# design 1

File: src/rtl/control_sequencer.sv
`default_nettype none
// ============================================================================
// Module      : control_sequencer
// Description : Hardwired control unit for the Mini-SRC datapath. It fetches
//               each instruction, decodes IR[31:27] and drives every datapath
//               control strobe, one state per clock.
// Revision    : 1.0 - initial release
// ============================================================================
module control_sequencer #(
    parameter logic [4:0] ALU_ADD = 5'b00001,
    parameter logic [4:0] ALU_SUB = 5'b00010,
    parameter logic [4:0] ALU_AND = 5'b00011,
    parameter logic [4:0] ALU_OR  = 5'b00100
) (
    input  logic        Clock,
    input  logic        Clear,
    input  logic [31:0] IR,
    input  logic        CON_Out,
    input  logic        Stop,
    output logic        PCin,
    output logic        IRin,
    output logic        HIin,
    output logic        LOin,
    output logic        ZHighin,
    output logic        ZLowin,
    output logic        MARin,
    output logic        MDRin,
    output logic        OutPort,
    output logic        Yin,
    output logic        PCout,
    output logic        HIout,
    output logic        LOout,
    output logic        ZHighout,
    output logic        ZLowout,
    output logic        InPort,
    output logic        MDRout,
    output logic        Cout,
    output logic        Gra,
    output logic        Grb,
    output logic        Grc,
    output logic        Rin,
    output logic        Rout,
    output logic        BAout,
    output logic        Read,
    output logic        Write,
    output logic        IncPC,
    output logic        CON_In,
    output logic        GLR,
    output logic [4:0]  OP,
    output logic        Run,
    output logic        Illegal
);

    // Instruction opcodes as seen in IR[31:27]
    localparam logic [4:0] c_OPC_LD   = 5'b00000;
    localparam logic [4:0] c_OPC_LDI  = 5'b00001;
    localparam logic [4:0] c_OPC_ST   = 5'b00010;
    localparam logic [4:0] c_OPC_ADD  = 5'b00011;
    localparam logic [4:0] c_OPC_SUB  = 5'b00100;
    localparam logic [4:0] c_OPC_AND  = 5'b01010;
    localparam logic [4:0] c_OPC_OR   = 5'b01011;
    localparam logic [4:0] c_OPC_ADDI = 5'b01100;
    localparam logic [4:0] c_OPC_ANDI = 5'b01101;
    localparam logic [4:0] c_OPC_ORI  = 5'b01110;
    localparam logic [4:0] c_OPC_BR   = 5'b10010;
    localparam logic [4:0] c_OPC_NOP  = 5'b11010;
    localparam logic [4:0] c_OPC_HALT = 5'b11011;

    typedef enum logic [3:0] {
        S_RST  = 4'd0,
        S_T0   = 4'd1,
        S_T1   = 4'd2,
        S_T2   = 4'd3,
        S_T3   = 4'd4,
        S_T4   = 4'd5,
        S_T5   = 4'd6,
        S_T6   = 4'd7,
        S_T7   = 4'd8,
        S_HALT = 4'd9
    } state_t;

    state_t     r_state;
    logic [4:0] w_opc;
    logic       w_is_ralu;
    logic       w_is_ialu;
    logic       w_is_ldi;
    logic       w_is_ld;
    logic       w_is_st;
    logic       w_is_br;
    logic       w_is_nop;
    logic       w_is_halt;
    logic       w_is_illegal;
    logic [4:0] w_alu_sel;
    logic       w_unused_ir;

    // Only the opcode field matters to the sequencer
    assign w_opc       = IR[31:27];
    assign w_unused_ir = ^IR[26:0];

    assign w_is_ralu = (w_opc == c_OPC_ADD) || (w_opc == c_OPC_SUB) ||
                       (w_opc == c_OPC_AND) || (w_opc == c_OPC_OR);
    assign w_is_ialu = (w_opc == c_OPC_ADDI) || (w_opc == c_OPC_ANDI) ||
                       (w_opc == c_OPC_ORI);
    assign w_is_ldi  = (w_opc == c_OPC_LDI);
    assign w_is_ld   = (w_opc == c_OPC_LD);
    assign w_is_st   = (w_opc == c_OPC_ST);
    assign w_is_br   = (w_opc == c_OPC_BR);
    assign w_is_nop  = (w_opc == c_OPC_NOP);
    assign w_is_halt = (w_opc == c_OPC_HALT);
    assign w_is_illegal = !(w_is_ralu || w_is_ialu || w_is_ldi || w_is_ld ||
                            w_is_st || w_is_br || w_is_nop || w_is_halt);

    // ALU function for the register/immediate ALU ops; everything else adds
    always_comb begin
        w_alu_sel = ALU_ADD;
        case (w_opc)
            c_OPC_SUB:            w_alu_sel = ALU_SUB;
            c_OPC_AND, c_OPC_ANDI: w_alu_sel = ALU_AND;
            c_OPC_OR,  c_OPC_ORI:  w_alu_sel = ALU_OR;
            default:              w_alu_sel = ALU_ADD;
        endcase
    end

    // State sequencing; Clear wins, Stop is honoured only at instruction boundaries
    always_ff @(posedge Clock) begin
        if (Clear) begin
            r_state <= S_RST;
        end else begin
            case (r_state)
                S_RST: r_state <= Stop ? S_HALT : S_T0;
                S_T0:  r_state <= S_T1;
                S_T1:  r_state <= S_T2;
                S_T2: begin
                    if (w_is_halt)
                        r_state <= S_HALT;
                    else if (w_is_nop || w_is_illegal)
                        r_state <= Stop ? S_HALT : S_T0;
                    else
                        r_state <= S_T3;
                end
                S_T3:  r_state <= S_T4;
                S_T4:  r_state <= S_T5;
                S_T5: begin
                    if (w_is_ld || w_is_st || w_is_br)
                        r_state <= S_T6;
                    else
                        r_state <= Stop ? S_HALT : S_T0;
                end
                S_T6: begin
                    if (w_is_br)
                        r_state <= Stop ? S_HALT : S_T0;
                    else
                        r_state <= S_T7;
                end
                S_T7:   r_state <= Stop ? S_HALT : S_T0;
                S_HALT: r_state <= S_HALT;
                default: r_state <= S_RST;
            endcase
        end
    end

    // Strobe decode from the current state and opcode class
    always_comb begin
        PCin    = 1'b0;
        IRin    = 1'b0;
        ZHighin = 1'b0;
        ZLowin  = 1'b0;
        MARin   = 1'b0;
        MDRin   = 1'b0;
        Yin     = 1'b0;
        PCout   = 1'b0;
        ZLowout = 1'b0;
        MDRout  = 1'b0;
        Cout    = 1'b0;
        Gra     = 1'b0;
        Grb     = 1'b0;
        Grc     = 1'b0;
        Rin     = 1'b0;
        Rout    = 1'b0;
        BAout   = 1'b0;
        Read    = 1'b0;
        Write   = 1'b0;
        IncPC   = 1'b0;
        CON_In  = 1'b0;
        OP      = 5'b00000;
        case (r_state)
            S_T0: begin
                PCout = 1'b1;
                MARin = 1'b1;
            end
            S_T1: begin
                Read  = 1'b1;
                MDRin = 1'b1;
                IncPC = 1'b1;
            end
            S_T2: begin
                MDRout = 1'b1;
                IRin   = 1'b1;
            end
            S_T3: begin
                if (w_is_br) begin
                    Gra    = 1'b1;
                    Rout   = 1'b1;
                    CON_In = 1'b1;
                end else if (w_is_ralu || w_is_ialu) begin
                    Grb  = 1'b1;
                    Rout = 1'b1;
                    Yin  = 1'b1;
                end else if (w_is_ldi || w_is_ld || w_is_st) begin
                    Grb   = 1'b1;
                    BAout = 1'b1;
                    Yin   = 1'b1;
                end
            end
            S_T4: begin
                if (w_is_br) begin
                    PCout = 1'b1;
                    Yin   = 1'b1;
                end else if (w_is_ralu) begin
                    Grc     = 1'b1;
                    Rout    = 1'b1;
                    OP      = w_alu_sel;
                    ZHighin = 1'b1;
                    ZLowin  = 1'b1;
                end else if (w_is_ialu || w_is_ldi || w_is_ld || w_is_st) begin
                    Cout    = 1'b1;
                    OP      = w_alu_sel;
                    ZHighin = 1'b1;
                    ZLowin  = 1'b1;
                end
            end
            S_T5: begin
                if (w_is_br) begin
                    Cout    = 1'b1;
                    OP      = ALU_ADD;
                    ZHighin = 1'b1;
                    ZLowin  = 1'b1;
                end else if (w_is_ld || w_is_st) begin
                    ZLowout = 1'b1;
                    MARin   = 1'b1;
                end else if (w_is_ralu || w_is_ialu || w_is_ldi) begin
                    ZLowout = 1'b1;
                    Gra     = 1'b1;
                    Rin     = 1'b1;
                end
            end
            S_T6: begin
                if (w_is_ld) begin
                    Read  = 1'b1;
                    MDRin = 1'b1;
                end else if (w_is_st) begin
                    Gra   = 1'b1;
                    Rout  = 1'b1;
                    MDRin = 1'b1;
                end else if (w_is_br && CON_Out) begin
                    ZLowout = 1'b1;
                    PCin    = 1'b1;
                end
            end
            S_T7: begin
                if (w_is_ld) begin
                    MDRout = 1'b1;
                    Gra    = 1'b1;
                    Rin    = 1'b1;
                end else if (w_is_st) begin
                    Write = 1'b1;
                end
            end
            default: begin
                OP = 5'b00000;
            end
        endcase
    end

    // Strobes this sequencer never uses
    assign HIin     = 1'b0;
    assign LOin     = 1'b0;
    assign OutPort  = 1'b0;
    assign HIout    = 1'b0;
    assign LOout    = 1'b0;
    assign ZHighout = 1'b0;
    assign InPort   = 1'b0;
    assign GLR      = 1'b0;

    assign Run     = (r_state != S_HALT);
    assign Illegal = (r_state == S_T2) && w_is_illegal;

endmodule
`default_nettype wire
File: config.mk
export PLATFORM = sky130hd
export DESIGN_NAME = control_sequencer
export DESIGN_NICKNAME = d
export VERILOG_FILES = /design/src/rtl/control_sequencer.sv
export SDC_FILE = /design/constraint.sdc
export NUM_CORES = 1
export LEC_CHECK = 0
export CORE_UTILIZATION = 23
export DETAILED_ROUTE_END_ITERATION = 12
export PLACE_DENSITY = 0.68
export SYNTH_ARGS = -nofsm -noshare
export SYNTH_HDL_FRONTEND = slang
export SYNTH_SLANG_ARGS = --single-unit
File: constraint.sdc
create_clock -name Clock -period 3.4 [get_ports Clock]
set_input_delay 0.68 -clock Clock [delete_from_list [all_inputs] [get_ports Clock]]
set_output_delay 0.68 -clock Clock [all_outputs]
set_load 0.005 [all_outputs]
# design 2

<file path="config.mk">
export PLATFORM = sky130hd
export DESIGN_NAME = capacitive_sensor_scanner
export DESIGN_NICKNAME = d
export VERILOG_FILES = /design/src/rtl/capacitive_sensor_scanner.sv
export SDC_FILE = /design/constraint.sdc
export NUM_CORES = 1
export LEC_CHECK = 0
export CELL_PAD_IN_SITES_DETAIL_PLACEMENT = 0
export CELL_PAD_IN_SITES_GLOBAL_PLACEMENT = 1
export CORE_ASPECT_RATIO = 2
export CORE_UTILIZATION = 35
export DETAILED_ROUTE_END_ITERATION = 8
export PLACE_DENSITY_LB_ADDON = 0.2
export SLEW_MARGIN = 10
export SYNTH_ARGS = -nofsm -noshare
export SYNTH_HDL_FRONTEND = slang
export SYNTH_SLANG_ARGS = --single-unit
</file>
<file path="constraint.sdc">
create_clock -name clock -period 4.77 [get_ports clock]
set_input_delay 0.477 -clock clock [delete_from_list [all_inputs] [get_ports clock]]
set_output_delay 0.477 -clock clock [all_outputs]
set_load 0.005 [all_outputs]
</file>
<file path="src/rtl/capacitive_sensor_scanner.sv">
`default_nettype none
// ============================================================================
// Module      : capacitive_sensor_scanner
// Description : Charges N RC sensor pads from one shared drive pin and times
//               each pad's discharge. Publishes a coherent snapshot of counts
//               with a valid strobe, plus charge and discharge fault flags.
//               Optional touch detection is enabled by CAP_SENSOR_TOUCH_EN.
// Revision    : 1.0 - initial release
// ============================================================================
module capacitive_sensor_scanner #(
  parameter int NUM_SENSORS       = 9,
  parameter int COUNT_WIDTH       = 32,
  parameter int PERIOD_CYCLES     = 100000,
  parameter int CHARGE_CYCLES     = 20000,
  parameter int CHARGE_TIMEOUT    = 40000,
  parameter int DISCHARGE_TIMEOUT = 30000
) (
  input  logic                               clock,
  input  logic                               reset,
  input  logic [NUM_SENSORS-1:0]             sensors_in,
  output logic                               sensors_out,
  output logic [NUM_SENSORS*COUNT_WIDTH-1:0] readings,
  output logic                               readings_valid,
  output logic [NUM_SENSORS-1:0]             discharge_timeout,
  output logic                               charge_fault
`ifdef CAP_SENSOR_TOUCH_EN
  ,
  input  logic [COUNT_WIDTH-1:0]             touch_threshold,
  output logic [NUM_SENSORS-1:0]             touched
`endif
);

  localparam int c_PERIOD_W  = (PERIOD_CYCLES > 1) ? $clog2(PERIOD_CYCLES) : 1;
  localparam int c_CHARGE_W  = $clog2(CHARGE_CYCLES + 1);
  localparam int c_TO_MAX    = (CHARGE_TIMEOUT > DISCHARGE_TIMEOUT) ? CHARGE_TIMEOUT
                                                                     : DISCHARGE_TIMEOUT;
  localparam int c_TIMEOUT_W = $clog2(c_TO_MAX + 1);

  localparam logic [c_PERIOD_W-1:0]  c_PERIOD_LAST = c_PERIOD_W'(PERIOD_CYCLES - 1);
  localparam logic [c_CHARGE_W-1:0]  c_CHARGE_LAST = c_CHARGE_W'(CHARGE_CYCLES - 1);
  localparam logic [c_TIMEOUT_W-1:0] c_CHG_TO_LAST = c_TIMEOUT_W'(CHARGE_TIMEOUT - 1);
  localparam logic [c_TIMEOUT_W-1:0] c_DIS_TO_LAST = c_TIMEOUT_W'(DISCHARGE_TIMEOUT - 1);

  typedef enum logic [1:0] {
    ST_IDLE      = 2'd0,
    ST_CHARGE    = 2'd1,
    ST_DISCHARGE = 2'd2,
    ST_LATCH     = 2'd3
  } state_t;

  state_t                   r_state;
  logic [NUM_SENSORS-1:0]   r_sync1;
  logic [NUM_SENSORS-1:0]   r_sync2;
  logic [c_PERIOD_W-1:0]    r_period_cnt;
  logic [c_CHARGE_W-1:0]    r_charge_cnt;
  logic [c_TIMEOUT_W-1:0]   r_timeout_cnt;
  logic [COUNT_WIDTH-1:0]   r_cnt [NUM_SENSORS];
  logic [NUM_SENSORS-1:0]   r_stopped;
  logic [NUM_SENSORS-1:0]   r_flags;

  logic                     w_all_high;
  logic [NUM_SENSORS-1:0]   w_stop_next;
  logic [COUNT_WIDTH-1:0]   w_cnt_inc [NUM_SENSORS];

  always_ff @(posedge clock) begin
    if (reset) begin
      r_sync1 <= '0;
      r_sync2 <= '0;
    end else begin
      r_sync1 <= sensors_in;
      r_sync2 <= r_sync1;
    end
  end

  always_ff @(posedge clock) begin
    if (reset) begin
      r_period_cnt <= '0;
    end else if (r_period_cnt == c_PERIOD_LAST) begin
      r_period_cnt <= '0;
    end else begin
      r_period_cnt <= r_period_cnt + 1'b1;
    end
  end

  assign w_all_high  = &r_sync2;
  // A channel stops on its first low sample and stays stopped for the scan.
  assign w_stop_next = r_stopped | ~r_sync2;

  for (genvar g = 0; g < NUM_SENSORS; g++) begin : g_chan
    assign w_cnt_inc[g] = (r_cnt[g] == '1) ? r_cnt[g] : r_cnt[g] + 1'b1;
  end

  always_ff @(posedge clock) begin
    if (reset) begin
      r_state           <= ST_IDLE;
      sensors_out       <= 1'b0;
      r_charge_cnt      <= '0;
      r_timeout_cnt     <= '0;
      r_stopped         <= '0;
      r_flags           <= '0;
      for (int i = 0; i < NUM_SENSORS; i++) begin
        r_cnt[i] <= '0;
      end
      readings          <= '0;
      readings_valid    <= 1'b0;
      discharge_timeout <= '0;
      charge_fault      <= 1'b0;
    end else begin
      readings_valid <= 1'b0;
      case (r_state)
        ST_IDLE: begin
          if (r_period_cnt == '0) begin
            r_state       <= ST_CHARGE;
            sensors_out   <= 1'b1;
            r_charge_cnt  <= '0;
            r_timeout_cnt <= '0;
            r_stopped     <= '0;
            for (int i = 0; i < NUM_SENSORS; i++) begin
              r_cnt[i] <= '0;
            end
          end
        end

        ST_CHARGE: begin
          r_timeout_cnt <= r_timeout_cnt + 1'b1;
          r_charge_cnt  <= w_all_high ? r_charge_cnt + 1'b1 : '0;
          // Reaching the charged condition wins over a coincident timeout.
          if (w_all_high && (r_charge_cnt == c_CHARGE_LAST)) begin
            r_state       <= ST_DISCHARGE;
            sensors_out   <= 1'b0;
            r_timeout_cnt <= '0;
          end else if (r_timeout_cnt == c_CHG_TO_LAST) begin
            r_state      <= ST_IDLE;
            sensors_out  <= 1'b0;
            charge_fault <= 1'b1;
          end
        end

        ST_DISCHARGE: begin
          r_timeout_cnt <= r_timeout_cnt + 1'b1;
          r_stopped     <= w_stop_next;
          for (int i = 0; i < NUM_SENSORS; i++) begin
            if (!w_stop_next[i]) begin
              r_cnt[i] <= w_cnt_inc[i];
            end
          end
          if ((&w_stop_next) || (r_timeout_cnt == c_DIS_TO_LAST)) begin
            r_state <= ST_LATCH;
            r_flags <= ~w_stop_next;
          end
        end

        ST_LATCH: begin
          for (int i = 0; i < NUM_SENSORS; i++) begin
            readings[i*COUNT_WIDTH +: COUNT_WIDTH] <= r_cnt[i];
          end
          discharge_timeout <= r_flags;
          charge_fault      <= 1'b0;
          readings_valid    <= 1'b1;
          r_state           <= ST_IDLE;
        end

        default: begin
          r_state     <= ST_IDLE;
          sensors_out <= 1'b0;
        end
      endcase
    end
  end

`ifdef CAP_SENSOR_TOUCH_EN
  logic [COUNT_WIDTH-1:0] r_baseline [NUM_SENSORS];
  logic                   r_base_valid;
  logic [COUNT_WIDTH-1:0] w_touch_limit [NUM_SENSORS];

  for (genvar g = 0; g < NUM_SENSORS; g++) begin : g_touch
    logic [COUNT_WIDTH:0] w_sum;
    assign w_sum            = {1'b0, r_baseline[g]} + {1'b0, touch_threshold};
    assign w_touch_limit[g] = w_sum[COUNT_WIDTH] ? '1 : w_sum[COUNT_WIDTH-1:0];
  end

  // Evaluated on the LATCH edge so touched moves together with readings.
  always_ff @(posedge clock) begin
    if (reset) begin
      r_base_valid <= 1'b0;
      touched      <= '0;
      for (int i = 0; i < NUM_SENSORS; i++) begin
        r_baseline[i] <= '0;
      end
    end else if (r_state == ST_LATCH) begin
      if (!r_base_valid) begin
        r_base_valid <= 1'b1;
        for (int i = 0; i < NUM_SENSORS; i++) begin
          r_baseline[i] <= r_cnt[i];
        end
      end else begin
        for (int i = 0; i < NUM_SENSORS; i++) begin
          touched[i] <= (r_cnt[i] > w_touch_limit[i]);
        end
      end
    end
  end
`endif

endmodule
`default_nettype wire

</file>
# design 3

$ cat src/rtl/gb_cpu_alu16_seq.sv
// 16-bit arithmetic sequencer (ADD HL,rr / INC rr / DEC rr / ADD SP,e8) built on the shared 8-bit ALU.
// Optional macro GB_CPU_IDU_FASTPATH_EN: INC16/DEC16 bypass the ALU via a dedicated 16-bit incrementer.
package gb_cpu_alu_pkg;
    typedef struct packed {
        logic z;
        logic n;
        logic h;
        logic c;
    } alu_flags_t;

    typedef enum logic [3:0] {
        ALU_NOP = 4'd0,
        ALU_ADD = 4'd1,
        ALU_ADC = 4'd2,
        ALU_SUB = 4'd3,
        ALU_SBC = 4'd4,
        ALU_AND = 4'd5,
        ALU_XOR = 4'd6,
        ALU_OR  = 4'd7,
        ALU_CP  = 4'd8
    } alu_opcode_t;

    typedef struct packed {
        alu_opcode_t opcode;
        logic [7:0]  operand_a;
        logic [7:0]  operand_b;
    } alu_instruction_t;
endpackage

module gb_cpu_alu16_seq
    import gb_cpu_alu_pkg::*;
(
    input  logic             clk,
    input  logic             rst_n,
    input  logic             start,
    input  logic [1:0]       op,
    input  logic [15:0]      op_a,
    input  logic [15:0]      op_b,
    input  alu_flags_t       flags_in,
    output logic             busy,
    output logic             done,
    output logic [15:0]      result,
    output alu_flags_t       flags_out,
    output logic             alu_req,
    input  logic             alu_gnt,
    output alu_instruction_t alu_instr,
    output alu_flags_t       alu_flags_i,
    input  logic [7:0]       alu_out,
    input  alu_flags_t       alu_flags_o
);
    localparam logic [1:0] OP_ADD16 = 2'b00;
    localparam logic [1:0] OP_INC16 = 2'b01;
    localparam logic [1:0] OP_DEC16 = 2'b10;
    localparam logic [1:0] OP_ADDSP = 2'b11;

    typedef enum logic [1:0] {S_IDLE, S_LO, S_HI, S_DONE} state_t;

    state_t     state_q, state_d;
    logic [1:0] op_q;
    logic [15:0] a_q, b_q;
    alu_flags_t fin_q;
    logic [7:0] res_lo_q;
    logic       lo_c_q, lo_h_q;
    logic [15:0] result_q;
    alu_flags_t flags_q;

    logic [7:0] b_lo, b_hi;
    alu_flags_t flags_hi;
    logic       fast_op;
    logic       unused_ok;

    assign unused_ok = &{1'b0, alu_flags_o.z, alu_flags_o.n};

`ifdef GB_CPU_IDU_FASTPATH_EN
    assign fast_op = (op == OP_INC16) || (op == OP_DEC16);
`else
    assign fast_op = 1'b0;
`endif

    always_ff @(posedge clk or negedge rst_n) begin
        if (!rst_n) begin
            state_q <= S_IDLE;
        end else begin
            state_q <= state_d;
        end
    end

    always_comb begin
        state_d = state_q;
        case (state_q)
            S_IDLE:  if (start) state_d = fast_op ? S_DONE : S_LO;
            S_LO:    if (alu_gnt) state_d = S_HI;
            S_HI:    if (alu_gnt) state_d = S_DONE;
            S_DONE:  state_d = S_IDLE;
            default: state_d = S_IDLE;
        endcase
    end

    // Second-operand bytes for the low (ADD) and high (ADC) micro-steps.
    always_comb begin
        b_lo = b_q[7:0];
        b_hi = b_q[15:8];
        case (op_q)
            OP_INC16: begin b_lo = 8'h01; b_hi = 8'h00; end
            OP_DEC16: begin b_lo = 8'hFF; b_hi = 8'hFF; end
            OP_ADDSP: begin b_lo = b_q[7:0]; b_hi = {8{b_q[7]}}; end
            default:  begin b_lo = b_q[7:0]; b_hi = b_q[15:8]; end
        endcase
    end

    always_comb begin
        flags_hi = fin_q;
        case (op_q)
            OP_ADD16: flags_hi = '{z: fin_q.z, n: 1'b0, h: alu_flags_o.h, c: alu_flags_o.c};
            OP_ADDSP: flags_hi = '{z: 1'b0, n: 1'b0, h: lo_h_q, c: lo_c_q};
            default:  flags_hi = fin_q;
        endcase
    end

    always_comb begin
        busy        = (state_q != S_IDLE);
        done        = (state_q == S_DONE);
        alu_req     = (state_q == S_LO) || (state_q == S_HI);
        alu_instr   = '{opcode: ALU_NOP, operand_a: 8'h00, operand_b: 8'h00};
        alu_flags_i = '0;
        case (state_q)
            S_LO: begin
                alu_instr     = '{opcode: ALU_ADD, operand_a: a_q[7:0], operand_b: b_lo};
                alu_flags_i   = fin_q;
                alu_flags_i.c = 1'b0;
            end
            S_HI: begin
                alu_instr     = '{opcode: ALU_ADC, operand_a: a_q[15:8], operand_b: b_hi};
                alu_flags_i   = fin_q;
                alu_flags_i.c = lo_c_q;
            end
            default: ;
        endcase
    end

    always_ff @(posedge clk or negedge rst_n) begin
        if (!rst_n) begin
            op_q     <= OP_ADD16;
            a_q      <= 16'h0000;
            b_q      <= 16'h0000;
            fin_q    <= '0;
            res_lo_q <= 8'h00;
            lo_c_q   <= 1'b0;
            lo_h_q   <= 1'b0;
            result_q <= 16'h0000;
            flags_q  <= '0;
        end else begin
            case (state_q)
                S_IDLE: begin
                    if (start) begin
                        op_q  <= op;
                        a_q   <= op_a;
                        b_q   <= op_b;
                        fin_q <= flags_in;
`ifdef GB_CPU_IDU_FASTPATH_EN
                        if (fast_op) begin
                            result_q <= (op == OP_INC16) ? op_a + 16'd1 : op_a - 16'd1;
                            flags_q  <= flags_in;
                        end
`endif
                    end
                end
                S_LO: begin
                    if (alu_gnt) begin
                        res_lo_q <= alu_out;
                        lo_c_q   <= alu_flags_o.c;
                        lo_h_q   <= alu_flags_o.h;
                    end
                end
                S_HI: begin
                    if (alu_gnt) begin
                        result_q <= {alu_out, res_lo_q};
                        flags_q  <= flags_hi;
                    end
                end
                default: ;
            endcase
        end
    end

    assign result    = result_q;
    assign flags_out = flags_q;
endmodule

$ cat config.mk
export PLATFORM = sky130hd
export DESIGN_NAME = gb_cpu_alu16_seq
export DESIGN_NICKNAME = d
export VERILOG_FILES = /design/src/rtl/gb_cpu_alu16_seq.sv
export SDC_FILE = /design/constraint.sdc
export NUM_CORES = 1
export LEC_CHECK = 0
export CORE_ASPECT_RATIO = 0.8
export CORE_UTILIZATION = 40
export DETAILED_ROUTE_END_ITERATION = 7
export PLACE_DENSITY = 0.73
export SYNTH_ARGS = -nofsm -noshare
export SYNTH_HDL_FRONTEND = slang
export SYNTH_SLANG_ARGS = --single-unit
$ cat constraint.sdc
create_clock -name clk -period 1.7 [get_ports clk]
set_input_delay 0.34 -clock clk [delete_from_list [all_inputs] [get_ports clk]]
set_output_delay 0.34 -clock clk [all_outputs]
set_load 0.01 [all_outputs]
# design 4

===== src/rtl/if_fetch_unit.sv =====
// Instruction-fetch front end: PC, single-outstanding imem req/ack, small fetch FIFO.
// Define IF_FETCH_PERF_EN to add bubble_cnt_o, a saturating count of valid_o=0 cycles.
module if_fetch_unit #(
    parameter int unsigned FIFO_DEPTH = 2,
    parameter logic [31:0] RESET_PC   = 32'h0,
    parameter logic [31:0] PC_STEP    = 32'd4
) (
    input  logic        clk_i,
    input  logic        rst_n_i,
    output logic        imem_req_o,
    output logic [31:0] imem_addr_o,
    input  logic        imem_ack_i,
    input  logic [31:0] imem_data_i,
    input  logic        stall_i,
    input  logic        redirect_i,
    input  logic [31:0] redirect_pc_i,
    output logic        valid_o,
    output logic [31:0] add_pc_o,
`ifdef IF_FETCH_PERF_EN
    output logic [31:0] bubble_cnt_o,
`endif
    output logic [31:0] instruction_o
);

    localparam int unsigned PtrW = (FIFO_DEPTH > 1) ? $clog2(FIFO_DEPTH) : 1;
    localparam int unsigned CntW = PtrW + 1;

    typedef enum logic [1:0] {StIdle, StWait, StDiscard} state_e;

    state_e            state_q, state_d;
    logic [31:0]       pc_q, pc_d;
    logic [31:0]       req_addr_q, req_addr_d;
    logic [PtrW-1:0]   wr_ptr_q, wr_ptr_d, rd_ptr_q, rd_ptr_d;
    logic [CntW-1:0]   count_q, count_d;
    logic [31:0]       mem_pc_q [FIFO_DEPTH];
    logic [31:0]       mem_pc_d [FIFO_DEPTH];
    logic [31:0]       mem_instr_q [FIFO_DEPTH];
    logic [31:0]       mem_instr_d [FIFO_DEPTH];

    logic        push, pop, space;
    logic [31:0] pc_inc;

    assign pc_inc = pc_q + PC_STEP;
    assign pop    = valid_o & ~stall_i & ~redirect_i;
    // A redirect in the same cycle as an ack drops the returned word.
    assign push   = (state_q == StWait) & imem_ack_i & ~redirect_i;

    always_comb begin
        count_d     = count_q;
        wr_ptr_d    = wr_ptr_q;
        rd_ptr_d    = rd_ptr_q;
        mem_pc_d    = mem_pc_q;
        mem_instr_d = mem_instr_q;
        if (redirect_i) begin
            count_d  = '0;
            wr_ptr_d = '0;
            rd_ptr_d = '0;
        end else begin
            count_d = count_q + CntW'(push) - CntW'(pop);
            if (push) begin
                mem_pc_d[wr_ptr_q]    = pc_inc;
                mem_instr_d[wr_ptr_q] = imem_data_i;
                wr_ptr_d              = wr_ptr_q + PtrW'(1);
            end
            if (pop) begin
                rd_ptr_d = rd_ptr_q + PtrW'(1);
            end
        end
    end

    // Issue only when the FIFO still has room after this cycle's push/pop.
    assign space = count_d < CntW'(FIFO_DEPTH);

    always_comb begin
        state_d    = state_q;
        pc_d       = pc_q;
        req_addr_d = req_addr_q;
        case (state_q)
            StIdle: begin
                if (redirect_i) begin
                    pc_d = redirect_pc_i;
                end else if (space) begin
                    state_d    = StWait;
                    req_addr_d = pc_q;
                end
            end
            StWait: begin
                if (imem_ack_i) begin
                    if (redirect_i) begin
                        pc_d    = redirect_pc_i;
                        state_d = StIdle;
                    end else begin
                        pc_d = pc_inc;
                        if (space) begin
                            req_addr_d = pc_inc;
                        end else begin
                            state_d = StIdle;
                        end
                    end
                end else if (redirect_i) begin
                    pc_d    = redirect_pc_i;
                    state_d = StDiscard;
                end
            end
            StDiscard: begin
                if (redirect_i) begin
                    pc_d = redirect_pc_i;
                end
                if (imem_ack_i) begin
                    state_d = StIdle;
                end
            end
            default: state_d = StIdle;
        endcase
    end

    always_ff @(posedge clk_i or negedge rst_n_i) begin
        if (!rst_n_i) begin
            state_q     <= StIdle;
            pc_q        <= RESET_PC;
            req_addr_q  <= '0;
            wr_ptr_q    <= '0;
            rd_ptr_q    <= '0;
            count_q     <= '0;
            mem_pc_q    <= '{default: '0};
            mem_instr_q <= '{default: '0};
        end else begin
            state_q     <= state_d;
            pc_q        <= pc_d;
            req_addr_q  <= req_addr_d;
            wr_ptr_q    <= wr_ptr_d;
            rd_ptr_q    <= rd_ptr_d;
            count_q     <= count_d;
            mem_pc_q    <= mem_pc_d;
            mem_instr_q <= mem_instr_d;
        end
    end

    assign imem_req_o    = (state_q != StIdle);
    assign imem_addr_o   = req_addr_q;
    assign valid_o       = (count_q != '0);
    assign add_pc_o      = valid_o ? mem_pc_q[rd_ptr_q] : '0;
    assign instruction_o = valid_o ? mem_instr_q[rd_ptr_q] : '0;

`ifdef IF_FETCH_PERF_EN
    logic [31:0] bubble_q, bubble_d;

    always_comb begin
        bubble_d = bubble_q;
        if (!valid_o && (bubble_q != '1)) begin
            bubble_d = bubble_q + 32'd1;
        end
    end

    always_ff @(posedge clk_i or negedge rst_n_i) begin
        if (!rst_n_i) begin
            bubble_q <= '0;
        end else begin
            bubble_q <= bubble_d;
        end
    end

    assign bubble_cnt_o = bubble_q;
`endif

endmodule


===== config.mk =====
export PLATFORM = sky130hd
export DESIGN_NAME = if_fetch_unit
export DESIGN_NICKNAME = d
export VERILOG_FILES = /design/src/rtl/if_fetch_unit.sv
export SDC_FILE = /design/constraint.sdc
export NUM_CORES = 1
export LEC_CHECK = 0
export ABC_CLOCK_PERIOD_IN_PS = 4000
export CORE_AREA = 2 2 153 155
export CTS_CLUSTER_SIZE = 40
export DETAILED_ROUTE_END_ITERATION = 8
export DIE_AREA = 0 0 155 157
export PLACE_DENSITY = 0.69
export RECOVER_POWER = 25
export SLEW_MARGIN = 20
export SYNTH_ARGS = -nofsm -noshare
export SYNTH_HDL_FRONTEND = slang
export SYNTH_SLANG_ARGS = --single-unit

===== constraint.sdc =====
create_clock -name clk_i -period 4 [get_ports clk_i]
set_input_delay 0.8 -clock clk_i [delete_from_list [all_inputs] [get_ports clk_i]]
set_output_delay 0.8 -clock clk_i [all_outputs]
set_load 0.05 [all_outputs]


## Gallery

Routed clock nets over the placement.
Plate I
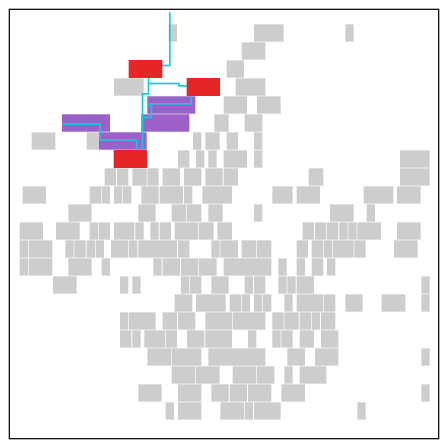
Plate II
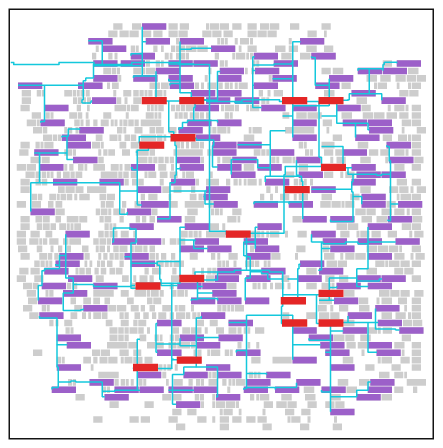
Plate III
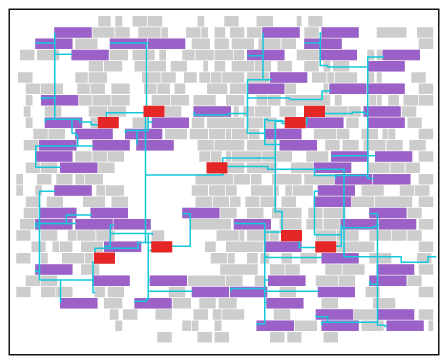
Plate IV
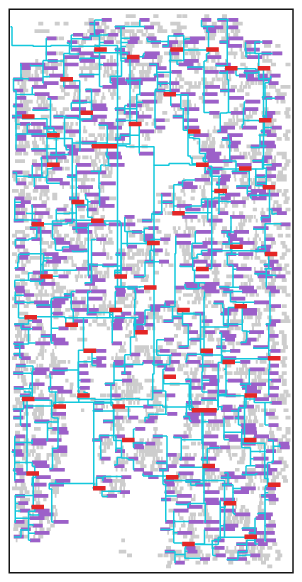
- Plate IV = design 2
- Plate II = design 4
- Plate I = design 1
- Plate III = design 3
- fewest sequential cells: Plate I

Key to Plate IV:
[red] clock drivers | count: 61
[purple] flip-flops | count: 674
[cyan] clock wires | length: 9150 um
routed clock nets: 62

Figure 1. A small window of the routed layout (design 2).
Scale bar: 10 um. Region (91, 111) to (116, 136) um. Cells in gray, sequential cells in the stronger gray; small squares are vias.
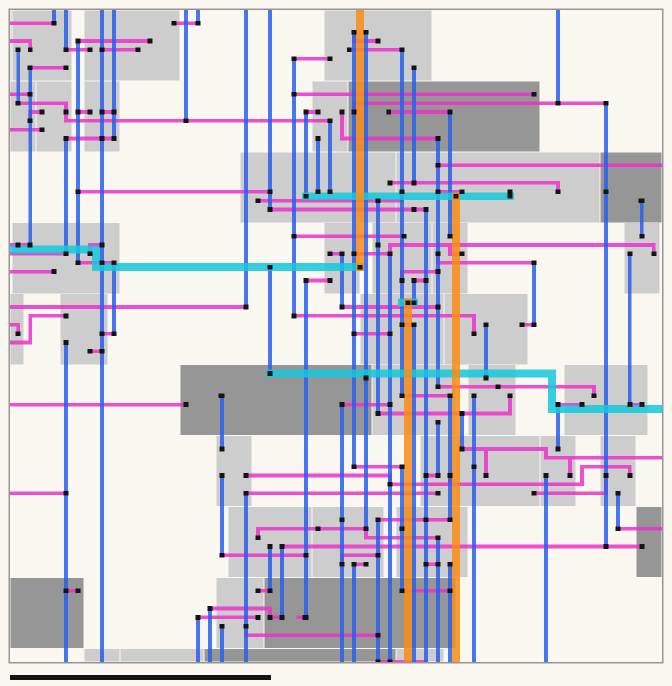
| color | layer |
|---|---|
| cyan | metal 3 |
| magenta | metal 1 |
| orange | metal 4 |
| blue | metal 2 |
sequential cells in the window: 3
cells with their middle in the window: 31
most frequent: nor2_1 (8), xor2_1 (4), dfxtp_1 (3)
netlist names of flops here include: `r_period_cnt` (3)

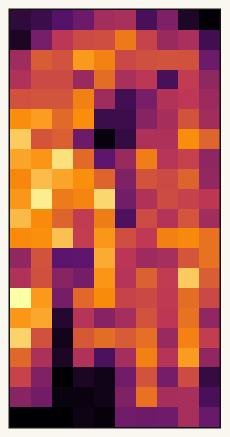
Figure 2: design 2, wire density map.
10 x 21 tiles, from black (low) to pale yellow (high), scaled to the fullest tile. Values are wire area over tile area, all layers added.
fullest tile: 0.29
mean over tiles: 0.14
nearly empty tiles: 2.9%
GRT Util Overall: 0.175
routed vias: 20857
WL/cell: 17.9 um
final WL: 74.7 mm

==> results_dict.tcl, design 2 <==
# place-and-route summary
set metrics [dict create \
    cts-resized-gates 0 \
    status "finished with violations" \
    violations "DRC" \
    worst_ep_required_time_ns 5.03 \
    drtIter0Drc 959 \
    fin_util 0.430 \
    p_seq_frac 0.549 \
    syn_inst 2807 \
    clock_skew_ns 0.0338 \
    grt_pass1_vias 21075 \
    power.internal_mw 9.39 \
    period_needed_ns 3.66 \
    dr.pass1.iters 7 \
    finalSetupViolations 0 \
    drc_errors 33 \
]
## design 2: metal layers
layer / part of all wire / up-vias
li1: - / 10252
met1: 0.41 / 10050
met2: 0.51 / 441
met3: 0.063 / 108
met4: 0.024 / 6
met5: 0.00050 / -
## design 2: cell type report
cell class | count | area share
Timing Repair Buffer | 326 | 0.0924
Clock inverter | 20 | 0.00395
Tap cell | 1057 | 0.0373
Inverter | 30 | 0.00317
Multi-Input combinational cell | 1979 | 0.349
Clock buffer | 95 | 0.0522
Sequential cell | 674 | 0.462
Antenna cell | 1 | 0.0000705
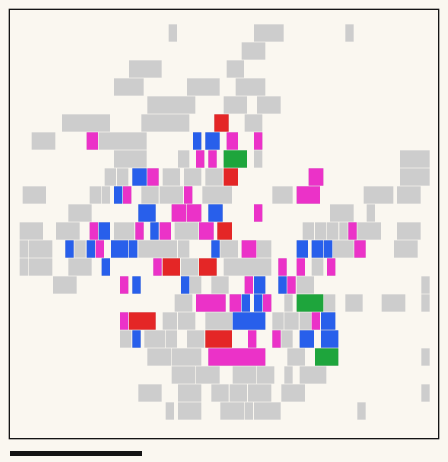
Figure 3: design 1, logic cells by family.
Scale bar: 20 um.
| color | family | cells | most used |
|---|---|---|---|
| green | mux cells | 3 | mux2i_1 |
| blue | nand cells | 28 | nand2_1 |
| red | and/or cells | 7 | or3_1 |
| magenta | nor cells | 36 | nor2_1 |
logic share of the area: 0.521
non-filler cells, final: 231

==> results_dict.tcl, design 1 <==
# place-and-route summary
set metrics [dict create \
    largest_cell_class "multi-input combinational cells" \
    ios 72 \
    reg2regPathDepth 3 \
    buffers_excl_clock 48 \
    p_sw_uw 111 \
    drive_gt1_frac 0.180 \
    drtAntennaViolNets 0 \
    place_area_um2 1320 \
    synth.ff_latch_count 4 \
    logic_gate_count 121 \
    hp-class "reg2reg" \
    syn_inst 144 \
    place_ws_ns -0.0839 \
    path_class "in2out" \
    drc_errors 0 \
    status "complete, no violations" \
    r2r_start "r_state[0]" \
]
## design 1: worst max-delay path, cell delays in order
cell and delay (ns):
clkdlybuf4s50_1 0.45, buf_6 0.17, or4_4 0.42, or3_4 0.38, nand2_1 0.08, clkdlybuf4s50_1 0.50
## design 1: layer usage
metal | wire length (um) | vias up | global-route usage
met5 | 0 | - | 0
met4 | 0 | 0 | 0.0167
met3 | 118 | 0 | 0.0123
met2 | 1290 | 35 | 0.200
met1 | 1270 | 510 | 0.178
li1 | - | 565 | -
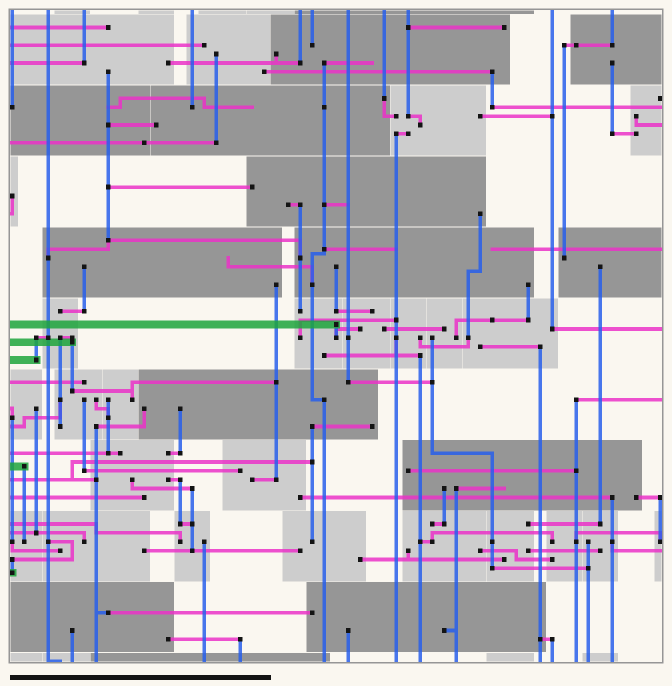
Figure 4: design 4, a small window of the routed layout.
Scale bar: 10 um. Region (65, 35) to (90, 60) um. Cells in gray, sequential cells in the stronger gray; small squares are vias.
| color | layer |
|---|---|
| magenta | metal 1 |
| blue | metal 2 |
| green | metal 3 |
sequential cells in the window: 10
most frequent: dfrtp_1 (10), nand2_1 (4)
netlist names of flops here include: `mem_pc_q` (7), `pc_q` (3)
cells with their middle in the window: 32

==> results_dict.tcl, design 4 <==
# place-and-route summary
set metrics [dict create \
    cts_tree "built" \
    finalSetupViolations 0 \
    largest_cell_class "sequential cells" \
    tightest_slew_ns 2.64 \
    timing_hold_violations_final 0 \
    grt_util_met1 0.317 \
    pwr-share-comb 0.361 \
    crit_arrival_ns 2.81 \
    critPathMaxStageDelay_ns 0.85 \
    finalWirelength_mm 25.4 \
    antenna_found_initial 0 \
    clock_skew_ns 0.0188 \
    clock_latency_ns 0.43 \
    status "finished with violations" \
    dr_wl_met2_mm 11.6 \
    die_area_um2 24300 \
    use_met3 0.0391 \
    power.internal_mw 4.74 \
    synthXorXnorAreaFrac 0.0521 \
    yosysUniqueCellTypes 64 \
    final_layout_top_logic_cell "dfrtp_1" \
    drc_errors 0 \
    p_clk_frac 0.225 \
    gr-total-overflow 0 \
    clock_buffers 23 \
    max_cap_viol_count 1 \
    pg_comb_mw 2.73 \
    comb_area_um2 4710 \
    ys_sh_adder 0.00372 \
    top_area_cell "dfrtp_1" \
    rsz0062_at_grt "false" \
    clk_pin_slew_worst_paths_ns 0.07 \
    dr.pass1.iters 5 \
    final_max_slew_viol_count 100 \
    ios 167 \
    compound_area_frac 0.0998 \
    violations "capacitance limit, slew limit" \
    power_leader "sequential cells" \
    logic_gate_count 714 \
    syn_inst 1008 \
    dp_hpwl_mm 17.6 \
    syn_area_um2 10100 \
    buffers_excl_clock 188 \
    grtUsageTotal 0.213 \
]
design 4: cell usage after synthesis (all sizes together) (3+ instances only):
library cell and instances:
ha 3, and2 4, or4 4, o22ai 12, nand4 12, o311ai 3
mux2i 66, or3 6, nand2b 8, nand3 20, dfrtp 198, nor2b 5
inv 10, buf 48, nand2 103, mux2 73, nor4 9, nor2 125
a22oi 6, a21oi 50, xnor2 44, and4 3, nor3 27, clkbuf 38
xor2 16, or2 3, and3 4, o21ai 83, o211ai 4
design 4: tightest hold or removal path, cell delays in order (launching register included):
cell and delay (ns):
dfrtp_1 0.34, nand2_1 0.04, o21ai_0 0.06
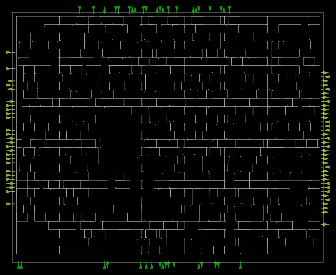
Figure 5: design 3, placement view.
Rows: 29
post-layout util: 0.664
core footprint: 7950 um2

==> results_dict.tcl, design 3 <==
# place-and-route summary
set metrics [dict create \
    top_area_cell "dfrtp_1" \
    fin_cells 487 \
    cts_tree "built" \
    drive_gt1_frac 0.546 \
    met3_length_um 394 \
    drc_errors 0 \
    dr_wl_met2_mm 3.85 \
    violations "setup timing" \
    grtUsageTotal 0.200 \
    powerClk_mw 1.38 \
    r2r_slack_ns 0.01 \
    nFillCells 581 \
    cts_hold_buf 1 \
    die_w_um 103 \
    whs_ns 0.485 \
    critPathMaxFanout 8 \
    dr.pass1.iters 4 \
    drtAntennaViolNets 0 \
    grt_pass1_wl_mm 13.0 \
    status "finished with violations" \
    setup_slack_ns -0.308 \
    reg2regPathDepth 7 \
    dp_hpwl_mm 5.23 \
    period_needed_ns 2.01 \
    largest_cell_class "sequential cells" \
    ys_sh_adder 0.0306 \
    synth.area.top_cells "dfrtp_1, mux2_4, mux2_2" \
    warnings 36 \
    ys_area_um2 3270 \
    async_flop_share 1.00 \
    fin_crit_sh 1.18 \
    gp_congestion 0.793 \
    area_growth_pct 61.0 \
    place_ws_ns -0.514 \
    grt_pass1_vias 2511 \
    syn_inst 236 \
    finalSetupViolations 22 \
    swShare 0.348 \
    cts-resized-gates 169 \
    p_sw_mw 3.89 \
    logic_family "multiplexers" \
    buffers_excl_clock 141 \
    cp-end-kind "output pin" \
    dpl.cell_count 450 \
    drt-wirelength-per-cell_um 16.8 \
]
## design 3: worst reg2reg max path: stages, from the launching register on
cell and delay, ns:
dfrtp_1 0.41, buf_6 0.14, ha_4 0.19, buf_16 0.15
buf_6 0.12, buf_6 0.12, nand2_8 0.10, mux2_2 0.35
## design 3: cells by family (layout without fill, tap and decap cells)
family	count (synthesis)	in the layout
DFF	70	70
muxes	65	65
AOI/OAI and AO/OA	42	42
and+or+nand+nor	29	29
buffers and inverters	21	163
adders and majority gates	8	8
other	1	2

# design 5

Figure 6. A small window of the routed layout (design 5).
Scale bar: 10 um. Region (48, 24) to (73, 49) um. Cells in gray, sequential cells in the stronger gray; small squares are vias.
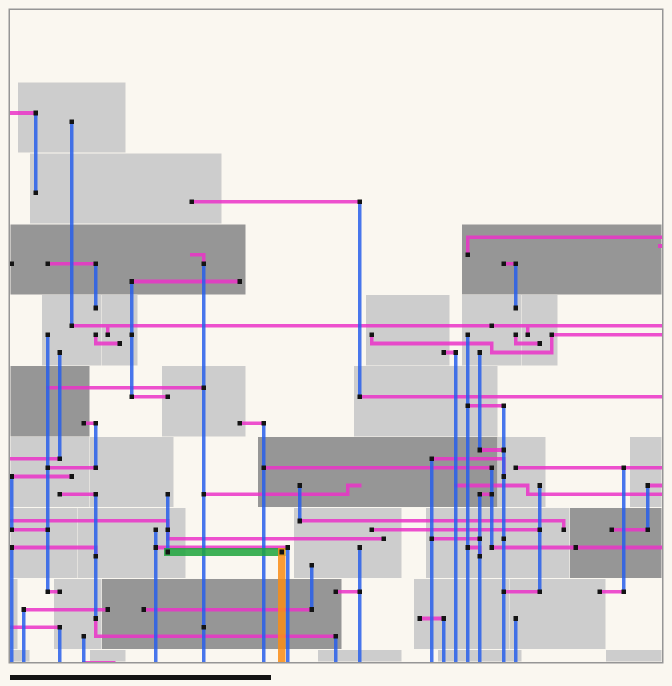

`config.mk`:
```
export PLATFORM = sky130hd
export DESIGN_NAME = csr_req_master
export DESIGN_NICKNAME = d
export VERILOG_FILES = /design/src/rtl/csr_req_master_pkg.sv /design/src/rtl/csr_op_decode.sv /design/src/rtl/csr_req_master.sv
export SDC_FILE = /design/constraint.sdc
export NUM_CORES = 1
export LEC_CHECK = 0
export CAP_MARGIN = 20
export CELL_PAD_IN_SITES_DETAIL_PLACEMENT = 0
export CELL_PAD_IN_SITES_GLOBAL_PLACEMENT = 1
export CORE_MARGIN = 2
export CORE_UTILIZATION = 27
export DETAILED_ROUTE_END_ITERATION = 10
export GPL_TIMING_DRIVEN = 0
export PLACE_DENSITY = 0.74
export SYNTH_ARGS = -nofsm -noshare
export SYNTH_HDL_FRONTEND = slang
export SYNTH_SLANG_ARGS = --single-unit
```
`constraint.sdc`:
```
create_clock -name clk -period 1.6 [get_ports clk]
set_input_delay 0.32 -clock clk [delete_from_list [all_inputs] [get_ports clk]]
set_output_delay 0.32 -clock clk [all_outputs]
set_load 0.02 [all_outputs]
```
`src/rtl/csr_req_master_pkg.sv`:
```
// Shared core package slice: CSR funct3 encodings, CSR request FSM state and
// writeback exception cause encodings used by csr_req_master.
package csr_req_master_pkg;

    // funct3 encodings of the Zicsr instructions
    localparam logic [2:0] F3_CSRRW  = 3'b001;
    localparam logic [2:0] F3_CSRRS  = 3'b010;
    localparam logic [2:0] F3_CSRRC  = 3'b011;
    localparam logic [2:0] F3_CSRRWI = 3'b101;
    localparam logic [2:0] F3_CSRRSI = 3'b110;
    localparam logic [2:0] F3_CSRRCI = 3'b111;

    typedef enum logic [1:0] {
        IDLE = 2'd0,
        REQ  = 2'd1,
        RSP  = 2'd2,
        WB   = 2'd3
    } csr_req_state_e;

    typedef enum logic [1:0] {
        NONE    = 2'd0,
        PRIV    = 2'd1,
        TIMEOUT = 2'd2
    } csr_exc_cause_e;

endpackage

```
`src/rtl/csr_op_decode.sv`:
```
// Combinational CSR op decode: funct3/rd/imm -> {read, write}.
// Register forms with rd==0 skip the read side effect; set/clear forms with a
// zero source skip the write. op==00 is unreachable.
module csr_op_decode
    import csr_req_master_pkg::*;
(
    input  logic [2:0] funct3,
    input  logic [4:0] rd_idx,
    input  logic [4:0] imm,
    output logic [1:0] op
);

    logic is_rw;

    // op[1] = read, op[0] = write
    always_comb begin
        is_rw = (funct3 == F3_CSRRW) || (funct3 == F3_CSRRWI);
        op[1] = (rd_idx != 5'd0) || !is_rw;
        op[0] = is_rw || (imm != 5'd0);
    end

endmodule

```
`src/rtl/csr_req_master.sv`:
```
// CSR request initiator: accepts one CSR instruction, drives the target
// through REQ / RSP (read release) and hands the old value or a fault to
// writeback. Optional REQ timeout is built when CSR_REQ_TIMEOUT_EN is defined.
module csr_req_master
    import csr_req_master_pkg::*;
#(
    parameter int unsigned REG_WIDTH   = 32,
    parameter int unsigned TIMEOUT_CYC = 64
) (
    input  logic                 clk,
    input  logic                 rst_n,
    input  logic                 instr_vld,
    output logic                 instr_rdy,
    input  logic [2:0]           instr_funct3,
    input  logic [4:0]           instr_imm,
    input  logic [REG_WIDTH-1:0] instr_rs1_val,
    input  logic [4:0]           instr_rd_idx,
    input  logic [11:0]          instr_csr_addr,
    input  logic                 flush,
    output logic                 csr_req_en,
    output logic [1:0]           csr_req_op,
    output logic [2:0]           csr_funct3,
    output logic [4:0]           csr_imm,
    output logic [REG_WIDTH-1:0] rs1_val,
    output logic [11:0]          csr_req_addr,
    input  logic [31:0]          csr_req_rdata,
    input  logic                 csr_req_rvalid,
    input  logic                 csr_act_rsp,
    output logic                 csr_rrsp,
    output logic                 wb_vld,
    input  logic                 wb_rdy,
    output logic [4:0]           wb_rd_idx,
    output logic [REG_WIDTH-1:0] wb_data,
    output logic                 wb_exc,
    output logic [1:0]           wb_exc_cause
);

    csr_req_state_e       state_q, state_d;
    logic [1:0]           dec_op;
    logic                 accept;
    logic                 to_hit;
    logic [REG_WIDTH-1:0] rdata_ext;

    csr_op_decode u_op_decode (
        .funct3 (instr_funct3),
        .rd_idx (instr_rd_idx),
        .imm    (instr_imm),
        .op     (dec_op)
    );

    // Handshake outputs come straight from state, never from inputs
    assign instr_rdy  = (state_q == IDLE);
    assign csr_req_en = (state_q == REQ);
    assign csr_rrsp   = (state_q == RSP);
    assign wb_vld     = (state_q == WB);

    // A flush in the offer cycle kills the instruction before it is taken
    assign accept    = instr_vld && instr_rdy && !flush;
    assign rdata_ext = REG_WIDTH'(csr_req_rdata);

`ifdef CSR_REQ_TIMEOUT_EN
    localparam int unsigned CNT_W = $clog2(TIMEOUT_CYC) + 1;

    logic [CNT_W-1:0] to_cnt_q;

    // Count REQ cycles that pass without a target response
    always_ff @(posedge clk or negedge rst_n) begin
        if (!rst_n) begin
            to_cnt_q <= '0;
        end else if (accept) begin
            to_cnt_q <= '0;
        end else if (state_q == REQ && !csr_req_rvalid) begin
            to_cnt_q <= to_cnt_q + 1'b1;
        end
    end

    // Terminal cycle: REQ has lasted TIMEOUT_CYC cycles including this one
    assign to_hit = (to_cnt_q == CNT_W'(TIMEOUT_CYC - 1));
`else
    assign to_hit = 1'b0;

    // Empty marker block: only elaborates for an illegal TIMEOUT_CYC
    if (TIMEOUT_CYC < 2) begin : g_timeout_cfg_bad
    end
`endif

    // State register
    always_ff @(posedge clk or negedge rst_n) begin
        if (!rst_n) state_q <= IDLE;
        else        state_q <= state_d;
    end

    // Next state: rvalid beats flush in REQ (the access is committed),
    // flush beats the timeout
    always_comb begin
        state_d = state_q;
        case (state_q)
            IDLE: if (accept) state_d = REQ;
            REQ: begin
                if (csr_req_rvalid)  state_d = csr_req_op[1] ? RSP : WB;
                else if (flush)      state_d = IDLE;
                else if (to_hit)     state_d = WB;
            end
            RSP:     state_d = flush ? IDLE : WB;
            WB:      if (flush || wb_rdy) state_d = IDLE;
            default: state_d = IDLE;
        endcase
    end

    // Instruction latches and writeback result capture
    always_ff @(posedge clk or negedge rst_n) begin
        if (!rst_n) begin
            csr_req_op   <= '0;
            csr_funct3   <= '0;
            csr_imm      <= '0;
            rs1_val      <= '0;
            csr_req_addr <= '0;
            wb_rd_idx    <= '0;
            wb_data      <= '0;
            wb_exc       <= 1'b0;
            wb_exc_cause <= NONE;
        end else if (accept) begin
            csr_req_op   <= dec_op;
            csr_funct3   <= instr_funct3;
            csr_imm      <= instr_imm;
            rs1_val      <= instr_rs1_val;
            csr_req_addr <= instr_csr_addr;
            wb_rd_idx    <= instr_rd_idx;
            wb_data      <= '0;
            wb_exc       <= 1'b0;
            wb_exc_cause <= NONE;
        end else if (state_q == REQ) begin
            if (csr_req_rvalid) begin
                // faulted or write-only accesses return zero
                wb_data      <= (csr_req_op[1] && !csr_act_rsp) ? rdata_ext : '0;
                wb_exc       <= csr_act_rsp;
                wb_exc_cause <= csr_act_rsp ? PRIV : NONE;
            end else if (!flush && to_hit) begin
                wb_data      <= '0;
                wb_exc       <= 1'b1;
                wb_exc_cause <= TIMEOUT;
            end
        end
    end

endmodule

```
# design 6

$ cat src/rtl/e5rv32_pkg.sv
// Shared constants and types for the e5rv32 core slice: register-file
// geometry, the register-file sequencing states and the writeback select
// encoding.
package e5rv32_pkg;

  localparam int XLEN_DEF  = 32;
  localparam int REG_IDX_W = 5;
  localparam int NUM_REGS  = 32;

  // Writeback source select encoding (ResultSrcW).
  localparam logic RES_ALU = 1'b0;
  localparam logic RES_MEM = 1'b1;

  // CLEAR zeroes the array after reset; RUN is normal operation.
  typedef enum logic {
    CLEAR = 1'b0,
    RUN   = 1'b1
  } rf_state_t;

endpackage

$ cat src/rtl/wb_select.sv
// Writeback result mux plus read-port data select. The register file
// instantiates one copy per read port.
// Build option: define REGFILE_BYPASS_EN to forward the writeback data
// combinationally to a read port that addresses the register being written.
module wb_select
  import e5rv32_pkg::*;
#(
  parameter int XLEN = XLEN_DEF
) (
  input  logic [XLEN-1:0]      result_i,
  input  logic [XLEN-1:0]      read_data_i,
  input  logic                 result_src_i,
  input  logic                 reg_write_i,
  input  logic [REG_IDX_W-1:0] rd_i,
  input  logic [REG_IDX_W-1:0] addr_i,
  input  logic [XLEN-1:0]      stored_i,
  input  logic                 run_i,
  output logic [XLEN-1:0]      wd_o,
  output logic [XLEN-1:0]      rd_data_o
);

  logic [XLEN-1:0] wd;
  logic            hit;

  // Writeback data: load data or ALU/PC result.
  assign wd   = (result_src_i == RES_MEM) ? read_data_i : result_i;
  assign wd_o = wd;

`ifdef REGFILE_BYPASS_EN
  assign hit = run_i && reg_write_i && (rd_i != '0) && (rd_i == addr_i);
`else
  // Without the bypass the falling-edge write supplies the forwarding.
  assign hit = 1'b0;
  logic unused_wb;
  assign unused_wb = ^{reg_write_i, rd_i};
`endif

  // Read data: zero while clearing or for x0, else bypass or stored value.
  // NOTE: every output of a combinational block is given a default first so
  // no path leaves it unassigned and no latch is inferred.
  always_comb begin
    rd_data_o = '0;
    if (run_i && (addr_i != '0)) begin
      rd_data_o = hit ? wd : stored_i;
    end
  end

endmodule

$ cat src/rtl/regfile_wb.sv
// Integer register file with writeback stage. After reset an internal
// sequencer zeroes x1..x31 one per falling edge while ClearBusy stalls the
// core. All state changes on the falling clock edge, which gives the
// decode stage half-cycle forwarding of writebacks.
// Build option: REGFILE_BYPASS_EN adds a combinational write-to-read bypass
// (see wb_select).
module regfile_wb
  import e5rv32_pkg::*;
#(
  parameter int XLEN = XLEN_DEF
) (
  input  logic                 clk,
  input  logic                 reset,
  input  logic [XLEN-1:0]      ResultW,
  input  logic [XLEN-1:0]      ReadDataW,
  input  logic                 ResultSrcW,
  input  logic                 RegWriteW,
  input  logic [REG_IDX_W-1:0] RdW,
  input  logic [REG_IDX_W-1:0] A1D,
  input  logic [REG_IDX_W-1:0] A2D,
  output logic [XLEN-1:0]      RD1D,
  output logic [XLEN-1:0]      RD2D,
  output logic                 ClearBusy
);

  rf_state_t            state_q, state_d;
  logic [REG_IDX_W-1:0] cnt_q, cnt_d;
  logic                 clr_we, run_we;
  logic                 run;
  logic [XLEN-1:0]      wd, wd_unused;

  // Entry 0 exists only to keep indexing simple; it is never written and
  // every read of index 0 is masked to zero.
  logic [XLEN-1:0]      regs_q [NUM_REGS];

  assign run       = (state_q == RUN);
  assign ClearBusy = (state_q == CLEAR);

  // State and clear counter; reset restarts clearing from x1.
  // NOTE: sequential state uses non-blocking assignments so every register
  // samples pre-edge values regardless of block ordering.
  always_ff @(negedge clk or negedge reset) begin
    if (!reset) begin
      state_q <= CLEAR;
      cnt_q   <= REG_IDX_W'(1);
    end else begin
      state_q <= state_d;
      cnt_q   <= cnt_d;
    end
  end

  // Next state, counter advance and write enables.
  always_comb begin
    state_d = state_q;
    cnt_d   = cnt_q;
    clr_we  = 1'b0;
    run_we  = 1'b0;
    case (state_q)
      CLEAR: begin
        clr_we = 1'b1;
        cnt_d  = cnt_q + REG_IDX_W'(1);
        if (cnt_q == REG_IDX_W'(NUM_REGS - 1)) begin
          state_d = RUN;
        end
      end
      RUN: begin
        run_we = RegWriteW && (RdW != '0);
      end
      default: begin
        state_d = CLEAR;
      end
    endcase
  end

  // Register array: clear sweep or writeback. Reset forces CLEAR
  // asynchronously, so no writeback lands on an edge while reset is low.
  // NOTE: the array has no reset; it is zeroed by the clear sweep instead,
  // which keeps it mappable onto plain storage.
  always_ff @(negedge clk) begin
    if (clr_we) begin
      regs_q[cnt_q] <= '0;
    end else if (run_we) begin
      regs_q[RdW] <= wd;
    end
  end

  wb_select #(.XLEN(XLEN)) u_sel1 (
    .result_i     (ResultW),
    .read_data_i  (ReadDataW),
    .result_src_i (ResultSrcW),
    .reg_write_i  (RegWriteW),
    .rd_i         (RdW),
    .addr_i       (A1D),
    .stored_i     (regs_q[A1D]),
    .run_i        (run),
    .wd_o         (wd),
    .rd_data_o    (RD1D)
  );

  wb_select #(.XLEN(XLEN)) u_sel2 (
    .result_i     (ResultW),
    .read_data_i  (ReadDataW),
    .result_src_i (ResultSrcW),
    .reg_write_i  (RegWriteW),
    .rd_i         (RdW),
    .addr_i       (A2D),
    .stored_i     (regs_q[A2D]),
    .run_i        (run),
    .wd_o         (wd_unused),
    .rd_data_o    (RD2D)
  );

endmodule

$ cat config.mk
export PLATFORM = sky130hd
export DESIGN_NAME = regfile_wb
export DESIGN_NICKNAME = d
export VERILOG_FILES = /design/src/rtl/e5rv32_pkg.sv /design/src/rtl/wb_select.sv /design/src/rtl/regfile_wb.sv
export SDC_FILE = /design/constraint.sdc
export NUM_CORES = 2
export LEC_CHECK = 0
export CAP_MARGIN = 20
export CORE_MARGIN = 5
export CORE_UTILIZATION = 35
export CTS_BUF_LIST = sky130_fd_sc_hd__clkbuf_4
export DETAILED_ROUTE_END_ITERATION = 12
export SLEW_MARGIN = 20
export SYNTH_ARGS = -nofsm -noshare
export SYNTH_HDL_FRONTEND = slang
export SYNTH_SLANG_ARGS = --single-unit
$ cat constraint.sdc
create_clock -name clk -period 3.1 [get_ports clk]
set_input_delay 0.465 -clock clk [delete_from_list [all_inputs] [get_ports clk]]
set_output_delay 0.465 -clock clk [all_outputs]
set_load 0.01 [all_outputs]
# design 7

<file path="config.mk">
export PLATFORM = sky130hd
export DESIGN_NAME = piano_octave
export DESIGN_NICKNAME = d
export VERILOG_FILES = /design/src/rtl/piano_octave.sv
export SDC_FILE = /design/constraint.sdc
export NUM_CORES = 1
export LEC_CHECK = 0
export CAP_MARGIN = 20
export CORE_UTILIZATION = 60
export CTS_BUF_LIST = sky130_fd_sc_hd__clkbuf_16
export DETAILED_ROUTE_END_ITERATION = 10
export PLACE_DENSITY_LB_ADDON = 0.08
export SLEW_MARGIN = 10
export SYNTH_ARGS = -nofsm -noshare
export SYNTH_HDL_FRONTEND = slang
export SYNTH_SLANG_ARGS = --single-unit
</file>
<file path="constraint.sdc">
create_clock -name clk -period 5.5 [get_ports clk]
set_clock_uncertainty 0.15 [all_clocks]
set_input_delay 0.825 -clock clk [delete_from_list [all_inputs] [get_ports clk]]
set_output_delay 0.825 -clock clk [all_outputs]
set_load 0.05 [all_outputs]
</file>
<file path="src/rtl/piano_octave.sv">
// piano_octave: keypad-to-square-wave tone generator with octave shift,
// lowest-key priority and a sustain tail after release.
// All state is registered on the rising edge of the 1 MHz system clock
// with a synchronous active-low reset.

module piano_octave #(
  parameter int NUM_KEYS    = 12,
  parameter int OCT_MAX     = 3,
  parameter int SUSTAIN_CYC = 2000
) (
  input  logic                clk,
  input  logic                rst_x,
  input  logic [NUM_KEYS-1:0] keypad_in,
  input  logic                oct_up,
  input  logic                oct_dn,
  output logic                out,
  output logic                active,
  output logic [4:0]          note_idx,
  output logic [1:0]          octave
);

  // Sustain counter is wide enough to hold SUSTAIN_CYC; at least one bit.
  localparam int               SUS_W    = (SUSTAIN_CYC < 1) ? 1 : $clog2(SUSTAIN_CYC + 1);
  localparam logic [SUS_W-1:0] SUS_LAST = SUS_W'(SUSTAIN_CYC);
  localparam logic [1:0]       OCT_TOP  = 2'(OCT_MAX);

  typedef enum logic [1:0] {
    ST_IDLE = 2'd0,
    ST_PLAY = 2'd1,
    ST_SUST = 2'd2
  } state_t;

  // Half-period in 1 MHz cycles for each semitone of the base octave (C4..B4).
  function automatic logic [10:0] semitone_half(input logic [3:0] semi);
    logic [10:0] h;
    case (semi)
      4'd0:    h = 11'd1911;
      4'd1:    h = 11'd1804;
      4'd2:    h = 11'd1703;
      4'd3:    h = 11'd1607;
      4'd4:    h = 11'd1517;
      4'd5:    h = 11'd1432;
      4'd6:    h = 11'd1351;
      4'd7:    h = 11'd1276;
      4'd8:    h = 11'd1204;
      4'd9:    h = 11'd1136;
      4'd10:   h = 11'd1073;
      4'd11:   h = 11'd1012;
      default: h = 11'd1911;
    endcase
    return h;
  endfunction

  // Registers
  logic [NUM_KEYS-1:0] key_r;
  logic                up_r;
  logic                dn_r;
  logic                up_prev_r;
  logic                dn_prev_r;
  logic [1:0]          octave_r;
  logic [1:0]          tone_oct_r;   // octave the current tone was started with
  logic [4:0]          note_r;
  logic [10:0]         cnt_r;
  logic                out_r;
  logic                active_r;
  logic [SUS_W-1:0]    sus_r;
  state_t              state_r;

  // Combinational signals
  logic [4:0]          sel_s;
  logic                key_any_s;
  logic                up_edge_s;
  logic                dn_edge_s;
  logic [1:0]          octave_nxt_s;
  logic                note_hi_s;
  logic [3:0]          semi_s;
  logic [2:0]          shift_s;
  logic [10:0]         half_s;
  logic                term_s;
  logic                tone_chg_s;
  logic                stop_s;
  state_t              state_nxt_s;
  logic [4:0]          note_nxt_s;
  logic [1:0]          tone_oct_nxt_s;
  logic [10:0]         cnt_nxt_s;
  logic                out_nxt_s;
  logic                active_nxt_s;
  logic [SUS_W-1:0]    sus_nxt_s;

  assign key_any_s = |key_r;
  assign up_edge_s = up_r & ~up_prev_r;
  assign dn_edge_s = dn_r & ~dn_prev_r;

  // Lowest pressed key wins: scan from the top so the lowest index is written last.
  always_comb begin
    sel_s = 5'd0;
    for (int k = NUM_KEYS - 1; k >= 0; k--) begin
      if (key_r[k]) begin
        sel_s = 5'(k);
      end else begin
        sel_s = sel_s;
      end
    end
  end

  // Octave step on a single rising edge; simultaneous up/down cancel out.
  always_comb begin
    octave_nxt_s = octave_r;
    if (up_edge_s && !dn_edge_s) begin
      if (octave_r < OCT_TOP) begin
        octave_nxt_s = octave_r + 2'd1;
      end else begin
        octave_nxt_s = octave_r;
      end
    end else if (dn_edge_s && !up_edge_s) begin
      if (octave_r != 2'd0) begin
        octave_nxt_s = octave_r - 2'd1;
      end else begin
        octave_nxt_s = octave_r;
      end
    end else begin
      octave_nxt_s = octave_r;
    end
  end

  // Effective half-period of the sounding note: base entry shifted by key octave plus shift.
  always_comb begin
    note_hi_s = (note_r >= 5'd12);
    if (note_hi_s) begin
      semi_s = 4'(note_r - 5'd12);
    end else begin
      semi_s = note_r[3:0];
    end
    shift_s = {2'b00, note_hi_s} + {1'b0, tone_oct_r};
    half_s  = semitone_half(semi_s) >> shift_s;
    term_s  = (cnt_r == (half_s - 11'd1));
  end

  // Tone restart when a key is held and either the winning key or the octave differs;
  // with no key held the sustain tail keeps the tone it started with.
  always_comb begin
    tone_chg_s = key_any_s && ((sel_s != note_r) || (octave_r != tone_oct_r));
    if (key_any_s) begin
      stop_s = 1'b0;
    end else if (state_r == ST_PLAY) begin
      stop_s = (SUSTAIN_CYC == 0);
    end else if (state_r == ST_SUST) begin
      stop_s = (sus_r == SUS_LAST);
    end else begin
      stop_s = 1'b0;
    end
  end

  // FSM state register.
  always_ff @(posedge clk) begin
    if (!rst_x) begin
      state_r <= ST_IDLE;
    end else begin
      state_r <= state_nxt_s;
    end
  end

  // FSM next-state logic.
  always_comb begin
    state_nxt_s = state_r;
    case (state_r)
      ST_IDLE: begin
        if (key_any_s) begin
          state_nxt_s = ST_PLAY;
        end else begin
          state_nxt_s = ST_IDLE;
        end
      end
      ST_PLAY, ST_SUST: begin
        if (key_any_s) begin
          state_nxt_s = ST_PLAY;
        end else if (stop_s) begin
          state_nxt_s = ST_IDLE;
        end else begin
          state_nxt_s = ST_SUST;
        end
      end
      default: state_nxt_s = ST_IDLE;
    endcase
  end

  // FSM output logic: next values of the tone datapath registers.
  always_comb begin
    note_nxt_s     = note_r;
    tone_oct_nxt_s = tone_oct_r;
    cnt_nxt_s      = cnt_r;
    out_nxt_s      = out_r;
    sus_nxt_s      = sus_r;
    active_nxt_s   = (state_nxt_s != ST_IDLE);
    case (state_r)
      ST_IDLE: begin
        cnt_nxt_s = 11'd0;
        out_nxt_s = 1'b0;
        sus_nxt_s = '0;
        if (key_any_s) begin
          note_nxt_s     = sel_s;
          tone_oct_nxt_s = octave_r;
        end else begin
          note_nxt_s     = note_r;
          tone_oct_nxt_s = tone_oct_r;
        end
      end
      ST_PLAY, ST_SUST: begin
        if (tone_chg_s) begin
          // New tone always starts from the low phase.
          note_nxt_s     = sel_s;
          tone_oct_nxt_s = octave_r;
          cnt_nxt_s      = 11'd0;
          out_nxt_s      = 1'b0;
          sus_nxt_s      = '0;
        end else if (stop_s) begin
          cnt_nxt_s = 11'd0;
          out_nxt_s = 1'b0;
          sus_nxt_s = '0;
        end else begin
          if (term_s) begin
            cnt_nxt_s = 11'd0;
            out_nxt_s = ~out_r;
          end else begin
            cnt_nxt_s = cnt_r + 11'd1;
            out_nxt_s = out_r;
          end
          // The edge that first sees the release counts as sustain cycle 1.
          if (key_any_s) begin
            sus_nxt_s = '0;
          end else if (state_r == ST_PLAY) begin
            sus_nxt_s = SUS_W'(1);
          end else begin
            sus_nxt_s = sus_r + SUS_W'(1);
          end
        end
      end
      default: begin
        cnt_nxt_s = 11'd0;
        out_nxt_s = 1'b0;
        sus_nxt_s = '0;
      end
    endcase
  end

  // Input stage: register keys and octave buttons, remember previous button levels.
  always_ff @(posedge clk) begin
    if (!rst_x) begin
      key_r     <= '0;
      up_r      <= 1'b0;
      dn_r      <= 1'b0;
      up_prev_r <= 1'b0;
      dn_prev_r <= 1'b0;
      octave_r  <= 2'd0;
    end else begin
      key_r     <= keypad_in;
      up_r      <= oct_up;
      dn_r      <= oct_dn;
      up_prev_r <= up_r;
      dn_prev_r <= dn_r;
      octave_r  <= octave_nxt_s;
    end
  end

  // Tone datapath registers: note, divider, output phase, sustain count.
  always_ff @(posedge clk) begin
    if (!rst_x) begin
      note_r     <= 5'd0;
      tone_oct_r <= 2'd0;
      cnt_r      <= 11'd0;
      out_r      <= 1'b0;
      active_r   <= 1'b0;
      sus_r      <= '0;
    end else begin
      note_r     <= note_nxt_s;
      tone_oct_r <= tone_oct_nxt_s;
      cnt_r      <= cnt_nxt_s;
      out_r      <= out_nxt_s;
      active_r   <= active_nxt_s;
      sus_r      <= sus_nxt_s;
    end
  end

  assign out      = out_r;
  assign active   = active_r;
  assign note_idx = note_r;
  assign octave   = octave_r;

endmodule

</file>
Figure 7. Logic cells by family (design 5).
Scale bar: 20 um.
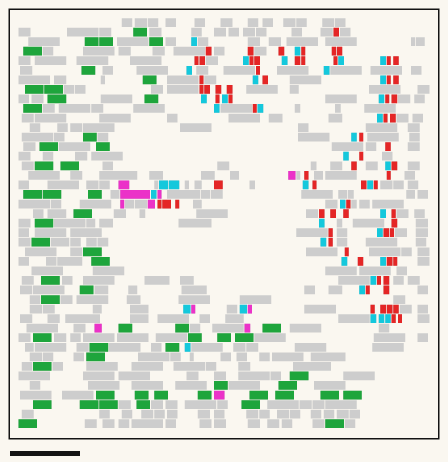
| color | family | cells | most used |
|---|---|---|---|
| cyan | aoi and oai cells | 39 | a21oi_1 |
| red | nand cells | 70 | nand2_1 |
| magenta | nor cells | 11 | nor2_1 |
| green | mux cells | 57 | mux2_4 |
Top cell excl fill/tap: clkdlybuf4s50_1
logic share of the area: 0.213
non-filler cells, final: 703

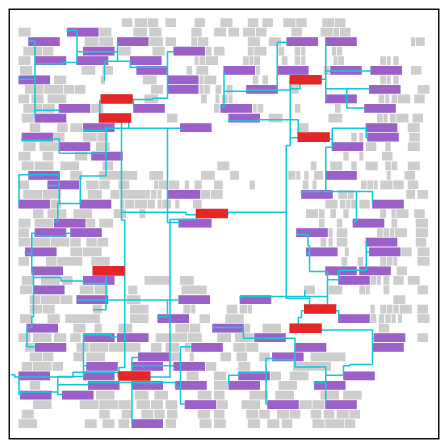
Figure 8: design 5, routed clock nets over the placement.
[cyan] clock wires | length: 1330 um
[red] clock drivers | count: 9
[purple] flip-flops | count: 94
flops lie: all over the die
routed clock nets: 10
clk latency late pin: 0.34 ns
clock share of power: 0.226
clock skew: 0.00770 ns
P_clk: 2.34 mW

## Picture notes: Figure 6
| color | layer |
|---|---|
| blue | metal 2 |
| magenta | metal 1 |
| green | metal 3 |
| orange | metal 4 |
most frequent: dfrtp_1 (4), mux2_2 (3), dlygate4sd2_1 (3)
netlist names of flops here include: `csr_req_op` (2), `wb_rd_idx` (2)
cells with their middle in the window: 22
sequential cells in the window: 4

==> results_dict.tcl, design 5 <==
# place-and-route summary
set metrics [dict create \
    cts.sinks 94 \
    cts_inserted_buffers 9 \
    crit_arrival_ns 1.87 \
    drtIter0Drc 63 \
    drt-wirelength-per-cell_um 15.5 \
    area_growth_pct 74.4 \
    fin_util 0.477 \
    place_ws_ns -0.574 \
    grt_pass1_wl_mm 17.4 \
    syn_area_um2 3750 \
    setup_slack_ns -0.0419 \
    finalSetupViolations 43 \
    clk_pin_slew_worst_paths_ns 0.07 \
    crit_path_end "rs1_val[1]" \
    rows 43 \
    syn_area_per_cell_um2 12.5 \
    vdd.ir_drop.worst_uv 782 \
    r2r_end "rs1_val[1]" \
    most_common_cell "dfrtp_1" \
    clock_path_buffers 2 \
    tns_ns -0.977 \
    p_seq_frac 0.355 \
    stdcell_area_um2 6550 \
    violations "setup timing" \
    yosys.area.top_type_share 0.627 \
    synth.ff_latch_count 94 \
    use_met3 0.0595 \
    antenna_found_initial 0 \
    nets 614 \
    n_all_inverters 3 \
    hp-start "csr_imm[4]" \
    ff_latch_area_um2 2350 \
    cp-end-kind "flip-flop" \
    status "finished with violations" \
    dpl.cell_count 674 \
    grt_util_met1 0.180 \
    avgViaCountPerCell 4.40 \
    maxUsedRoutingLayer "met4" \
    cts_tree "built" \
    common_cells "dfrtp_1, mux2_2, nand2_1" \
    p_sw_mw 3.58 \
    clock_buffers 10 \
    buffer_area_frac 0.342 \
]
[design 5: sequential cells by signal (all words and copies together) (netlist names)]
name          cells
csr_funct3        3
csr_imm           5
csr_req_addr     12
csr_req_op        2
rs1_val          32
state_q           2
wb_data          32
wb_exc_cause      1
wb_rd_idx         5
[design 5: critical path: cells and delay by family]
| kind | cells | cell delay (ns) |
|---|---|---|
| and+or+nand+nor | 1 | 0.33 |
| buffers and inverters | 4 | 0.93 |
| muxes | 1 | 0.30 |
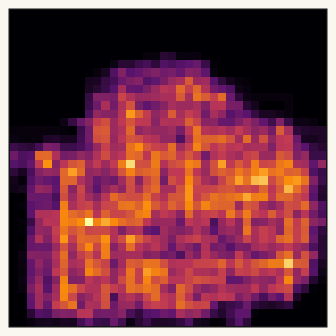
Figure 9: design 6, wire density map.
38 x 38 tiles, from black (low) to pale yellow (high), scaled to the fullest tile. Values are wire area over tile area, all layers added.
emptiest ninth of the die: top right
tiles over half the peak: 26%
mean over tiles: 0.21
fullest tile: 0.69
final WL: 179 mm
routed vias: 36505

==> results_dict.tcl, design 6 <==
# place-and-route summary
set metrics [dict create \
    status "finished with violations" \
    place_ws_ns -1.43 \
    finalSetupViolations 93 \
    antenna_cells 9 \
    ff_type "edfxtp_1" \
    power.leakage_nw 28.8 \
    ios 148 \
    synth.ff_latch_count 1030 \
    edf_count 1024 \
    clock_latency_ns 1.17 \
    ff_count 1030 \
    comb_area_frac 0.275 \
    htree_num_levels 5 \
    hp-start "cnt_q[0]" \
    ys_sh_adder 0.000514 \
    syn_nets 2680 \
    crit_path_end "RD2D[13]" \
    grt_pass1_vias 40432 \
    rows 136 \
    syn_area_per_cell_um2 18.8 \
    violations "setup timing" \
    critical_path.top_delay_family "multiplexers" \
    setup_slack_ns -1.90 \
    io_buffers 147 \
    area_growth_pct 36.3 \
    core_um2 138000 \
    dpl.cell_count 4889 \
    die_area_um2 147000 \
    yosys.area.top_type_share 0.632 \
    p_per_area_nw_per_um2 541 \
    drc_errors 0 \
    buffer_area_frac 0.116 \
]
[design 6: per-layer routing]
metal / vias up / wire (um) / global-route usage
li1: 15021 / - / -
met1: 18562 / 67400 / 0.305
met2: 2488 / 84100 / 0.364
met3: 432 / 20100 / 0.0772
met4: 2 / 7450 / 0.132
met5: - / 12 / 0
[design 6: flip-flops by register name, summed over array words and instances (netlist names)]
signal	count
regs_q	1024
cnt_q	5
run	1
[design 6: where the power goes]
part           total [mW]  leakage (nW)  internal, mW  switching (mW)
Sequential           15.5          10.7          15.5         0.00920
Clock                16.8          7.69          7.41            9.44
Combinational        3.53          10.4          1.54            1.99
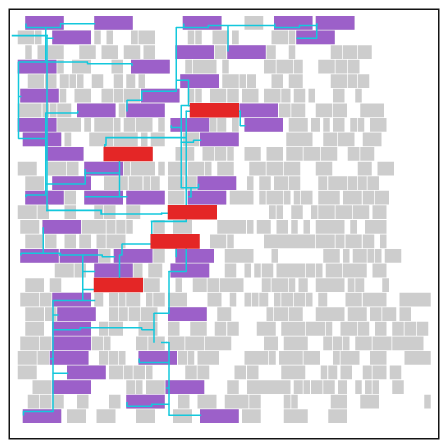
Figure 10: design 7, routed clock nets over the placement.
[purple] flip-flops | count: 50
[red] clock drivers | count: 5
[cyan] clock wires | length: 536 um
routed clock nets: 6
clock share of power: 0.313
P_clk: 293 uW

==> results_dict.tcl, design 7 <==
# place-and-route summary
set metrics [dict create \
    drc_errors 0 \
    buffers_excl_clock 26 \
    top_usage_layer "met2" \
    core_um2 5890 \
    pg_comb_uw 256 \
    status "complete, no violations" \
    final_cell_mix "dfxtp_1, nor2_1, nand2_1" \
    die_y_um 79.9 \
    syn_area_per_cell_um2 8.55 \
    initial_core_util 0.619 \
    yosysWarnings 0 \
    clk_pin_slew_worst_paths_ns 0.06 \
    max_freq_ghz 0.202 \
    period_needed_ns 4.95 \
    worst-path-buf-inv 1 \
    ff_type "dfxtp_1" \
    stdcell_area_um2 3970 \
    largest_cell_class "multi-input combinational cells" \
    final_max_slew_viol_count 0 \
    crit_path_end "out" \
    met1_length_mm 3.49 \
    setup_slack_ns 0.554 \
]
design 7: cell families after synthesis:
group | count (synthesis) | share of synthesized area
AOI/OAI and AO/OA | 86 | 0.196
xor gates and xnor gates | 36 | 0.0865
adders and majority gates | 18 | 0.0618
buffers and inverters | 37 | 0.0622
DFF | 50 | 0.275
muxes | 14 | 0.0391
other | 1 | 0.00103
and+or+nand+nor | 184 | 0.278
design 7: registers in the layout, summed over array words and instances (netlist names):
signal,count
out,1
dn_r,1
active,1
tone_oct_r,2
up_prev_r,1
sus_r,11
state_r,2
octave,2
dn_prev_r,1
cnt_r,11
note_idx,4
key_r,12
up_r,1

==> gallery <==
Placement view.
panel A
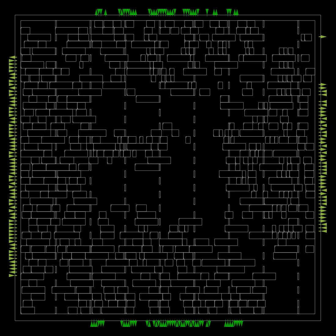
panel B
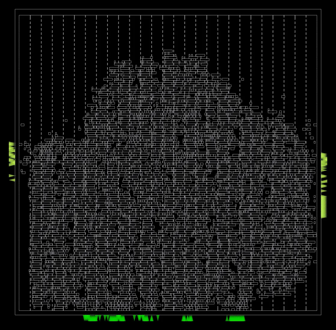
panel C
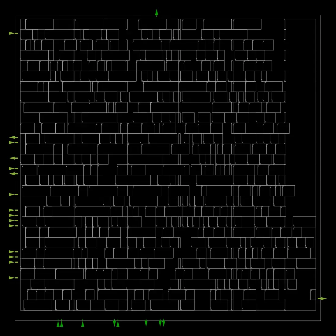
| from | picture |
|---|---|
| design 5 | panel A |
| design 7 | panel C |
| design 6 | panel B |


# design 8

Figure 11. Wire density map (design 8).
26 x 26 tiles, from black (low) to pale yellow (high), scaled to the fullest tile. Values are wire area over tile area, all layers added.
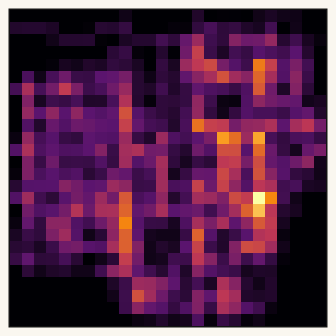

--- config.mk ---
export PLATFORM = sky130hd
export DESIGN_NAME = lcd_write_sched_flat
export DESIGN_NICKNAME = d
export VERILOG_FILES = /design/src/rtl/lcd_write_sched_if.sv /design/src/rtl/lcd_write_sched.sv /design/src/flat_wrapper.sv
export SDC_FILE = /design/constraint.sdc
export NUM_CORES = 1
export LEC_CHECK = 0
export CORE_MARGIN = 2
export CORE_UTILIZATION = 40
export DETAILED_ROUTE_END_ITERATION = 6
export DONT_BUFFER_PORTS = 1
export GPL_ROUTABILITY_DRIVEN = 0
export HOLD_SLACK_MARGIN = 0.15
export PLACE_DENSITY = 0.56
export SYNTH_ARGS = -nofsm -noshare
export SYNTH_HDL_FRONTEND = slang
export SYNTH_SLANG_ARGS = --single-unit
--- constraint.sdc ---
create_clock -name clk -period 7.7 [get_ports clk]
set_clock_uncertainty 0.1 [all_clocks]
set_input_delay 1.54 -clock clk [delete_from_list [all_inputs] [get_ports clk]]
set_output_delay 1.54 -clock clk [all_outputs]
set_load 0.005 [all_outputs]
--- src/rtl/lcd_write_sched_if.sv ---
// UART-to-LCD write scheduler bundle: received byte strobe in, LCD pins
// and status out.
interface lcd_write_sched_if #(
  parameter int FIFO_DEPTH = 8
);
  localparam int LW = $clog2(FIFO_DEPTH) + 1;

  logic          rx_valid;
  logic [7:0]    rx_data;
  logic          lcd_rs;
  logic          lcd_e;
  logic [7:0]    lcd_data;
  logic          init_done;
  logic          busy;
  logic [LW-1:0] fifo_level;
  logic [7:0]    drop_cnt;

  modport master (
    output rx_valid, rx_data,
    input  lcd_rs, lcd_e, lcd_data,
    input  init_done, busy, fifo_level, drop_cnt
  );

  modport slave (
    input  rx_valid, rx_data,
    output lcd_rs, lcd_e, lcd_data,
    output init_done, busy, fifo_level, drop_cnt
  );
endinterface

--- src/rtl/lcd_write_sched.sv ---
// HD44780 write scheduler: rx FIFO, power-up init, timed E strobes, wrap/CR.
// Optional LCD_CLEAR_ON_FF_EN: byte 0x0C clears the display.
module lcd_write_sched #(
  parameter int E_HIGH_CYC = 50000,
  parameter int E_CYC      = 100000,
  parameter int CLR_CYC    = 200000,
  parameter int FIFO_DEPTH = 8,
  parameter int COLS       = 16
) (
  input logic clk,
  input logic rst,
  lcd_write_sched_if.slave bus
);
  localparam int AW = $clog2(FIFO_DEPTH);
  localparam int LW = AW + 1;
  localparam int CW = $clog2(CLR_CYC + 1);
  localparam int XW = (COLS > 1) ? $clog2(COLS) : 1;

  typedef enum logic [2:0] {
    S_INIT,
    S_IDLE,
    S_DECODE,
    S_ADDR,
    S_DATA,
    S_CLR
  } state_t;

  logic [7:0]    mem_q [FIFO_DEPTH];
  logic [AW-1:0] wp_q;
  logic [AW-1:0] rp_q;
  logic [LW-1:0] lvl_q;
  logic [7:0]    drop_q;

  state_t        state_q;
  logic [2:0]    idx_q;
  logic          run_q;
  logic [CW-1:0] cnt_q;
  logic [CW-1:0] len_q;
  logic          lcd_e_q;
  logic          lcd_rs_q;
  logic [7:0]    lcd_data_q;
  logic          done_q;
  logic          busy_q;
  logic [7:0]    byte_q;
  logic          row_q;
  logic [XW-1:0] col_q;
  logic          need_q;

  logic          pop;
  logic          push;
  logic          wr_end;
  logic [7:0]    addr_cmd;

  assign pop    = (state_q == S_IDLE) && (lvl_q != '0);
  assign push   = bus.rx_valid &&
                  ((lvl_q != LW'(FIFO_DEPTH)) || pop);
  assign wr_end = (cnt_q == len_q - 1'b1);
  assign addr_cmd = 8'h80 | (row_q ? 8'h40 : 8'h00) | 8'(col_q);

  function automatic logic [7:0] init_cmd(input logic [2:0] i);
    case (i)
      3'd0:    return 8'h38;
      3'd1:    return 8'h0C;
      3'd2:    return 8'h06;
      3'd3:    return 8'h01;
      default: return 8'h80;
    endcase
  endfunction

  // Starts a write: bus and rs settle with E rising in the same cycle.
  task automatic launch(input logic rs, input logic [7:0] d);
    lcd_rs_q   <= rs;
    lcd_data_q <= d;
    lcd_e_q    <= 1'b1;
    cnt_q      <= '0;
    len_q      <= (!rs && d == 8'h01) ? CW'(CLR_CYC) : CW'(E_CYC);
  endtask

  always_ff @(posedge clk) begin
    if (!rst) begin
      wp_q   <= '0;
      rp_q   <= '0;
      lvl_q  <= '0;
      drop_q <= '0;
    end else begin
      if (push) wp_q <= wp_q + 1'b1;
      if (pop)  rp_q <= rp_q + 1'b1;
      if (push && !pop)      lvl_q <= lvl_q + 1'b1;
      else if (pop && !push) lvl_q <= lvl_q - 1'b1;
      if (bus.rx_valid && !push && drop_q != 8'hFF)
        drop_q <= drop_q + 1'b1;
    end
  end

  always_ff @(posedge clk) begin
    if (push) mem_q[wp_q] <= bus.rx_data;
  end

  always_ff @(posedge clk) begin
    if (!rst) begin
      state_q    <= S_INIT;
      idx_q      <= '0;
      run_q      <= 1'b0;
      cnt_q      <= '0;
      len_q      <= CW'(E_CYC);
      lcd_e_q    <= 1'b0;
      lcd_rs_q   <= 1'b0;
      lcd_data_q <= '0;
      done_q     <= 1'b0;
      busy_q     <= 1'b0;
      byte_q     <= '0;
      row_q      <= 1'b0;
      col_q      <= '0;
      need_q     <= 1'b0;
    end else begin
      busy_q <= (state_q != S_IDLE) || (lvl_q != '0);
      cnt_q  <= cnt_q + 1'b1;
      if (cnt_q == CW'(E_HIGH_CYC - 1)) lcd_e_q <= 1'b0;
      unique case (state_q)
        S_INIT: begin
          if (!run_q) begin
            run_q <= 1'b1;
            launch(1'b0, init_cmd(idx_q));
          end else if (wr_end) begin
            if (idx_q == 3'd4) begin
              done_q  <= 1'b1;
              row_q   <= 1'b0;
              col_q   <= '0;
              need_q  <= 1'b0;
              state_q <= S_IDLE;
            end else begin
              idx_q <= idx_q + 3'd1;
              launch(1'b0, init_cmd(idx_q + 3'd1));
            end
          end
        end
        S_IDLE: begin
          if (pop) begin
            byte_q  <= mem_q[rp_q];
            state_q <= S_DECODE;
          end
        end
        S_DECODE: begin
          if (byte_q == 8'h0D) begin
            col_q   <= '0;
            need_q  <= 1'b1;
            state_q <= S_IDLE;
          end
`ifdef LCD_CLEAR_ON_FF_EN
          else if (byte_q == 8'h0C) begin
            launch(1'b0, 8'h01);
            state_q <= S_CLR;
          end
`endif
          else if (need_q) begin
            launch(1'b0, addr_cmd);
            state_q <= S_ADDR;
          end else begin
            launch(1'b1, byte_q);
            state_q <= S_DATA;
          end
        end
        S_ADDR: begin
          if (wr_end) begin
            need_q <= 1'b0;
            launch(1'b1, byte_q);
            state_q <= S_DATA;
          end
        end
        S_DATA: begin
          if (wr_end) begin
            // Wrap to the other line; no scrolling.
            if (col_q == XW'(COLS - 1)) begin
              col_q  <= '0;
              row_q  <= ~row_q;
              need_q <= 1'b1;
            end else begin
              col_q <= col_q + 1'b1;
            end
            state_q <= S_IDLE;
          end
        end
        S_CLR: begin
          if (wr_end) begin
            row_q   <= 1'b0;
            col_q   <= '0;
            need_q  <= 1'b0;
            state_q <= S_IDLE;
          end
        end
        default: state_q <= S_IDLE;
      endcase
    end
  end

  assign bus.lcd_e      = lcd_e_q;
  assign bus.lcd_rs     = lcd_rs_q;
  assign bus.lcd_data   = lcd_data_q;
  assign bus.init_done  = done_q;
  assign bus.busy       = busy_q;
  assign bus.fifo_level = lvl_q;
  assign bus.drop_cnt   = drop_q;
endmodule

--- src/flat_wrapper.sv ---
// flat-port wrapper written by rule: the top's interface ports become plain ports
module lcd_write_sched_flat 
#(
  parameter int E_HIGH_CYC = 50000,
  parameter int E_CYC      = 100000,
  parameter int CLR_CYC    = 200000,
  parameter int FIFO_DEPTH = 8,
  parameter int COLS       = 16
)
  (clk, rst, bus_rx_valid, bus_rx_data, bus_lcd_rs, bus_lcd_e, bus_lcd_data, bus_init_done, bus_busy, bus_fifo_level, bus_drop_cnt);
  lcd_write_sched_if #(.FIFO_DEPTH(FIFO_DEPTH)) bus_i ();
  input logic clk;
  input logic rst;
  input wire logic [$bits(bus_i.rx_valid)-1:0] bus_rx_valid;
  input wire logic [$bits(bus_i.rx_data)-1:0] bus_rx_data;
  output wire logic [$bits(bus_i.lcd_rs)-1:0] bus_lcd_rs;
  output wire logic [$bits(bus_i.lcd_e)-1:0] bus_lcd_e;
  output wire logic [$bits(bus_i.lcd_data)-1:0] bus_lcd_data;
  output wire logic [$bits(bus_i.init_done)-1:0] bus_init_done;
  output wire logic [$bits(bus_i.busy)-1:0] bus_busy;
  output wire logic [$bits(bus_i.fifo_level)-1:0] bus_fifo_level;
  output wire logic [$bits(bus_i.drop_cnt)-1:0] bus_drop_cnt;
  assign bus_i.rx_valid = bus_rx_valid;
  assign bus_i.rx_data = bus_rx_data;
  assign bus_lcd_rs = bus_i.lcd_rs;
  assign bus_lcd_e = bus_i.lcd_e;
  assign bus_lcd_data = bus_i.lcd_data;
  assign bus_init_done = bus_i.init_done;
  assign bus_busy = bus_i.busy;
  assign bus_fifo_level = bus_i.fifo_level;
  assign bus_drop_cnt = bus_i.drop_cnt;
  lcd_write_sched #(.E_HIGH_CYC(E_HIGH_CYC), .E_CYC(E_CYC), .CLR_CYC(CLR_CYC), .FIFO_DEPTH(FIFO_DEPTH), .COLS(COLS)) u_core (.clk(clk), .rst(rst), .bus(bus_i));
endmodule
# design 9

**src/rtl/akum_stos_pkg.sv**
```systemverilog
// Shared types and helpers for the accumulator save/restore stack.
package akum_stos_pkg;

    // Encoded directly as {push, pop} so the decode is a plain cast.
    typedef enum logic [1:0] {
        OP_NOP  = 2'b00,
        OP_PUSH = 2'b10,
        OP_POP  = 2'b01,
        OP_SWAP = 2'b11
    } stos_op_t;

    // Counter must hold 0..glebokosc inclusive.
    function automatic int licznik_w(input int glebokosc);
        return $clog2(glebokosc) + 1;
    endfunction

endpackage

```
**src/rtl/stos_pamiec.sv**
```systemverilog
// Stack storage: synchronous write, asynchronous read, no reset.
module stos_pamiec #(
    parameter int SZER = 8,
    parameter int GLEB = 8
) (
    input  logic                    clk,
    input  logic                    wr_en,
    input  logic [$clog2(GLEB)-1:0] wr_addr,
    input  logic [SZER-1:0]         wr_data,
    input  logic [$clog2(GLEB)-1:0] rd_addr,
    output logic [SZER-1:0]         rd_data
);

    logic [SZER-1:0] mem [GLEB];

    always_ff @(posedge clk) begin
        if (wr_en) mem[wr_addr] <= wr_data;
    end

    assign rd_data = mem[rd_addr];

endmodule

```
**src/rtl/akum_stos.sv**
```systemverilog
// LIFO stack saving/restoring the accumulator: op decode, entry counter,
// registered pop output and sticky overflow/underflow flags.
module akum_stos
    import akum_stos_pkg::*;
#(
    parameter int ALU_rozm_data = 8,
    parameter int GLEBOKOSC     = 8
) (
    input  logic                               clk,
    input  logic                               rst,
    input  logic [ALU_rozm_data-1:0]           din,
    input  logic                               push,
    input  logic                               pop,
    input  logic                               err_clr,
    output logic [ALU_rozm_data-1:0]           dout,
    output logic                               dout_valid,
    output logic                               pusty,
    output logic                               pelny,
    output logic [licznik_w(GLEBOKOSC)-1:0]    licznik,
    output logic                               przepelnienie,
    output logic                               niedomiar
);

    localparam int AW = $clog2(GLEBOKOSC);
    localparam int CW = licznik_w(GLEBOKOSC);

    stos_op_t                 op;
    logic [AW-1:0]            ptr;
    logic [AW-1:0]            top_addr;
    logic [AW-1:0]            wr_addr;
    logic                     wr_en;
    logic [ALU_rozm_data-1:0] rd_data;

    assign op       = stos_op_t'({push, pop});
    assign pusty    = (licznik == '0);
    assign pelny    = (licznik == CW'(GLEBOKOSC));
    assign ptr      = licznik[AW-1:0];
    // When full the low bits wrap to 0, so ptr-1 still lands on the top entry.
    assign top_addr = ptr - AW'(1);

    always_comb begin
        wr_en   = 1'b0;
        wr_addr = ptr;
        unique case (op)
            OP_PUSH: wr_en = !pelny;
            OP_SWAP: begin
                wr_en   = !pusty;
                wr_addr = top_addr;
            end
            default: ;
        endcase
    end

    stos_pamiec #(
        .SZER (ALU_rozm_data),
        .GLEB (GLEBOKOSC)
    ) u_pamiec (
        .clk     (clk),
        .wr_en   (wr_en),
        .wr_addr (wr_addr),
        .wr_data (din),
        .rd_addr (top_addr),
        .rd_data (rd_data)
    );

    always_ff @(posedge clk or posedge rst) begin
        if (rst) begin
            licznik       <= '0;
            dout          <= '0;
            dout_valid    <= 1'b0;
            przepelnienie <= 1'b0;
            niedomiar     <= 1'b0;
        end else begin
            dout_valid <= 1'b0;
            // Clear first so a same-cycle error below takes precedence.
            if (err_clr) begin
                przepelnienie <= 1'b0;
                niedomiar     <= 1'b0;
            end
            unique case (op)
                OP_PUSH: begin
                    if (pelny) przepelnienie <= 1'b1;
                    else       licznik       <= licznik + CW'(1);
                end
                OP_POP: begin
                    if (pusty) begin
                        niedomiar <= 1'b1;
                    end else begin
                        dout       <= rd_data;
                        dout_valid <= 1'b1;
                        licznik    <= licznik - CW'(1);
                    end
                end
                OP_SWAP: begin
                    // Empty swap bypasses the accumulator value straight back.
                    dout       <= pusty ? din : rd_data;
                    dout_valid <= 1'b1;
                end
                default: ;
            endcase
        end
    end

endmodule

```
**config.mk**
```make
export PLATFORM = sky130hd
export DESIGN_NAME = akum_stos
export DESIGN_NICKNAME = d
export VERILOG_FILES = /design/src/rtl/akum_stos_pkg.sv /design/src/rtl/stos_pamiec.sv /design/src/rtl/akum_stos.sv
export SDC_FILE = /design/constraint.sdc
export NUM_CORES = 1
export LEC_CHECK = 0
export ABC_AREA = 1
export CELL_PAD_IN_SITES_DETAIL_PLACEMENT = 0
export CELL_PAD_IN_SITES_GLOBAL_PLACEMENT = 1
export CORE_MARGIN = 2
export CORE_UTILIZATION = 40
export DETAILED_ROUTE_END_ITERATION = 12
export PLACE_DENSITY_LB_ADDON = 0.1
export REMOVE_ABC_BUFFERS = 1
export SETUP_SLACK_MARGIN = 0.5
export SLEW_MARGIN = 40
export SYNTH_ARGS = -nofsm -noshare
export SYNTH_HDL_FRONTEND = slang
export SYNTH_HIERARCHICAL = 1
export SYNTH_SLANG_ARGS = --single-unit
```
**constraint.sdc**
```tcl
create_clock -name clk -period 1.8 [get_ports clk]
set_input_delay 0.36 -clock clk [delete_from_list [all_inputs] [get_ports clk]]
set_output_delay 0.36 -clock clk [all_outputs]
set_load 0.01 [all_outputs]
```
# design 10

File: src/rtl/bcd_hour_counter.sv
// BCD hour counter: one 24h state register shown in 12h or 24h form, up/down tick, PM flag, day carry.
// Optional time-set load port is compiled in when HOUR_LOAD_EN is defined.
module bcd_hour_counter #(
    parameter logic [7:0] INIT_HOUR   = 8'h00,
    parameter logic       DEFAULT_24H = 1'b0
) (
    input  logic       clk,
    input  logic       rst_n,
    input  logic       en,
    input  logic       dec,
    input  logic       mode_24,
    input  logic       load,
    input  logic [3:0] load_tens,
    input  logic [3:0] load_units,
    input  logic       load_pm,
    output logic [3:0] tens,
    output logic [3:0] units,
    output logic       pm,
    output logic       cout,
    output logic       load_err
);

    logic [7:0] h24;
    logic [7:0] h24_next;
    logic [7:0] step_val;
    logic [4:0] hour_bin;
    logic [4:0] disp_bin;

    // Binary 0..23 back to packed BCD {tens,units}.
    function automatic logic [7:0] bin_to_bcd(input logic [4:0] b);
        logic [3:0] t;
        t = (b >= 5'd20) ? 4'd2 : (b >= 5'd10) ? 4'd1 : 4'd0;
        return {t, 4'(b - 5'(t) * 5'd10)};
    endfunction

    // The board strap default has no internal effect.
    logic unused_cfg;
    assign unused_cfg = DEFAULT_24H;

    assign hour_bin = 5'(h24[7:4]) * 5'd10 + 5'(h24[3:0]);

    always_comb begin
        disp_bin = hour_bin;
        if (!mode_24) begin
            if (hour_bin == 5'd0)
                disp_bin = 5'd12;
            else if (hour_bin > 5'd12)
                disp_bin = hour_bin - 5'd12;
        end
    end

    assign {tens, units} = bin_to_bcd(disp_bin);
    assign pm            = (h24 >= 8'h12);
    assign cout          = en & ~dec & (h24 == 8'h23);

    always_comb begin
        step_val = h24;
        if (dec) begin
            if (h24 == 8'h00)
                step_val = 8'h23;
            else if (h24[3:0] == 4'd0)
                step_val = {h24[7:4] - 4'd1, 4'd9};
            else
                step_val = {h24[7:4], h24[3:0] - 4'd1};
        end else begin
            if (h24 == 8'h23)
                step_val = 8'h00;
            else if (h24[3:0] == 4'd9)
                step_val = {h24[7:4] + 4'd1, 4'd0};
            else
                step_val = {h24[7:4], h24[3:0] + 4'd1};
        end
    end

`ifdef HOUR_LOAD_EN
    logic [6:0] ld_bin;
    logic [4:0] ld_hour;
    logic       digits_ok;
    logic       load_valid;
    logic       load_err_next;

    assign ld_bin    = 7'(load_tens) * 7'd10 + 7'(load_units);
    assign digits_ok = (load_tens <= 4'd9) && (load_units <= 4'd9);

    // Loaded digits are interpreted in whichever display mode is active.
    always_comb begin
        load_valid = 1'b0;
        ld_hour    = 5'd0;
        if (mode_24) begin
            load_valid = digits_ok && (ld_bin <= 7'd23);
            ld_hour    = ld_bin[4:0];
        end else begin
            load_valid = digits_ok && (ld_bin >= 7'd1) && (ld_bin <= 7'd12);
            ld_hour    = ((ld_bin == 7'd12) ? 5'd0 : ld_bin[4:0]) + (load_pm ? 5'd12 : 5'd0);
        end
    end

    // A load, valid or not, always claims the cycle and drops any tick.
    always_comb begin
        h24_next      = h24;
        load_err_next = 1'b0;
        if (load) begin
            if (load_valid)
                h24_next = bin_to_bcd(ld_hour);
            else
                load_err_next = 1'b1;
        end else if (en) begin
            h24_next = step_val;
        end
    end

    always_ff @(posedge clk or negedge rst_n) begin
        if (!rst_n)
            load_err <= 1'b0;
        else
            load_err <= load_err_next;
    end
`else
    logic unused_load;
    assign unused_load = ^{load, load_tens, load_units, load_pm};

    always_comb begin
        h24_next = h24;
        if (en)
            h24_next = step_val;
    end

    assign load_err = 1'b0;
`endif

    always_ff @(posedge clk or negedge rst_n) begin
        if (!rst_n)
            h24 <= INIT_HOUR;
        else
            h24 <= h24_next;
    end

endmodule

File: config.mk
export PLATFORM = sky130hd
export DESIGN_NAME = bcd_hour_counter
export DESIGN_NICKNAME = d
export VERILOG_FILES = /design/src/rtl/bcd_hour_counter.sv
export SDC_FILE = /design/constraint.sdc
export NUM_CORES = 1
export LEC_CHECK = 0
export ABC_AREA = 1
export CAP_MARGIN = 15
export CORE_MARGIN = 4
export CORE_UTILIZATION = 51
export DETAILED_ROUTE_END_ITERATION = 12
export GPL_TIMING_DRIVEN = 0
export PLACE_DENSITY = 0.8
export SYNTH_ARGS = -nofsm -noshare
export SYNTH_HDL_FRONTEND = slang
export SYNTH_SLANG_ARGS = --single-unit
File: constraint.sdc
create_clock -name clk -period 3.7 [get_ports clk]
set_clock_uncertainty 0.05 [all_clocks]
set_input_delay 0.555 -clock clk [delete_from_list [all_inputs] [get_ports clk]]
set_output_delay 0.555 -clock clk [all_outputs]
set_load 0.05 [all_outputs]
Figure 12. Wire density map (design 9).
20 x 20 tiles, from black (low) to pale yellow (high), scaled to the fullest tile. Values are wire area over tile area, all layers added.
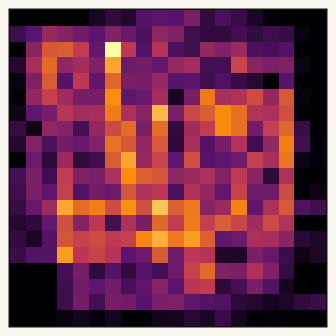
tiles over half the peak: 22%
nearly empty tiles: 14%
densest ninth of the die: middle
fullest tile: 0.45
GRT Util Overall: 0.193
final WL: 9.20 mm
WL/cell: 14.5 um
routed vias: 2900

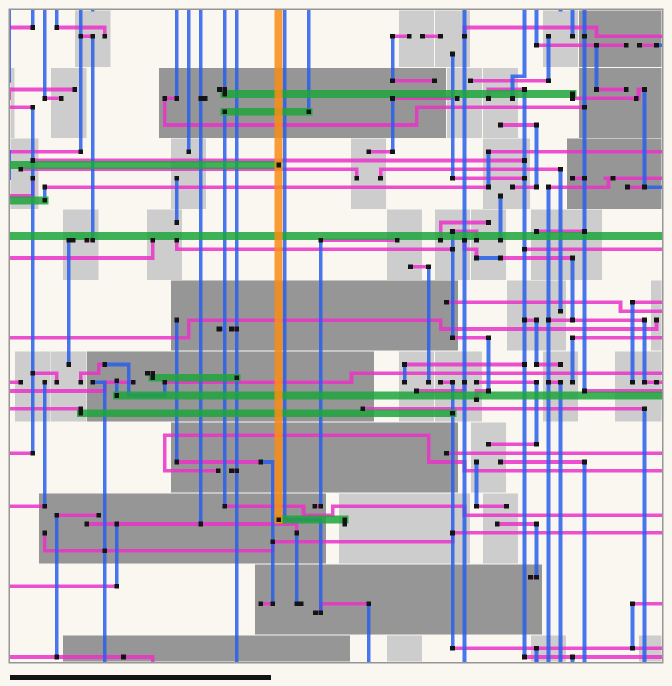
Figure 13: design 9, a small window of the routed layout.
Scale bar: 10 um. Region (38, 18) to (63, 43) um. Cells in gray, sequential cells in the stronger gray; small squares are vias.
| color | layer |
|---|---|
| blue | metal 2 |
| green | metal 3 |
| orange | metal 4 |
| magenta | metal 1 |
netlist names of flops here include: `u_pamiec/mem` (6)
most frequent: nand2_1 (14), inv_1 (6), edfxtp_1 (6)
cells with their middle in the window: 33
sequential cells in the window: 6

==> results_dict.tcl, design 9 <==
# place-and-route summary
set metrics [dict create \
    status "complete, no violations" \
    comb_area_frac 0.242 \
    logic_family "simple AND/OR/NAND/NOR gates" \
    ys_sh_simple 0.229 \
    stdcell_area_um2 4930 \
    maxUsedRoutingLayer "met4" \
    rows 35 \
    buffers_excl_clock 87 \
    tns_ns 0 \
    place_area_um2 4480 \
    drtIter0Drc 154 \
    cts-resized-gates 116 \
    antenna_found_initial 0 \
    critPathLaunchType "flip-flop" \
    top_usage_layer "met2" \
    use_met3 0.0435 \
    final_cell_mix "nand2_1, inv_1, edfxtp_1" \
    dpl.cell_count 605 \
    cts-root-buf "clkbuf_8" \
    common_cells "nand2_1, inv_1, edfxtp_1" \
    place_ws_ns -0.332 \
    synth.area.top_cells "edfxtp_1, nand2_1, dfrtp_1" \
    yosys.area.top_type_share 0.502 \
    clock_skew_ns 0.00913 \
    compound_area_frac 0.0278 \
    cp-end-kind "flip-flop" \
    met3_length_um 331 \
    core_um2 9240 \
    initial_core_util 0.414 \
    syn_area_per_cell_um2 9.17 \
    timing_hold_violations_final 0 \
]
[design 9: sequential cells by signal, summed over array words and instances, names as in the netlist]
name / flops
licznik: 4
niedomiar: 1
dout: 8
dout_valid: 1
u_pamiec/mem: 64
przepelnienie: 1
[design 9: worst paths after layout]
check	slack, ns	cells after the start	to	startpoint
max	0.04	6	u_pamiec/mem[3][0]	licznik[0]
min	0.38	2	licznik[2]	rst
max reg2reg	0.04	6	u_pamiec/mem[3][0]	licznik[0]
min reg2reg	0.51	2	dout[3]	dout[3]
max in group asynchronous	1.00	2	dout[4]	rst
min in group clk	0.51	2	dout[3]	dout[3]
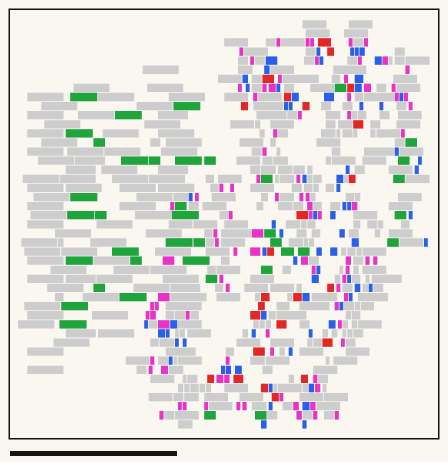
Figure 14: design 8, logic cells by family.
Scale bar: 50 um.
| color | family | cells | most used |
|---|---|---|---|
| magenta | nor cells | 91 | nor2_1 |
| blue | nand cells | 71 | nand2_1 |
| red | and/or cells | 24 | and3_1 |
| green | mux cells | 39 | mux2i_1 |
logic share of the area: 0.382
non-filler cells, final: 745

## Picture notes: Figure 11
densest ninth of the die: right middle
mean over tiles: 0.12
nearly empty tiles: 21%
WL/cell: 17.1 um
GRT Util Overall: 0.170
routed vias: 4044
final WL: 12.7 mm

==> results_dict.tcl, design 8 <==
# place-and-route summary
set metrics [dict create \
    yosys_cells 544 \
    buffers_excl_clock 5 \
    r2r_end "u_core.len_q[11]" \
    clk_pin_slew_worst_paths_ns 0.06 \
    cts-root-buf "clkbuf_16" \
    htree_num_levels 4 \
    status "complete, no violations" \
    largest_cell_class "sequential cells" \
    drtAntennaViolNets 0 \
    syn_area_um2 6150 \
    synth.ff_latch_count 135 \
    logic_family "simple AND/OR/NAND/NOR gates" \
    post_cts_buffers 0 \
    ff_type "dfxtp_1" \
    fin_crit_sh 0.412 \
    cts_hold_buf 0 \
    final_max_slew_viol_count 0 \
    synthXorXnorAreaFrac 0.0470 \
    logic_gate_count 369 \
    rows 45 \
    yosysWarnings 0 \
    die_w_um 128 \
    slowest_stage "o21ai_2" \
    max_freq_ghz 0.315 \
    largestRegisters "u_core.mem_q: 64 flops, u_core.cnt_q: 18 flops" \
    syn_nets 575 \
    largest_register_ffs 64 \
    cts_inserted_buffers 17 \
    place_ws_ns 4.16 \
    drc_errors 0 \
    r2r_slack_ns 4.53 \
    gr-total-overflow 0 \
]
-- design 8: worst max-delay path, delay by kind of cell (launching register included) --
| family | cells | cell delay [ns] |
|---|---|---|
| flip-flops | 1 | 0.37 |
| adder cells (fa/ha/maj) | 1 | 0.27 |
| AND/OR/NAND/NOR | 2 | 0.48 |
| AND-OR/OR-AND | 4 | 1.79 |
-- design 8: metal layers --
metal / vias up / track usage / wire [um]
met5: - / 0 / 0
li1: 1996 / - / -
met2: 72 / 0.275 / 6320
met3: 8 / 0.0534 / 517
met4: 0 / 0.0698 / 156
met1: 1968 / 0.211 / 5750
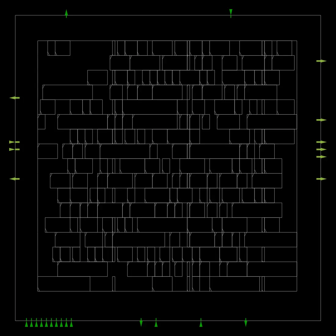
Figure 15: design 10, placement view.
core footprint: 2210 um2
n_taps: 28
Rows: 17
Seq area share: 0.127

==> results_dict.tcl, design 10 <==
# place-and-route summary
set metrics [dict create \
    status "finished with violations" \
    violations "setup timing" \
    hp-class "reg2reg" \
    critical_path.top_delay_family "adder cells" \
    cts-resized-gates 41 \
    synthXorXnorAreaFrac 0.0430 \
    clock_path_buffers 2 \
    ys_sh_adder 0.205 \
    ys_area_um2 1190 \
    drc_errors 0 \
    crit_cells 19 \
    largest_register "h24" \
    setup_slack_ns -0.114 \
    syn_area_um2 1190 \
    die_y_um 56.4 \
    drive_gt1_frac 0.296 \
    io_buffers 11 \
    drtAntennaViolNets 0 \
    fin_util 0.723 \
    comb_area_um2 1010 \
    finalSetupViolations 1 \
    ff_latch_area_um2 204 \
    use_met3 0.0529 \
    met1_length_mm 1.32 \
    critPathMaxFanout 4 \
    synth.ff_latch_count 8 \
    yosys_cells 173 \
    use_met2 0.337 \
    avgViaCountPerCell 5.48 \
    final_cell_mix "nand2_1, inv_1, nand3_1" \
    gp_congestion 0.891 \
    grt_pass1_vias 1222 \
    cts-root-buf "clkbuf_4" \
]
[design 10: cells in the mapped netlist (all sizes together) (2+ instances only)]
master | n | area share
nand2 | 40 | 0.14
o221ai | 2 | 0.015
nor2 | 13 | 0.049
xor2 | 5 | 0.043
nand4 | 3 | 0.021
ha | 18 | 0.19
nand3 | 28 | 0.13
clkbuf | 2 | 0.0063
o211ai | 2 | 0.013
a21oi | 2 | 0.012
buf | 3 | 0.019
inv | 29 | 0.091
dfrtp | 8 | 0.17
o21ai | 9 | 0.038

==> screenshots <==
Routed clock nets over the placement.
image #1
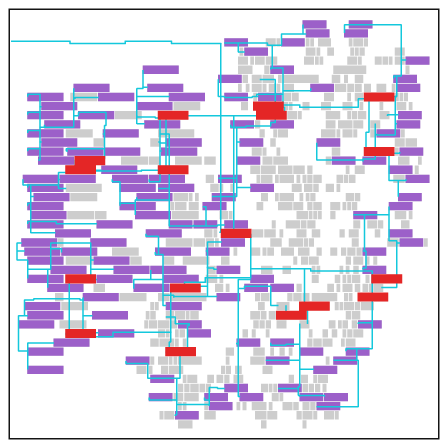
image #2
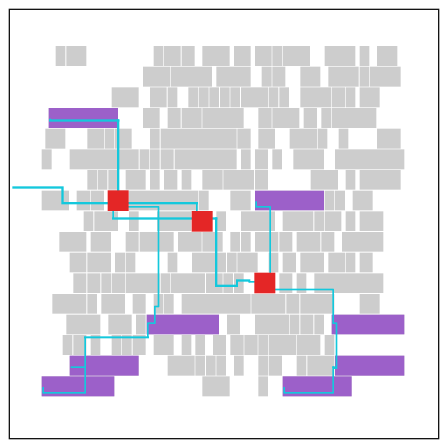
image #3
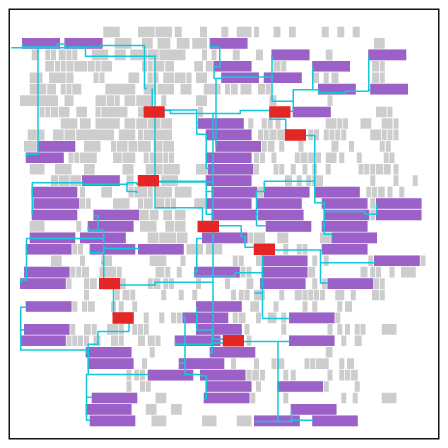
Of these, fewest sequential cells: image #2
Of these, most sequential cells: image #1
design 10 -> image #2
design 8 -> image #1
design 9 -> image #3


# design 11

Figure 16. Placement view (design 11).
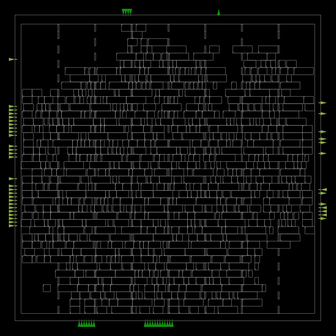
Figure 17. A small window of the routed layout (design 11).
Scale bar: 10 um. Region (45, 22) to (70, 47) um. Cells in gray, sequential cells in the stronger gray; small squares are vias.
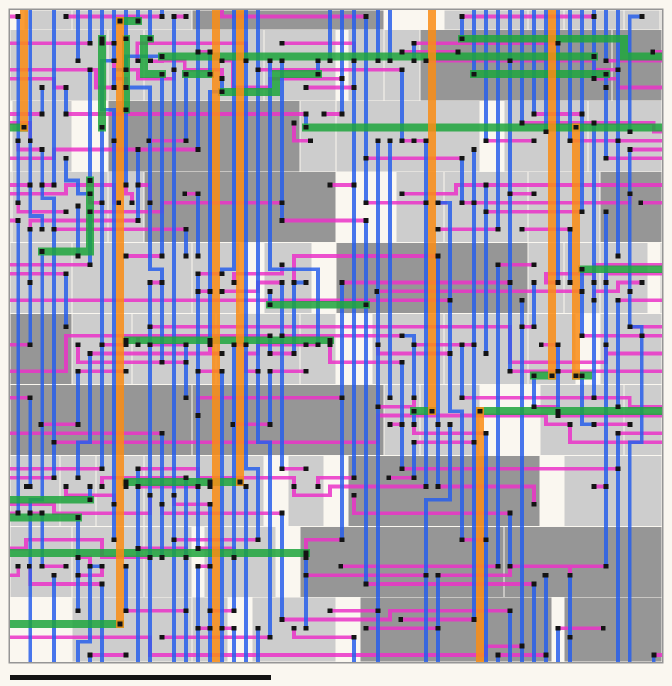
==> src/rtl/pwm3_ctrl_pkg.sv <==
// Shared types and default timing for the three-phase PWM leg controller.
// The PRECHARGE state is built only when PWM3_PRECHARGE_EN is defined.
package pwm3_ctrl_pkg;

  localparam int DUTY_W        = 16;
  localparam int PERIOD_DEF    = 16000;
  localparam int DEAD_DEF      = 50;
  localparam int PRECHARGE_DEF = 8000;
  localparam int MIN_PULSE_DEF = 640;

  typedef enum logic [1:0] {
    ST_IDLE  = 2'd0,
    ST_PRE   = 2'd1,
    ST_RUN   = 2'd2,
    ST_FAULT = 2'd3
  } state_e;

  // Clamp to full scale, then snap short pulses to a rail.
  function automatic logic [DUTY_W-1:0] duty_snap(
    input logic [DUTY_W-1:0] d,
    input int                period,
    input int                min_pulse
  );
    int v;
    v = int'(d);
    if (v > period) v = period;
    if (v < min_pulse) v = 0;
    else if (v > period - min_pulse) v = period;
    return DUTY_W'(v);
  endfunction

endpackage

==> src/rtl/pwm_deadtime.sv <==
// One inverter leg: turns the high/low reference into active-low gates
// with a both-off dead window on every reference edge.
module pwm_deadtime
  import pwm3_ctrl_pkg::*;
#(
  parameter int DEAD = DEAD_DEF
) (
  input  logic clk,
  input  logic rst,
  input  logic run,
  input  logic hi_ref,
  output logic gate_hi,
  output logic gate_lo
);

  localparam int CW = $clog2(DEAD + 1);

  logic          ref_q;
  logic [CW-1:0] cnt_q;
  logic          hi_q;
  logic          lo_q;

  // Out of RUN the leg rests in the low-on condition with both gates off.
  always_ff @(posedge clk) begin
    if (rst || !run) begin
      ref_q <= 1'b0;
      cnt_q <= '0;
      hi_q  <= 1'b1;
      lo_q  <= 1'b1;
    end else if (hi_ref != ref_q) begin
      ref_q <= hi_ref;
      cnt_q <= CW'(DEAD - 1);
      hi_q  <= 1'b1;
      lo_q  <= 1'b1;
    end else if (cnt_q != '0) begin
      cnt_q <= cnt_q - 1'b1;
      hi_q  <= 1'b1;
      lo_q  <= 1'b1;
    end else begin
      hi_q  <= ~ref_q;
      lo_q  <= ref_q;
    end
  end

  assign gate_hi = hi_q;
  assign gate_lo = lo_q;

endmodule

==> src/rtl/pwm3_leg_ctrl.sv <==
// Three-phase PWM controller: FSM, carrier, duty buffers and fault latch.
// Define PWM3_PRECHARGE_EN to build the bootstrap PRECHARGE state.
module pwm3_leg_ctrl
  import pwm3_ctrl_pkg::*;
#(
  parameter int PERIOD        = PERIOD_DEF,
  parameter int DEAD          = DEAD_DEF,
  parameter int PRECHARGE_CYC = PRECHARGE_DEF,
  parameter int MIN_PULSE     = MIN_PULSE_DEF
) (
  input  logic              clk,
  input  logic              rst,
  input  logic              enable,
  input  logic              fault_in,
  input  logic              fault_clr,
  input  logic              duty_load,
  input  logic [DUTY_W-1:0] duty_a,
  input  logic [DUTY_W-1:0] duty_b,
  input  logic [DUTY_W-1:0] duty_c,
  output logic [2:0]        gate_hi,
  output logic [2:0]        gate_lo,
  output logic              period_start,
  output logic [1:0]        state,
  output logic              fault_latched
);

  localparam logic [DUTY_W-1:0] LAST = DUTY_W'(PERIOD - 1);

  state_e                 state_q;
  logic [DUTY_W-1:0]      carrier_q;
  logic                   ps_q;
  logic                   flt_q;
  logic [2:0][DUTY_W-1:0] pend_q;
  logic [2:0][DUTY_W-1:0] act_q;
  logic [2:0][DUTY_W-1:0] snap;
  logic [2:0]             hi_ref;
  logic [2:0]             dt_hi;
  logic [2:0]             dt_lo;
  logic                   run_go;
  logic                   xfer;
  logic                   enter_run;

`ifdef PWM3_PRECHARGE_EN
  localparam int PCW = $clog2(PRECHARGE_CYC + 1);
  logic [PCW-1:0] pre_cnt_q;
  logic           pre_q;
  logic           pre_done;

  assign pre_done  = pre_cnt_q == PCW'(PRECHARGE_CYC - 1);
  assign enter_run = (state_q == ST_PRE) && enable
                     && !fault_in && pre_done;
`else
  assign enter_run = (state_q == ST_IDLE) && enable
                     && !fault_in;
`endif

  assign run_go = (state_q == ST_RUN) && enable && !fault_in;
  assign xfer   = run_go && (carrier_q == LAST);

  assign snap[0] = duty_snap(duty_a, PERIOD, MIN_PULSE);
  assign snap[1] = duty_snap(duty_b, PERIOD, MIN_PULSE);
  assign snap[2] = duty_snap(duty_c, PERIOD, MIN_PULSE);

  always_ff @(posedge clk) begin
    if (rst) begin
      state_q   <= ST_IDLE;
      carrier_q <= '0;
      ps_q      <= 1'b0;
      flt_q     <= 1'b0;
`ifdef PWM3_PRECHARGE_EN
      pre_cnt_q <= '0;
      pre_q     <= 1'b0;
`endif
    end else if (fault_in) begin
      state_q   <= ST_FAULT;
      carrier_q <= '0;
      ps_q      <= 1'b0;
      flt_q     <= 1'b1;
`ifdef PWM3_PRECHARGE_EN
      pre_cnt_q <= '0;
      pre_q     <= 1'b0;
`endif
    end else begin
      ps_q <= 1'b0;
`ifdef PWM3_PRECHARGE_EN
      pre_q <= 1'b0;
`endif
      unique case (state_q)
        ST_IDLE: begin
          if (enable) begin
`ifdef PWM3_PRECHARGE_EN
            state_q   <= ST_PRE;
            pre_cnt_q <= '0;
            pre_q     <= 1'b1;
`else
            state_q   <= ST_RUN;
            carrier_q <= '0;
            ps_q      <= 1'b1;
`endif
          end
        end
        ST_PRE: begin
`ifdef PWM3_PRECHARGE_EN
          if (!enable) begin
            state_q <= ST_IDLE;
          end else if (pre_done) begin
            state_q   <= ST_RUN;
            carrier_q <= '0;
            ps_q      <= 1'b1;
          end else begin
            pre_cnt_q <= pre_cnt_q + 1'b1;
            pre_q     <= 1'b1;
          end
`else
          state_q <= ST_IDLE;
`endif
        end
        ST_RUN: begin
          if (!enable) begin
            state_q   <= ST_IDLE;
            carrier_q <= '0;
          end else if (carrier_q == LAST) begin
            carrier_q <= '0;
            ps_q      <= 1'b1;
          end else begin
            carrier_q <= carrier_q + 1'b1;
          end
        end
        ST_FAULT: begin
          if (fault_clr) begin
            state_q <= ST_IDLE;
            flt_q   <= 1'b0;
          end
        end
      endcase
    end
  end

  // A load landing on the transfer edge goes straight to active.
  always_ff @(posedge clk) begin
    if (rst) begin
      pend_q <= '0;
      act_q  <= '0;
    end else begin
      if (duty_load) pend_q <= snap;
      if (xfer || enter_run)
        act_q <= duty_load ? snap : pend_q;
    end
  end

  for (genvar g = 0; g < 3; g++) begin : g_leg
    assign hi_ref[g] = carrier_q < act_q[g];

    pwm_deadtime #(
      .DEAD(DEAD)
    ) u_dt (
      .clk    (clk),
      .rst    (rst),
      .run    (run_go),
      .hi_ref (hi_ref[g]),
      .gate_hi(dt_hi[g]),
      .gate_lo(dt_lo[g])
    );
  end

  // Bit 0 = leg a, bit 1 = leg b, bit 2 = leg c.
  assign gate_hi = dt_hi;
`ifdef PWM3_PRECHARGE_EN
  assign gate_lo = dt_lo & ~{3{pre_q}};
`else
  assign gate_lo = dt_lo;
`endif

  assign period_start  = ps_q;
  assign state         = state_q;
  assign fault_latched = flt_q;

endmodule

==> config.mk <==
export PLATFORM = sky130hd
export DESIGN_NAME = pwm3_leg_ctrl
export DESIGN_NICKNAME = d
export VERILOG_FILES = /design/src/rtl/pwm3_ctrl_pkg.sv /design/src/rtl/pwm_deadtime.sv /design/src/rtl/pwm3_leg_ctrl.sv
export SDC_FILE = /design/constraint.sdc
export NUM_CORES = 1
export LEC_CHECK = 0
export CAP_MARGIN = 20
export CORE_MARGIN = 2
export CORE_UTILIZATION = 55
export CTS_BUF_LIST = sky130_fd_sc_hd__clkbuf_2
export DETAILED_ROUTE_END_ITERATION = 10
export PLACE_DENSITY = 0.88
export SYNTH_ARGS = -nofsm -noshare
export SYNTH_HDL_FRONTEND = slang
export SYNTH_SLANG_ARGS = --single-unit
==> constraint.sdc <==
create_clock -name clk -period 2.32 [get_ports clk]
set_input_delay 0.464 -clock clk [delete_from_list [all_inputs] [get_ports clk]]
set_output_delay 0.464 -clock clk [all_outputs]
set_load 0.01 [all_outputs]
==> results_dict.tcl <==
# place-and-route summary
set metrics [dict create \
    n_all_inverters 54 \
    seq_share 0.356 \
    nets 970 \
    synthXorXnorAreaFrac 0.0349 \
    yosys.area.top_type_share 0.423 \
    ff_latch_area_um2 2870 \
    power.internal_mw 3.20 \
    die_area_um2 13200 \
    pwr-share-comb 0.132 \
    status "complete, no violations" \
    tightest_slew_ns 0.630 \
    relSlewSlack 0.580 \
    slowest_stage "dfxtp_1" \
    power.leakage_nw 3.22 \
    fin_util 0.673 \
    power_leader "sequential cells" \
    use_met3 0.0617 \
    async_flop_share 0 \
]
About Figure 16:
non-filler cells, final: 1024
n_taps: 147
# fillers: 914
Rows: 40
core footprint: 12000 um2

About Figure 17:
| color | layer |
|---|---|
| magenta | metal 1 |
| green | metal 3 |
| blue | metal 2 |
| orange | metal 4 |
most frequent: dfxtp_1 (10), nor2_1 (8)
cells with their middle in the window: 58
sequential cells in the window: 11
netlist names of flops here include: `act_q` (4), `pend_q` (4), `carrier_q` (3)

what timing repair did:
action | CTS | global route
pin swaps | 0 | 2
gates resized | 2 | 9
setup endpoints to repair | 2 | 16
setup buffers | 0 | 1
final timing paths:
check | start | endpoint | slack (ns) | cells after the start
max | carrier_q[1] | g_leg[0].u_dt.cnt_q[3] | 0.08 | 6
min | rst | g_leg[2].u_dt.gate_lo | 0.23 | 4
max reg2reg | carrier_q[1] | g_leg[0].u_dt.cnt_q[3] | 0.08 | 6
min reg2reg | g_leg[2].u_dt.ref_q | g_leg[2].u_dt.gate_hi | 0.46 | 1


==> notes/layouts.md <==
Pictures saved along the way, in no particular order.

Wire density map.
picture 1
16 x 16 tiles, from black (low) to pale yellow (high), scaled to the fullest tile. Values are wire area over tile area, all layers added.
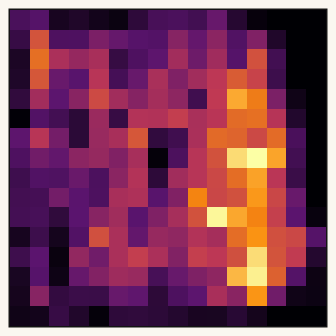
picture 2
31 x 31 tiles, from black (low) to pale yellow (high), scaled to the fullest tile. Values are wire area over tile area, all layers added.
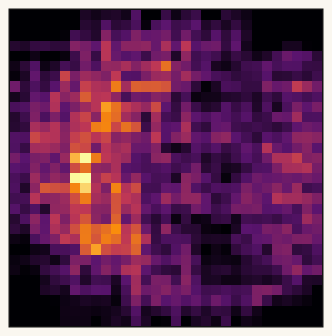
picture 3
13 x 13 tiles, from black (low) to pale yellow (high), scaled to the fullest tile. Values are wire area over tile area, all layers added.
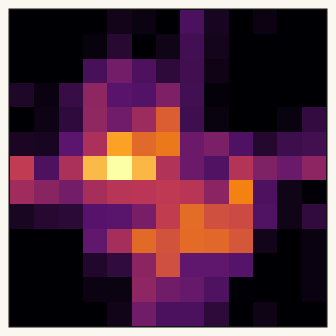
picture 4
11 x 11 tiles, from black (low) to pale yellow (high), scaled to the fullest tile. Values are wire area over tile area, all layers added.
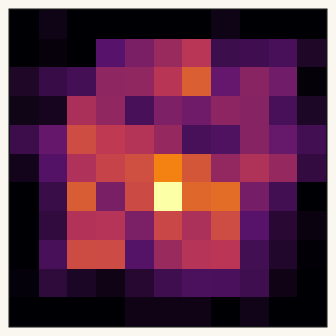
picture 5
23 x 23 tiles, from black (low) to pale yellow (high), scaled to the fullest tile. Values are wire area over tile area, all layers added.
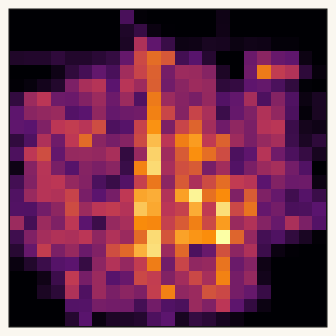
picture 6
24 x 24 tiles, from black (low) to pale yellow (high), scaled to the fullest tile. Values are wire area over tile area, all layers added.
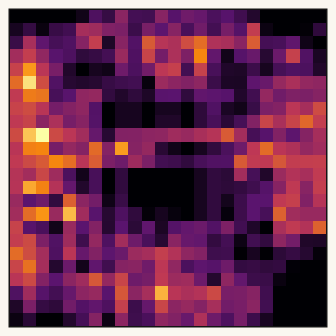
- design 11 = picture 5
- design 10 = picture 4
- design 5 = picture 6
- design 4 = picture 2
- design 7 = picture 1
- design 1 = picture 3

Key to picture 3:
tiles over half the peak: 12%
fullest tile: 0.51
emptiest ninth of the die: top right


==> screenshots <==
A small window of the routed layout.
(a)
Scale bar: 10 um. Region (27, 11) to (52, 36) um. Cells in gray, sequential cells in the stronger gray; small squares are vias.
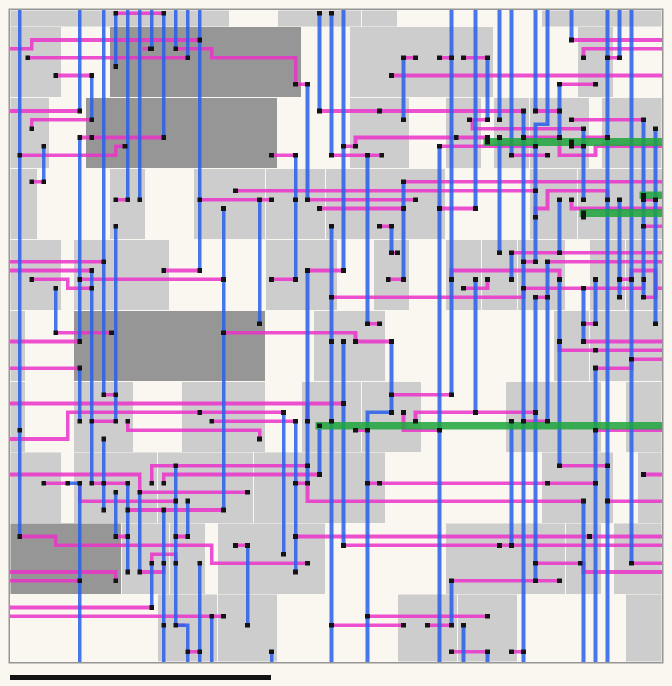
(b)
Scale bar: 10 um. Region (20, 7) to (45, 32) um. Cells in gray, sequential cells in the stronger gray; small squares are vias.
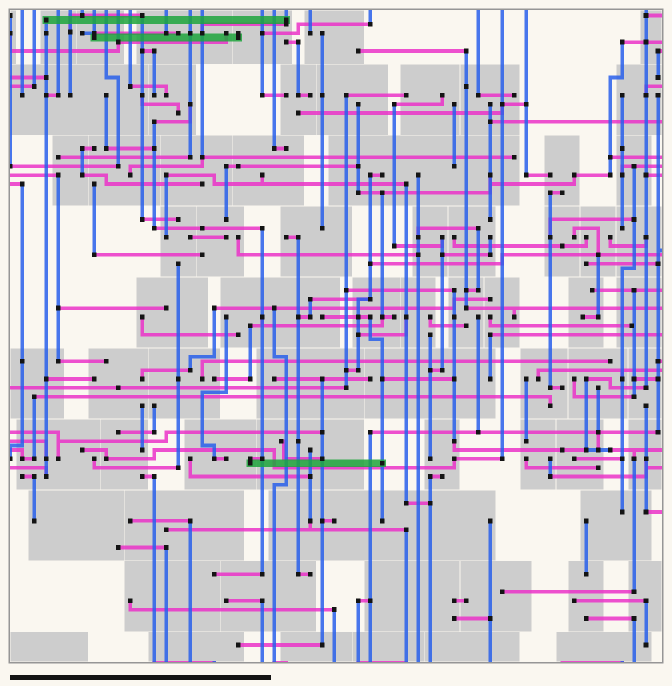
(c)
Scale bar: 10 um. Region (39, 12) to (64, 37) um. Cells in gray, sequential cells in the stronger gray; small squares are vias.
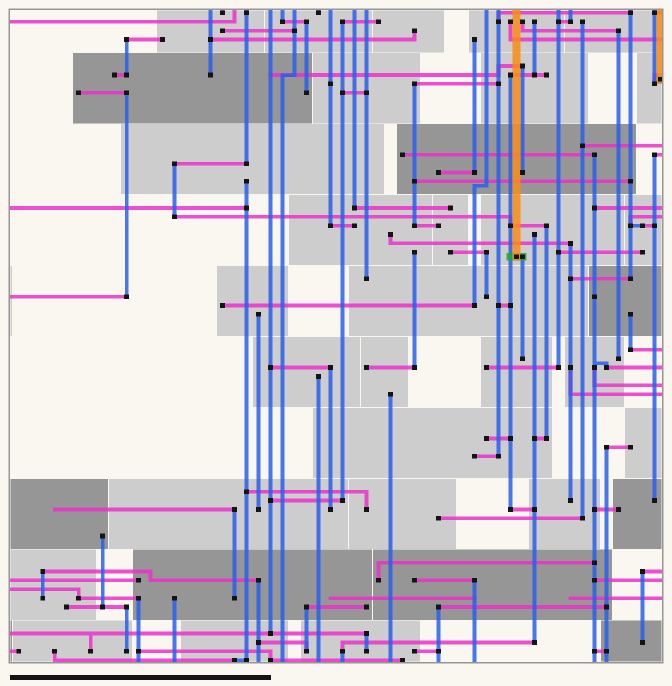
(d)
Scale bar: 10 um. Region (16, 4) to (41, 29) um. Cells in gray, sequential cells in the stronger gray; small squares are vias.
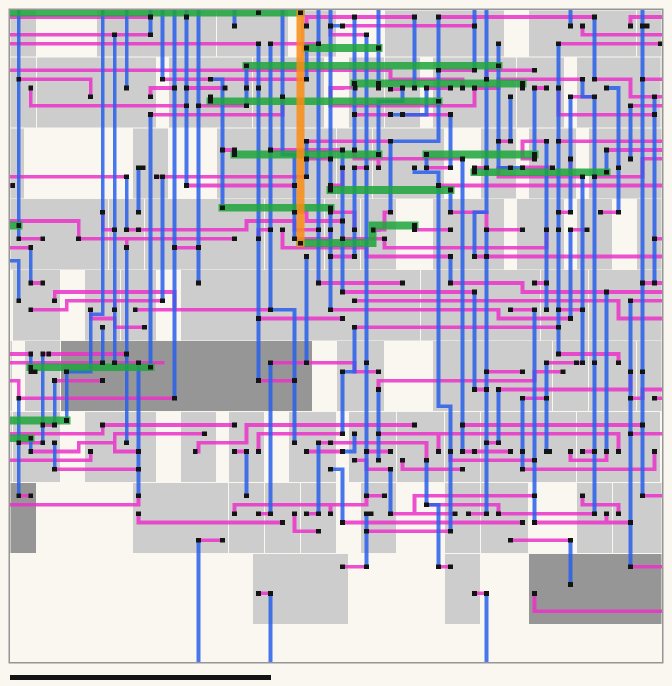
(e)
Scale bar: 10 um. Region (52, 26) to (77, 51) um. Cells in gray, sequential cells in the stronger gray; small squares are vias.
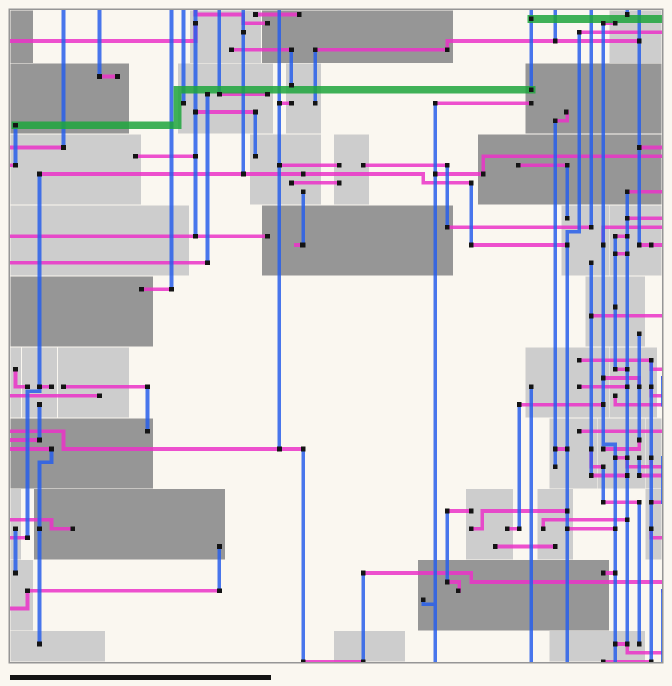
(f)
Scale bar: 10 um. Region (179, 102) to (204, 127) um. Cells in gray, sequential cells in the stronger gray; small squares are vias.
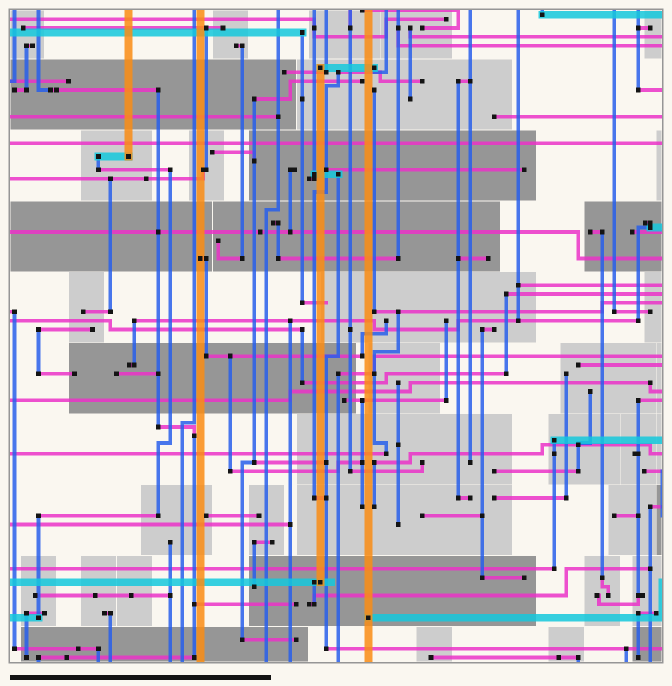
The one with the smallest die is (d).
The one with the largest die is (f).
(a) is design 7.
(c) is design 3.
(b) is design 1.
(e) is design 8.
(f) is design 6.
(d) is design 10.

Key to (d):
| color | layer |
|---|---|
| orange | metal 4 |
| blue | metal 2 |
| magenta | metal 1 |
| green | metal 3 |
cells with their middle in the window: 68
most frequent: inv_1 (10), ha_1 (9), nand2_1 (8)
netlist names of flops here include: `h24` (2)
sequential cells in the window: 2

Power is estimated from default activity; no workload was simulated.
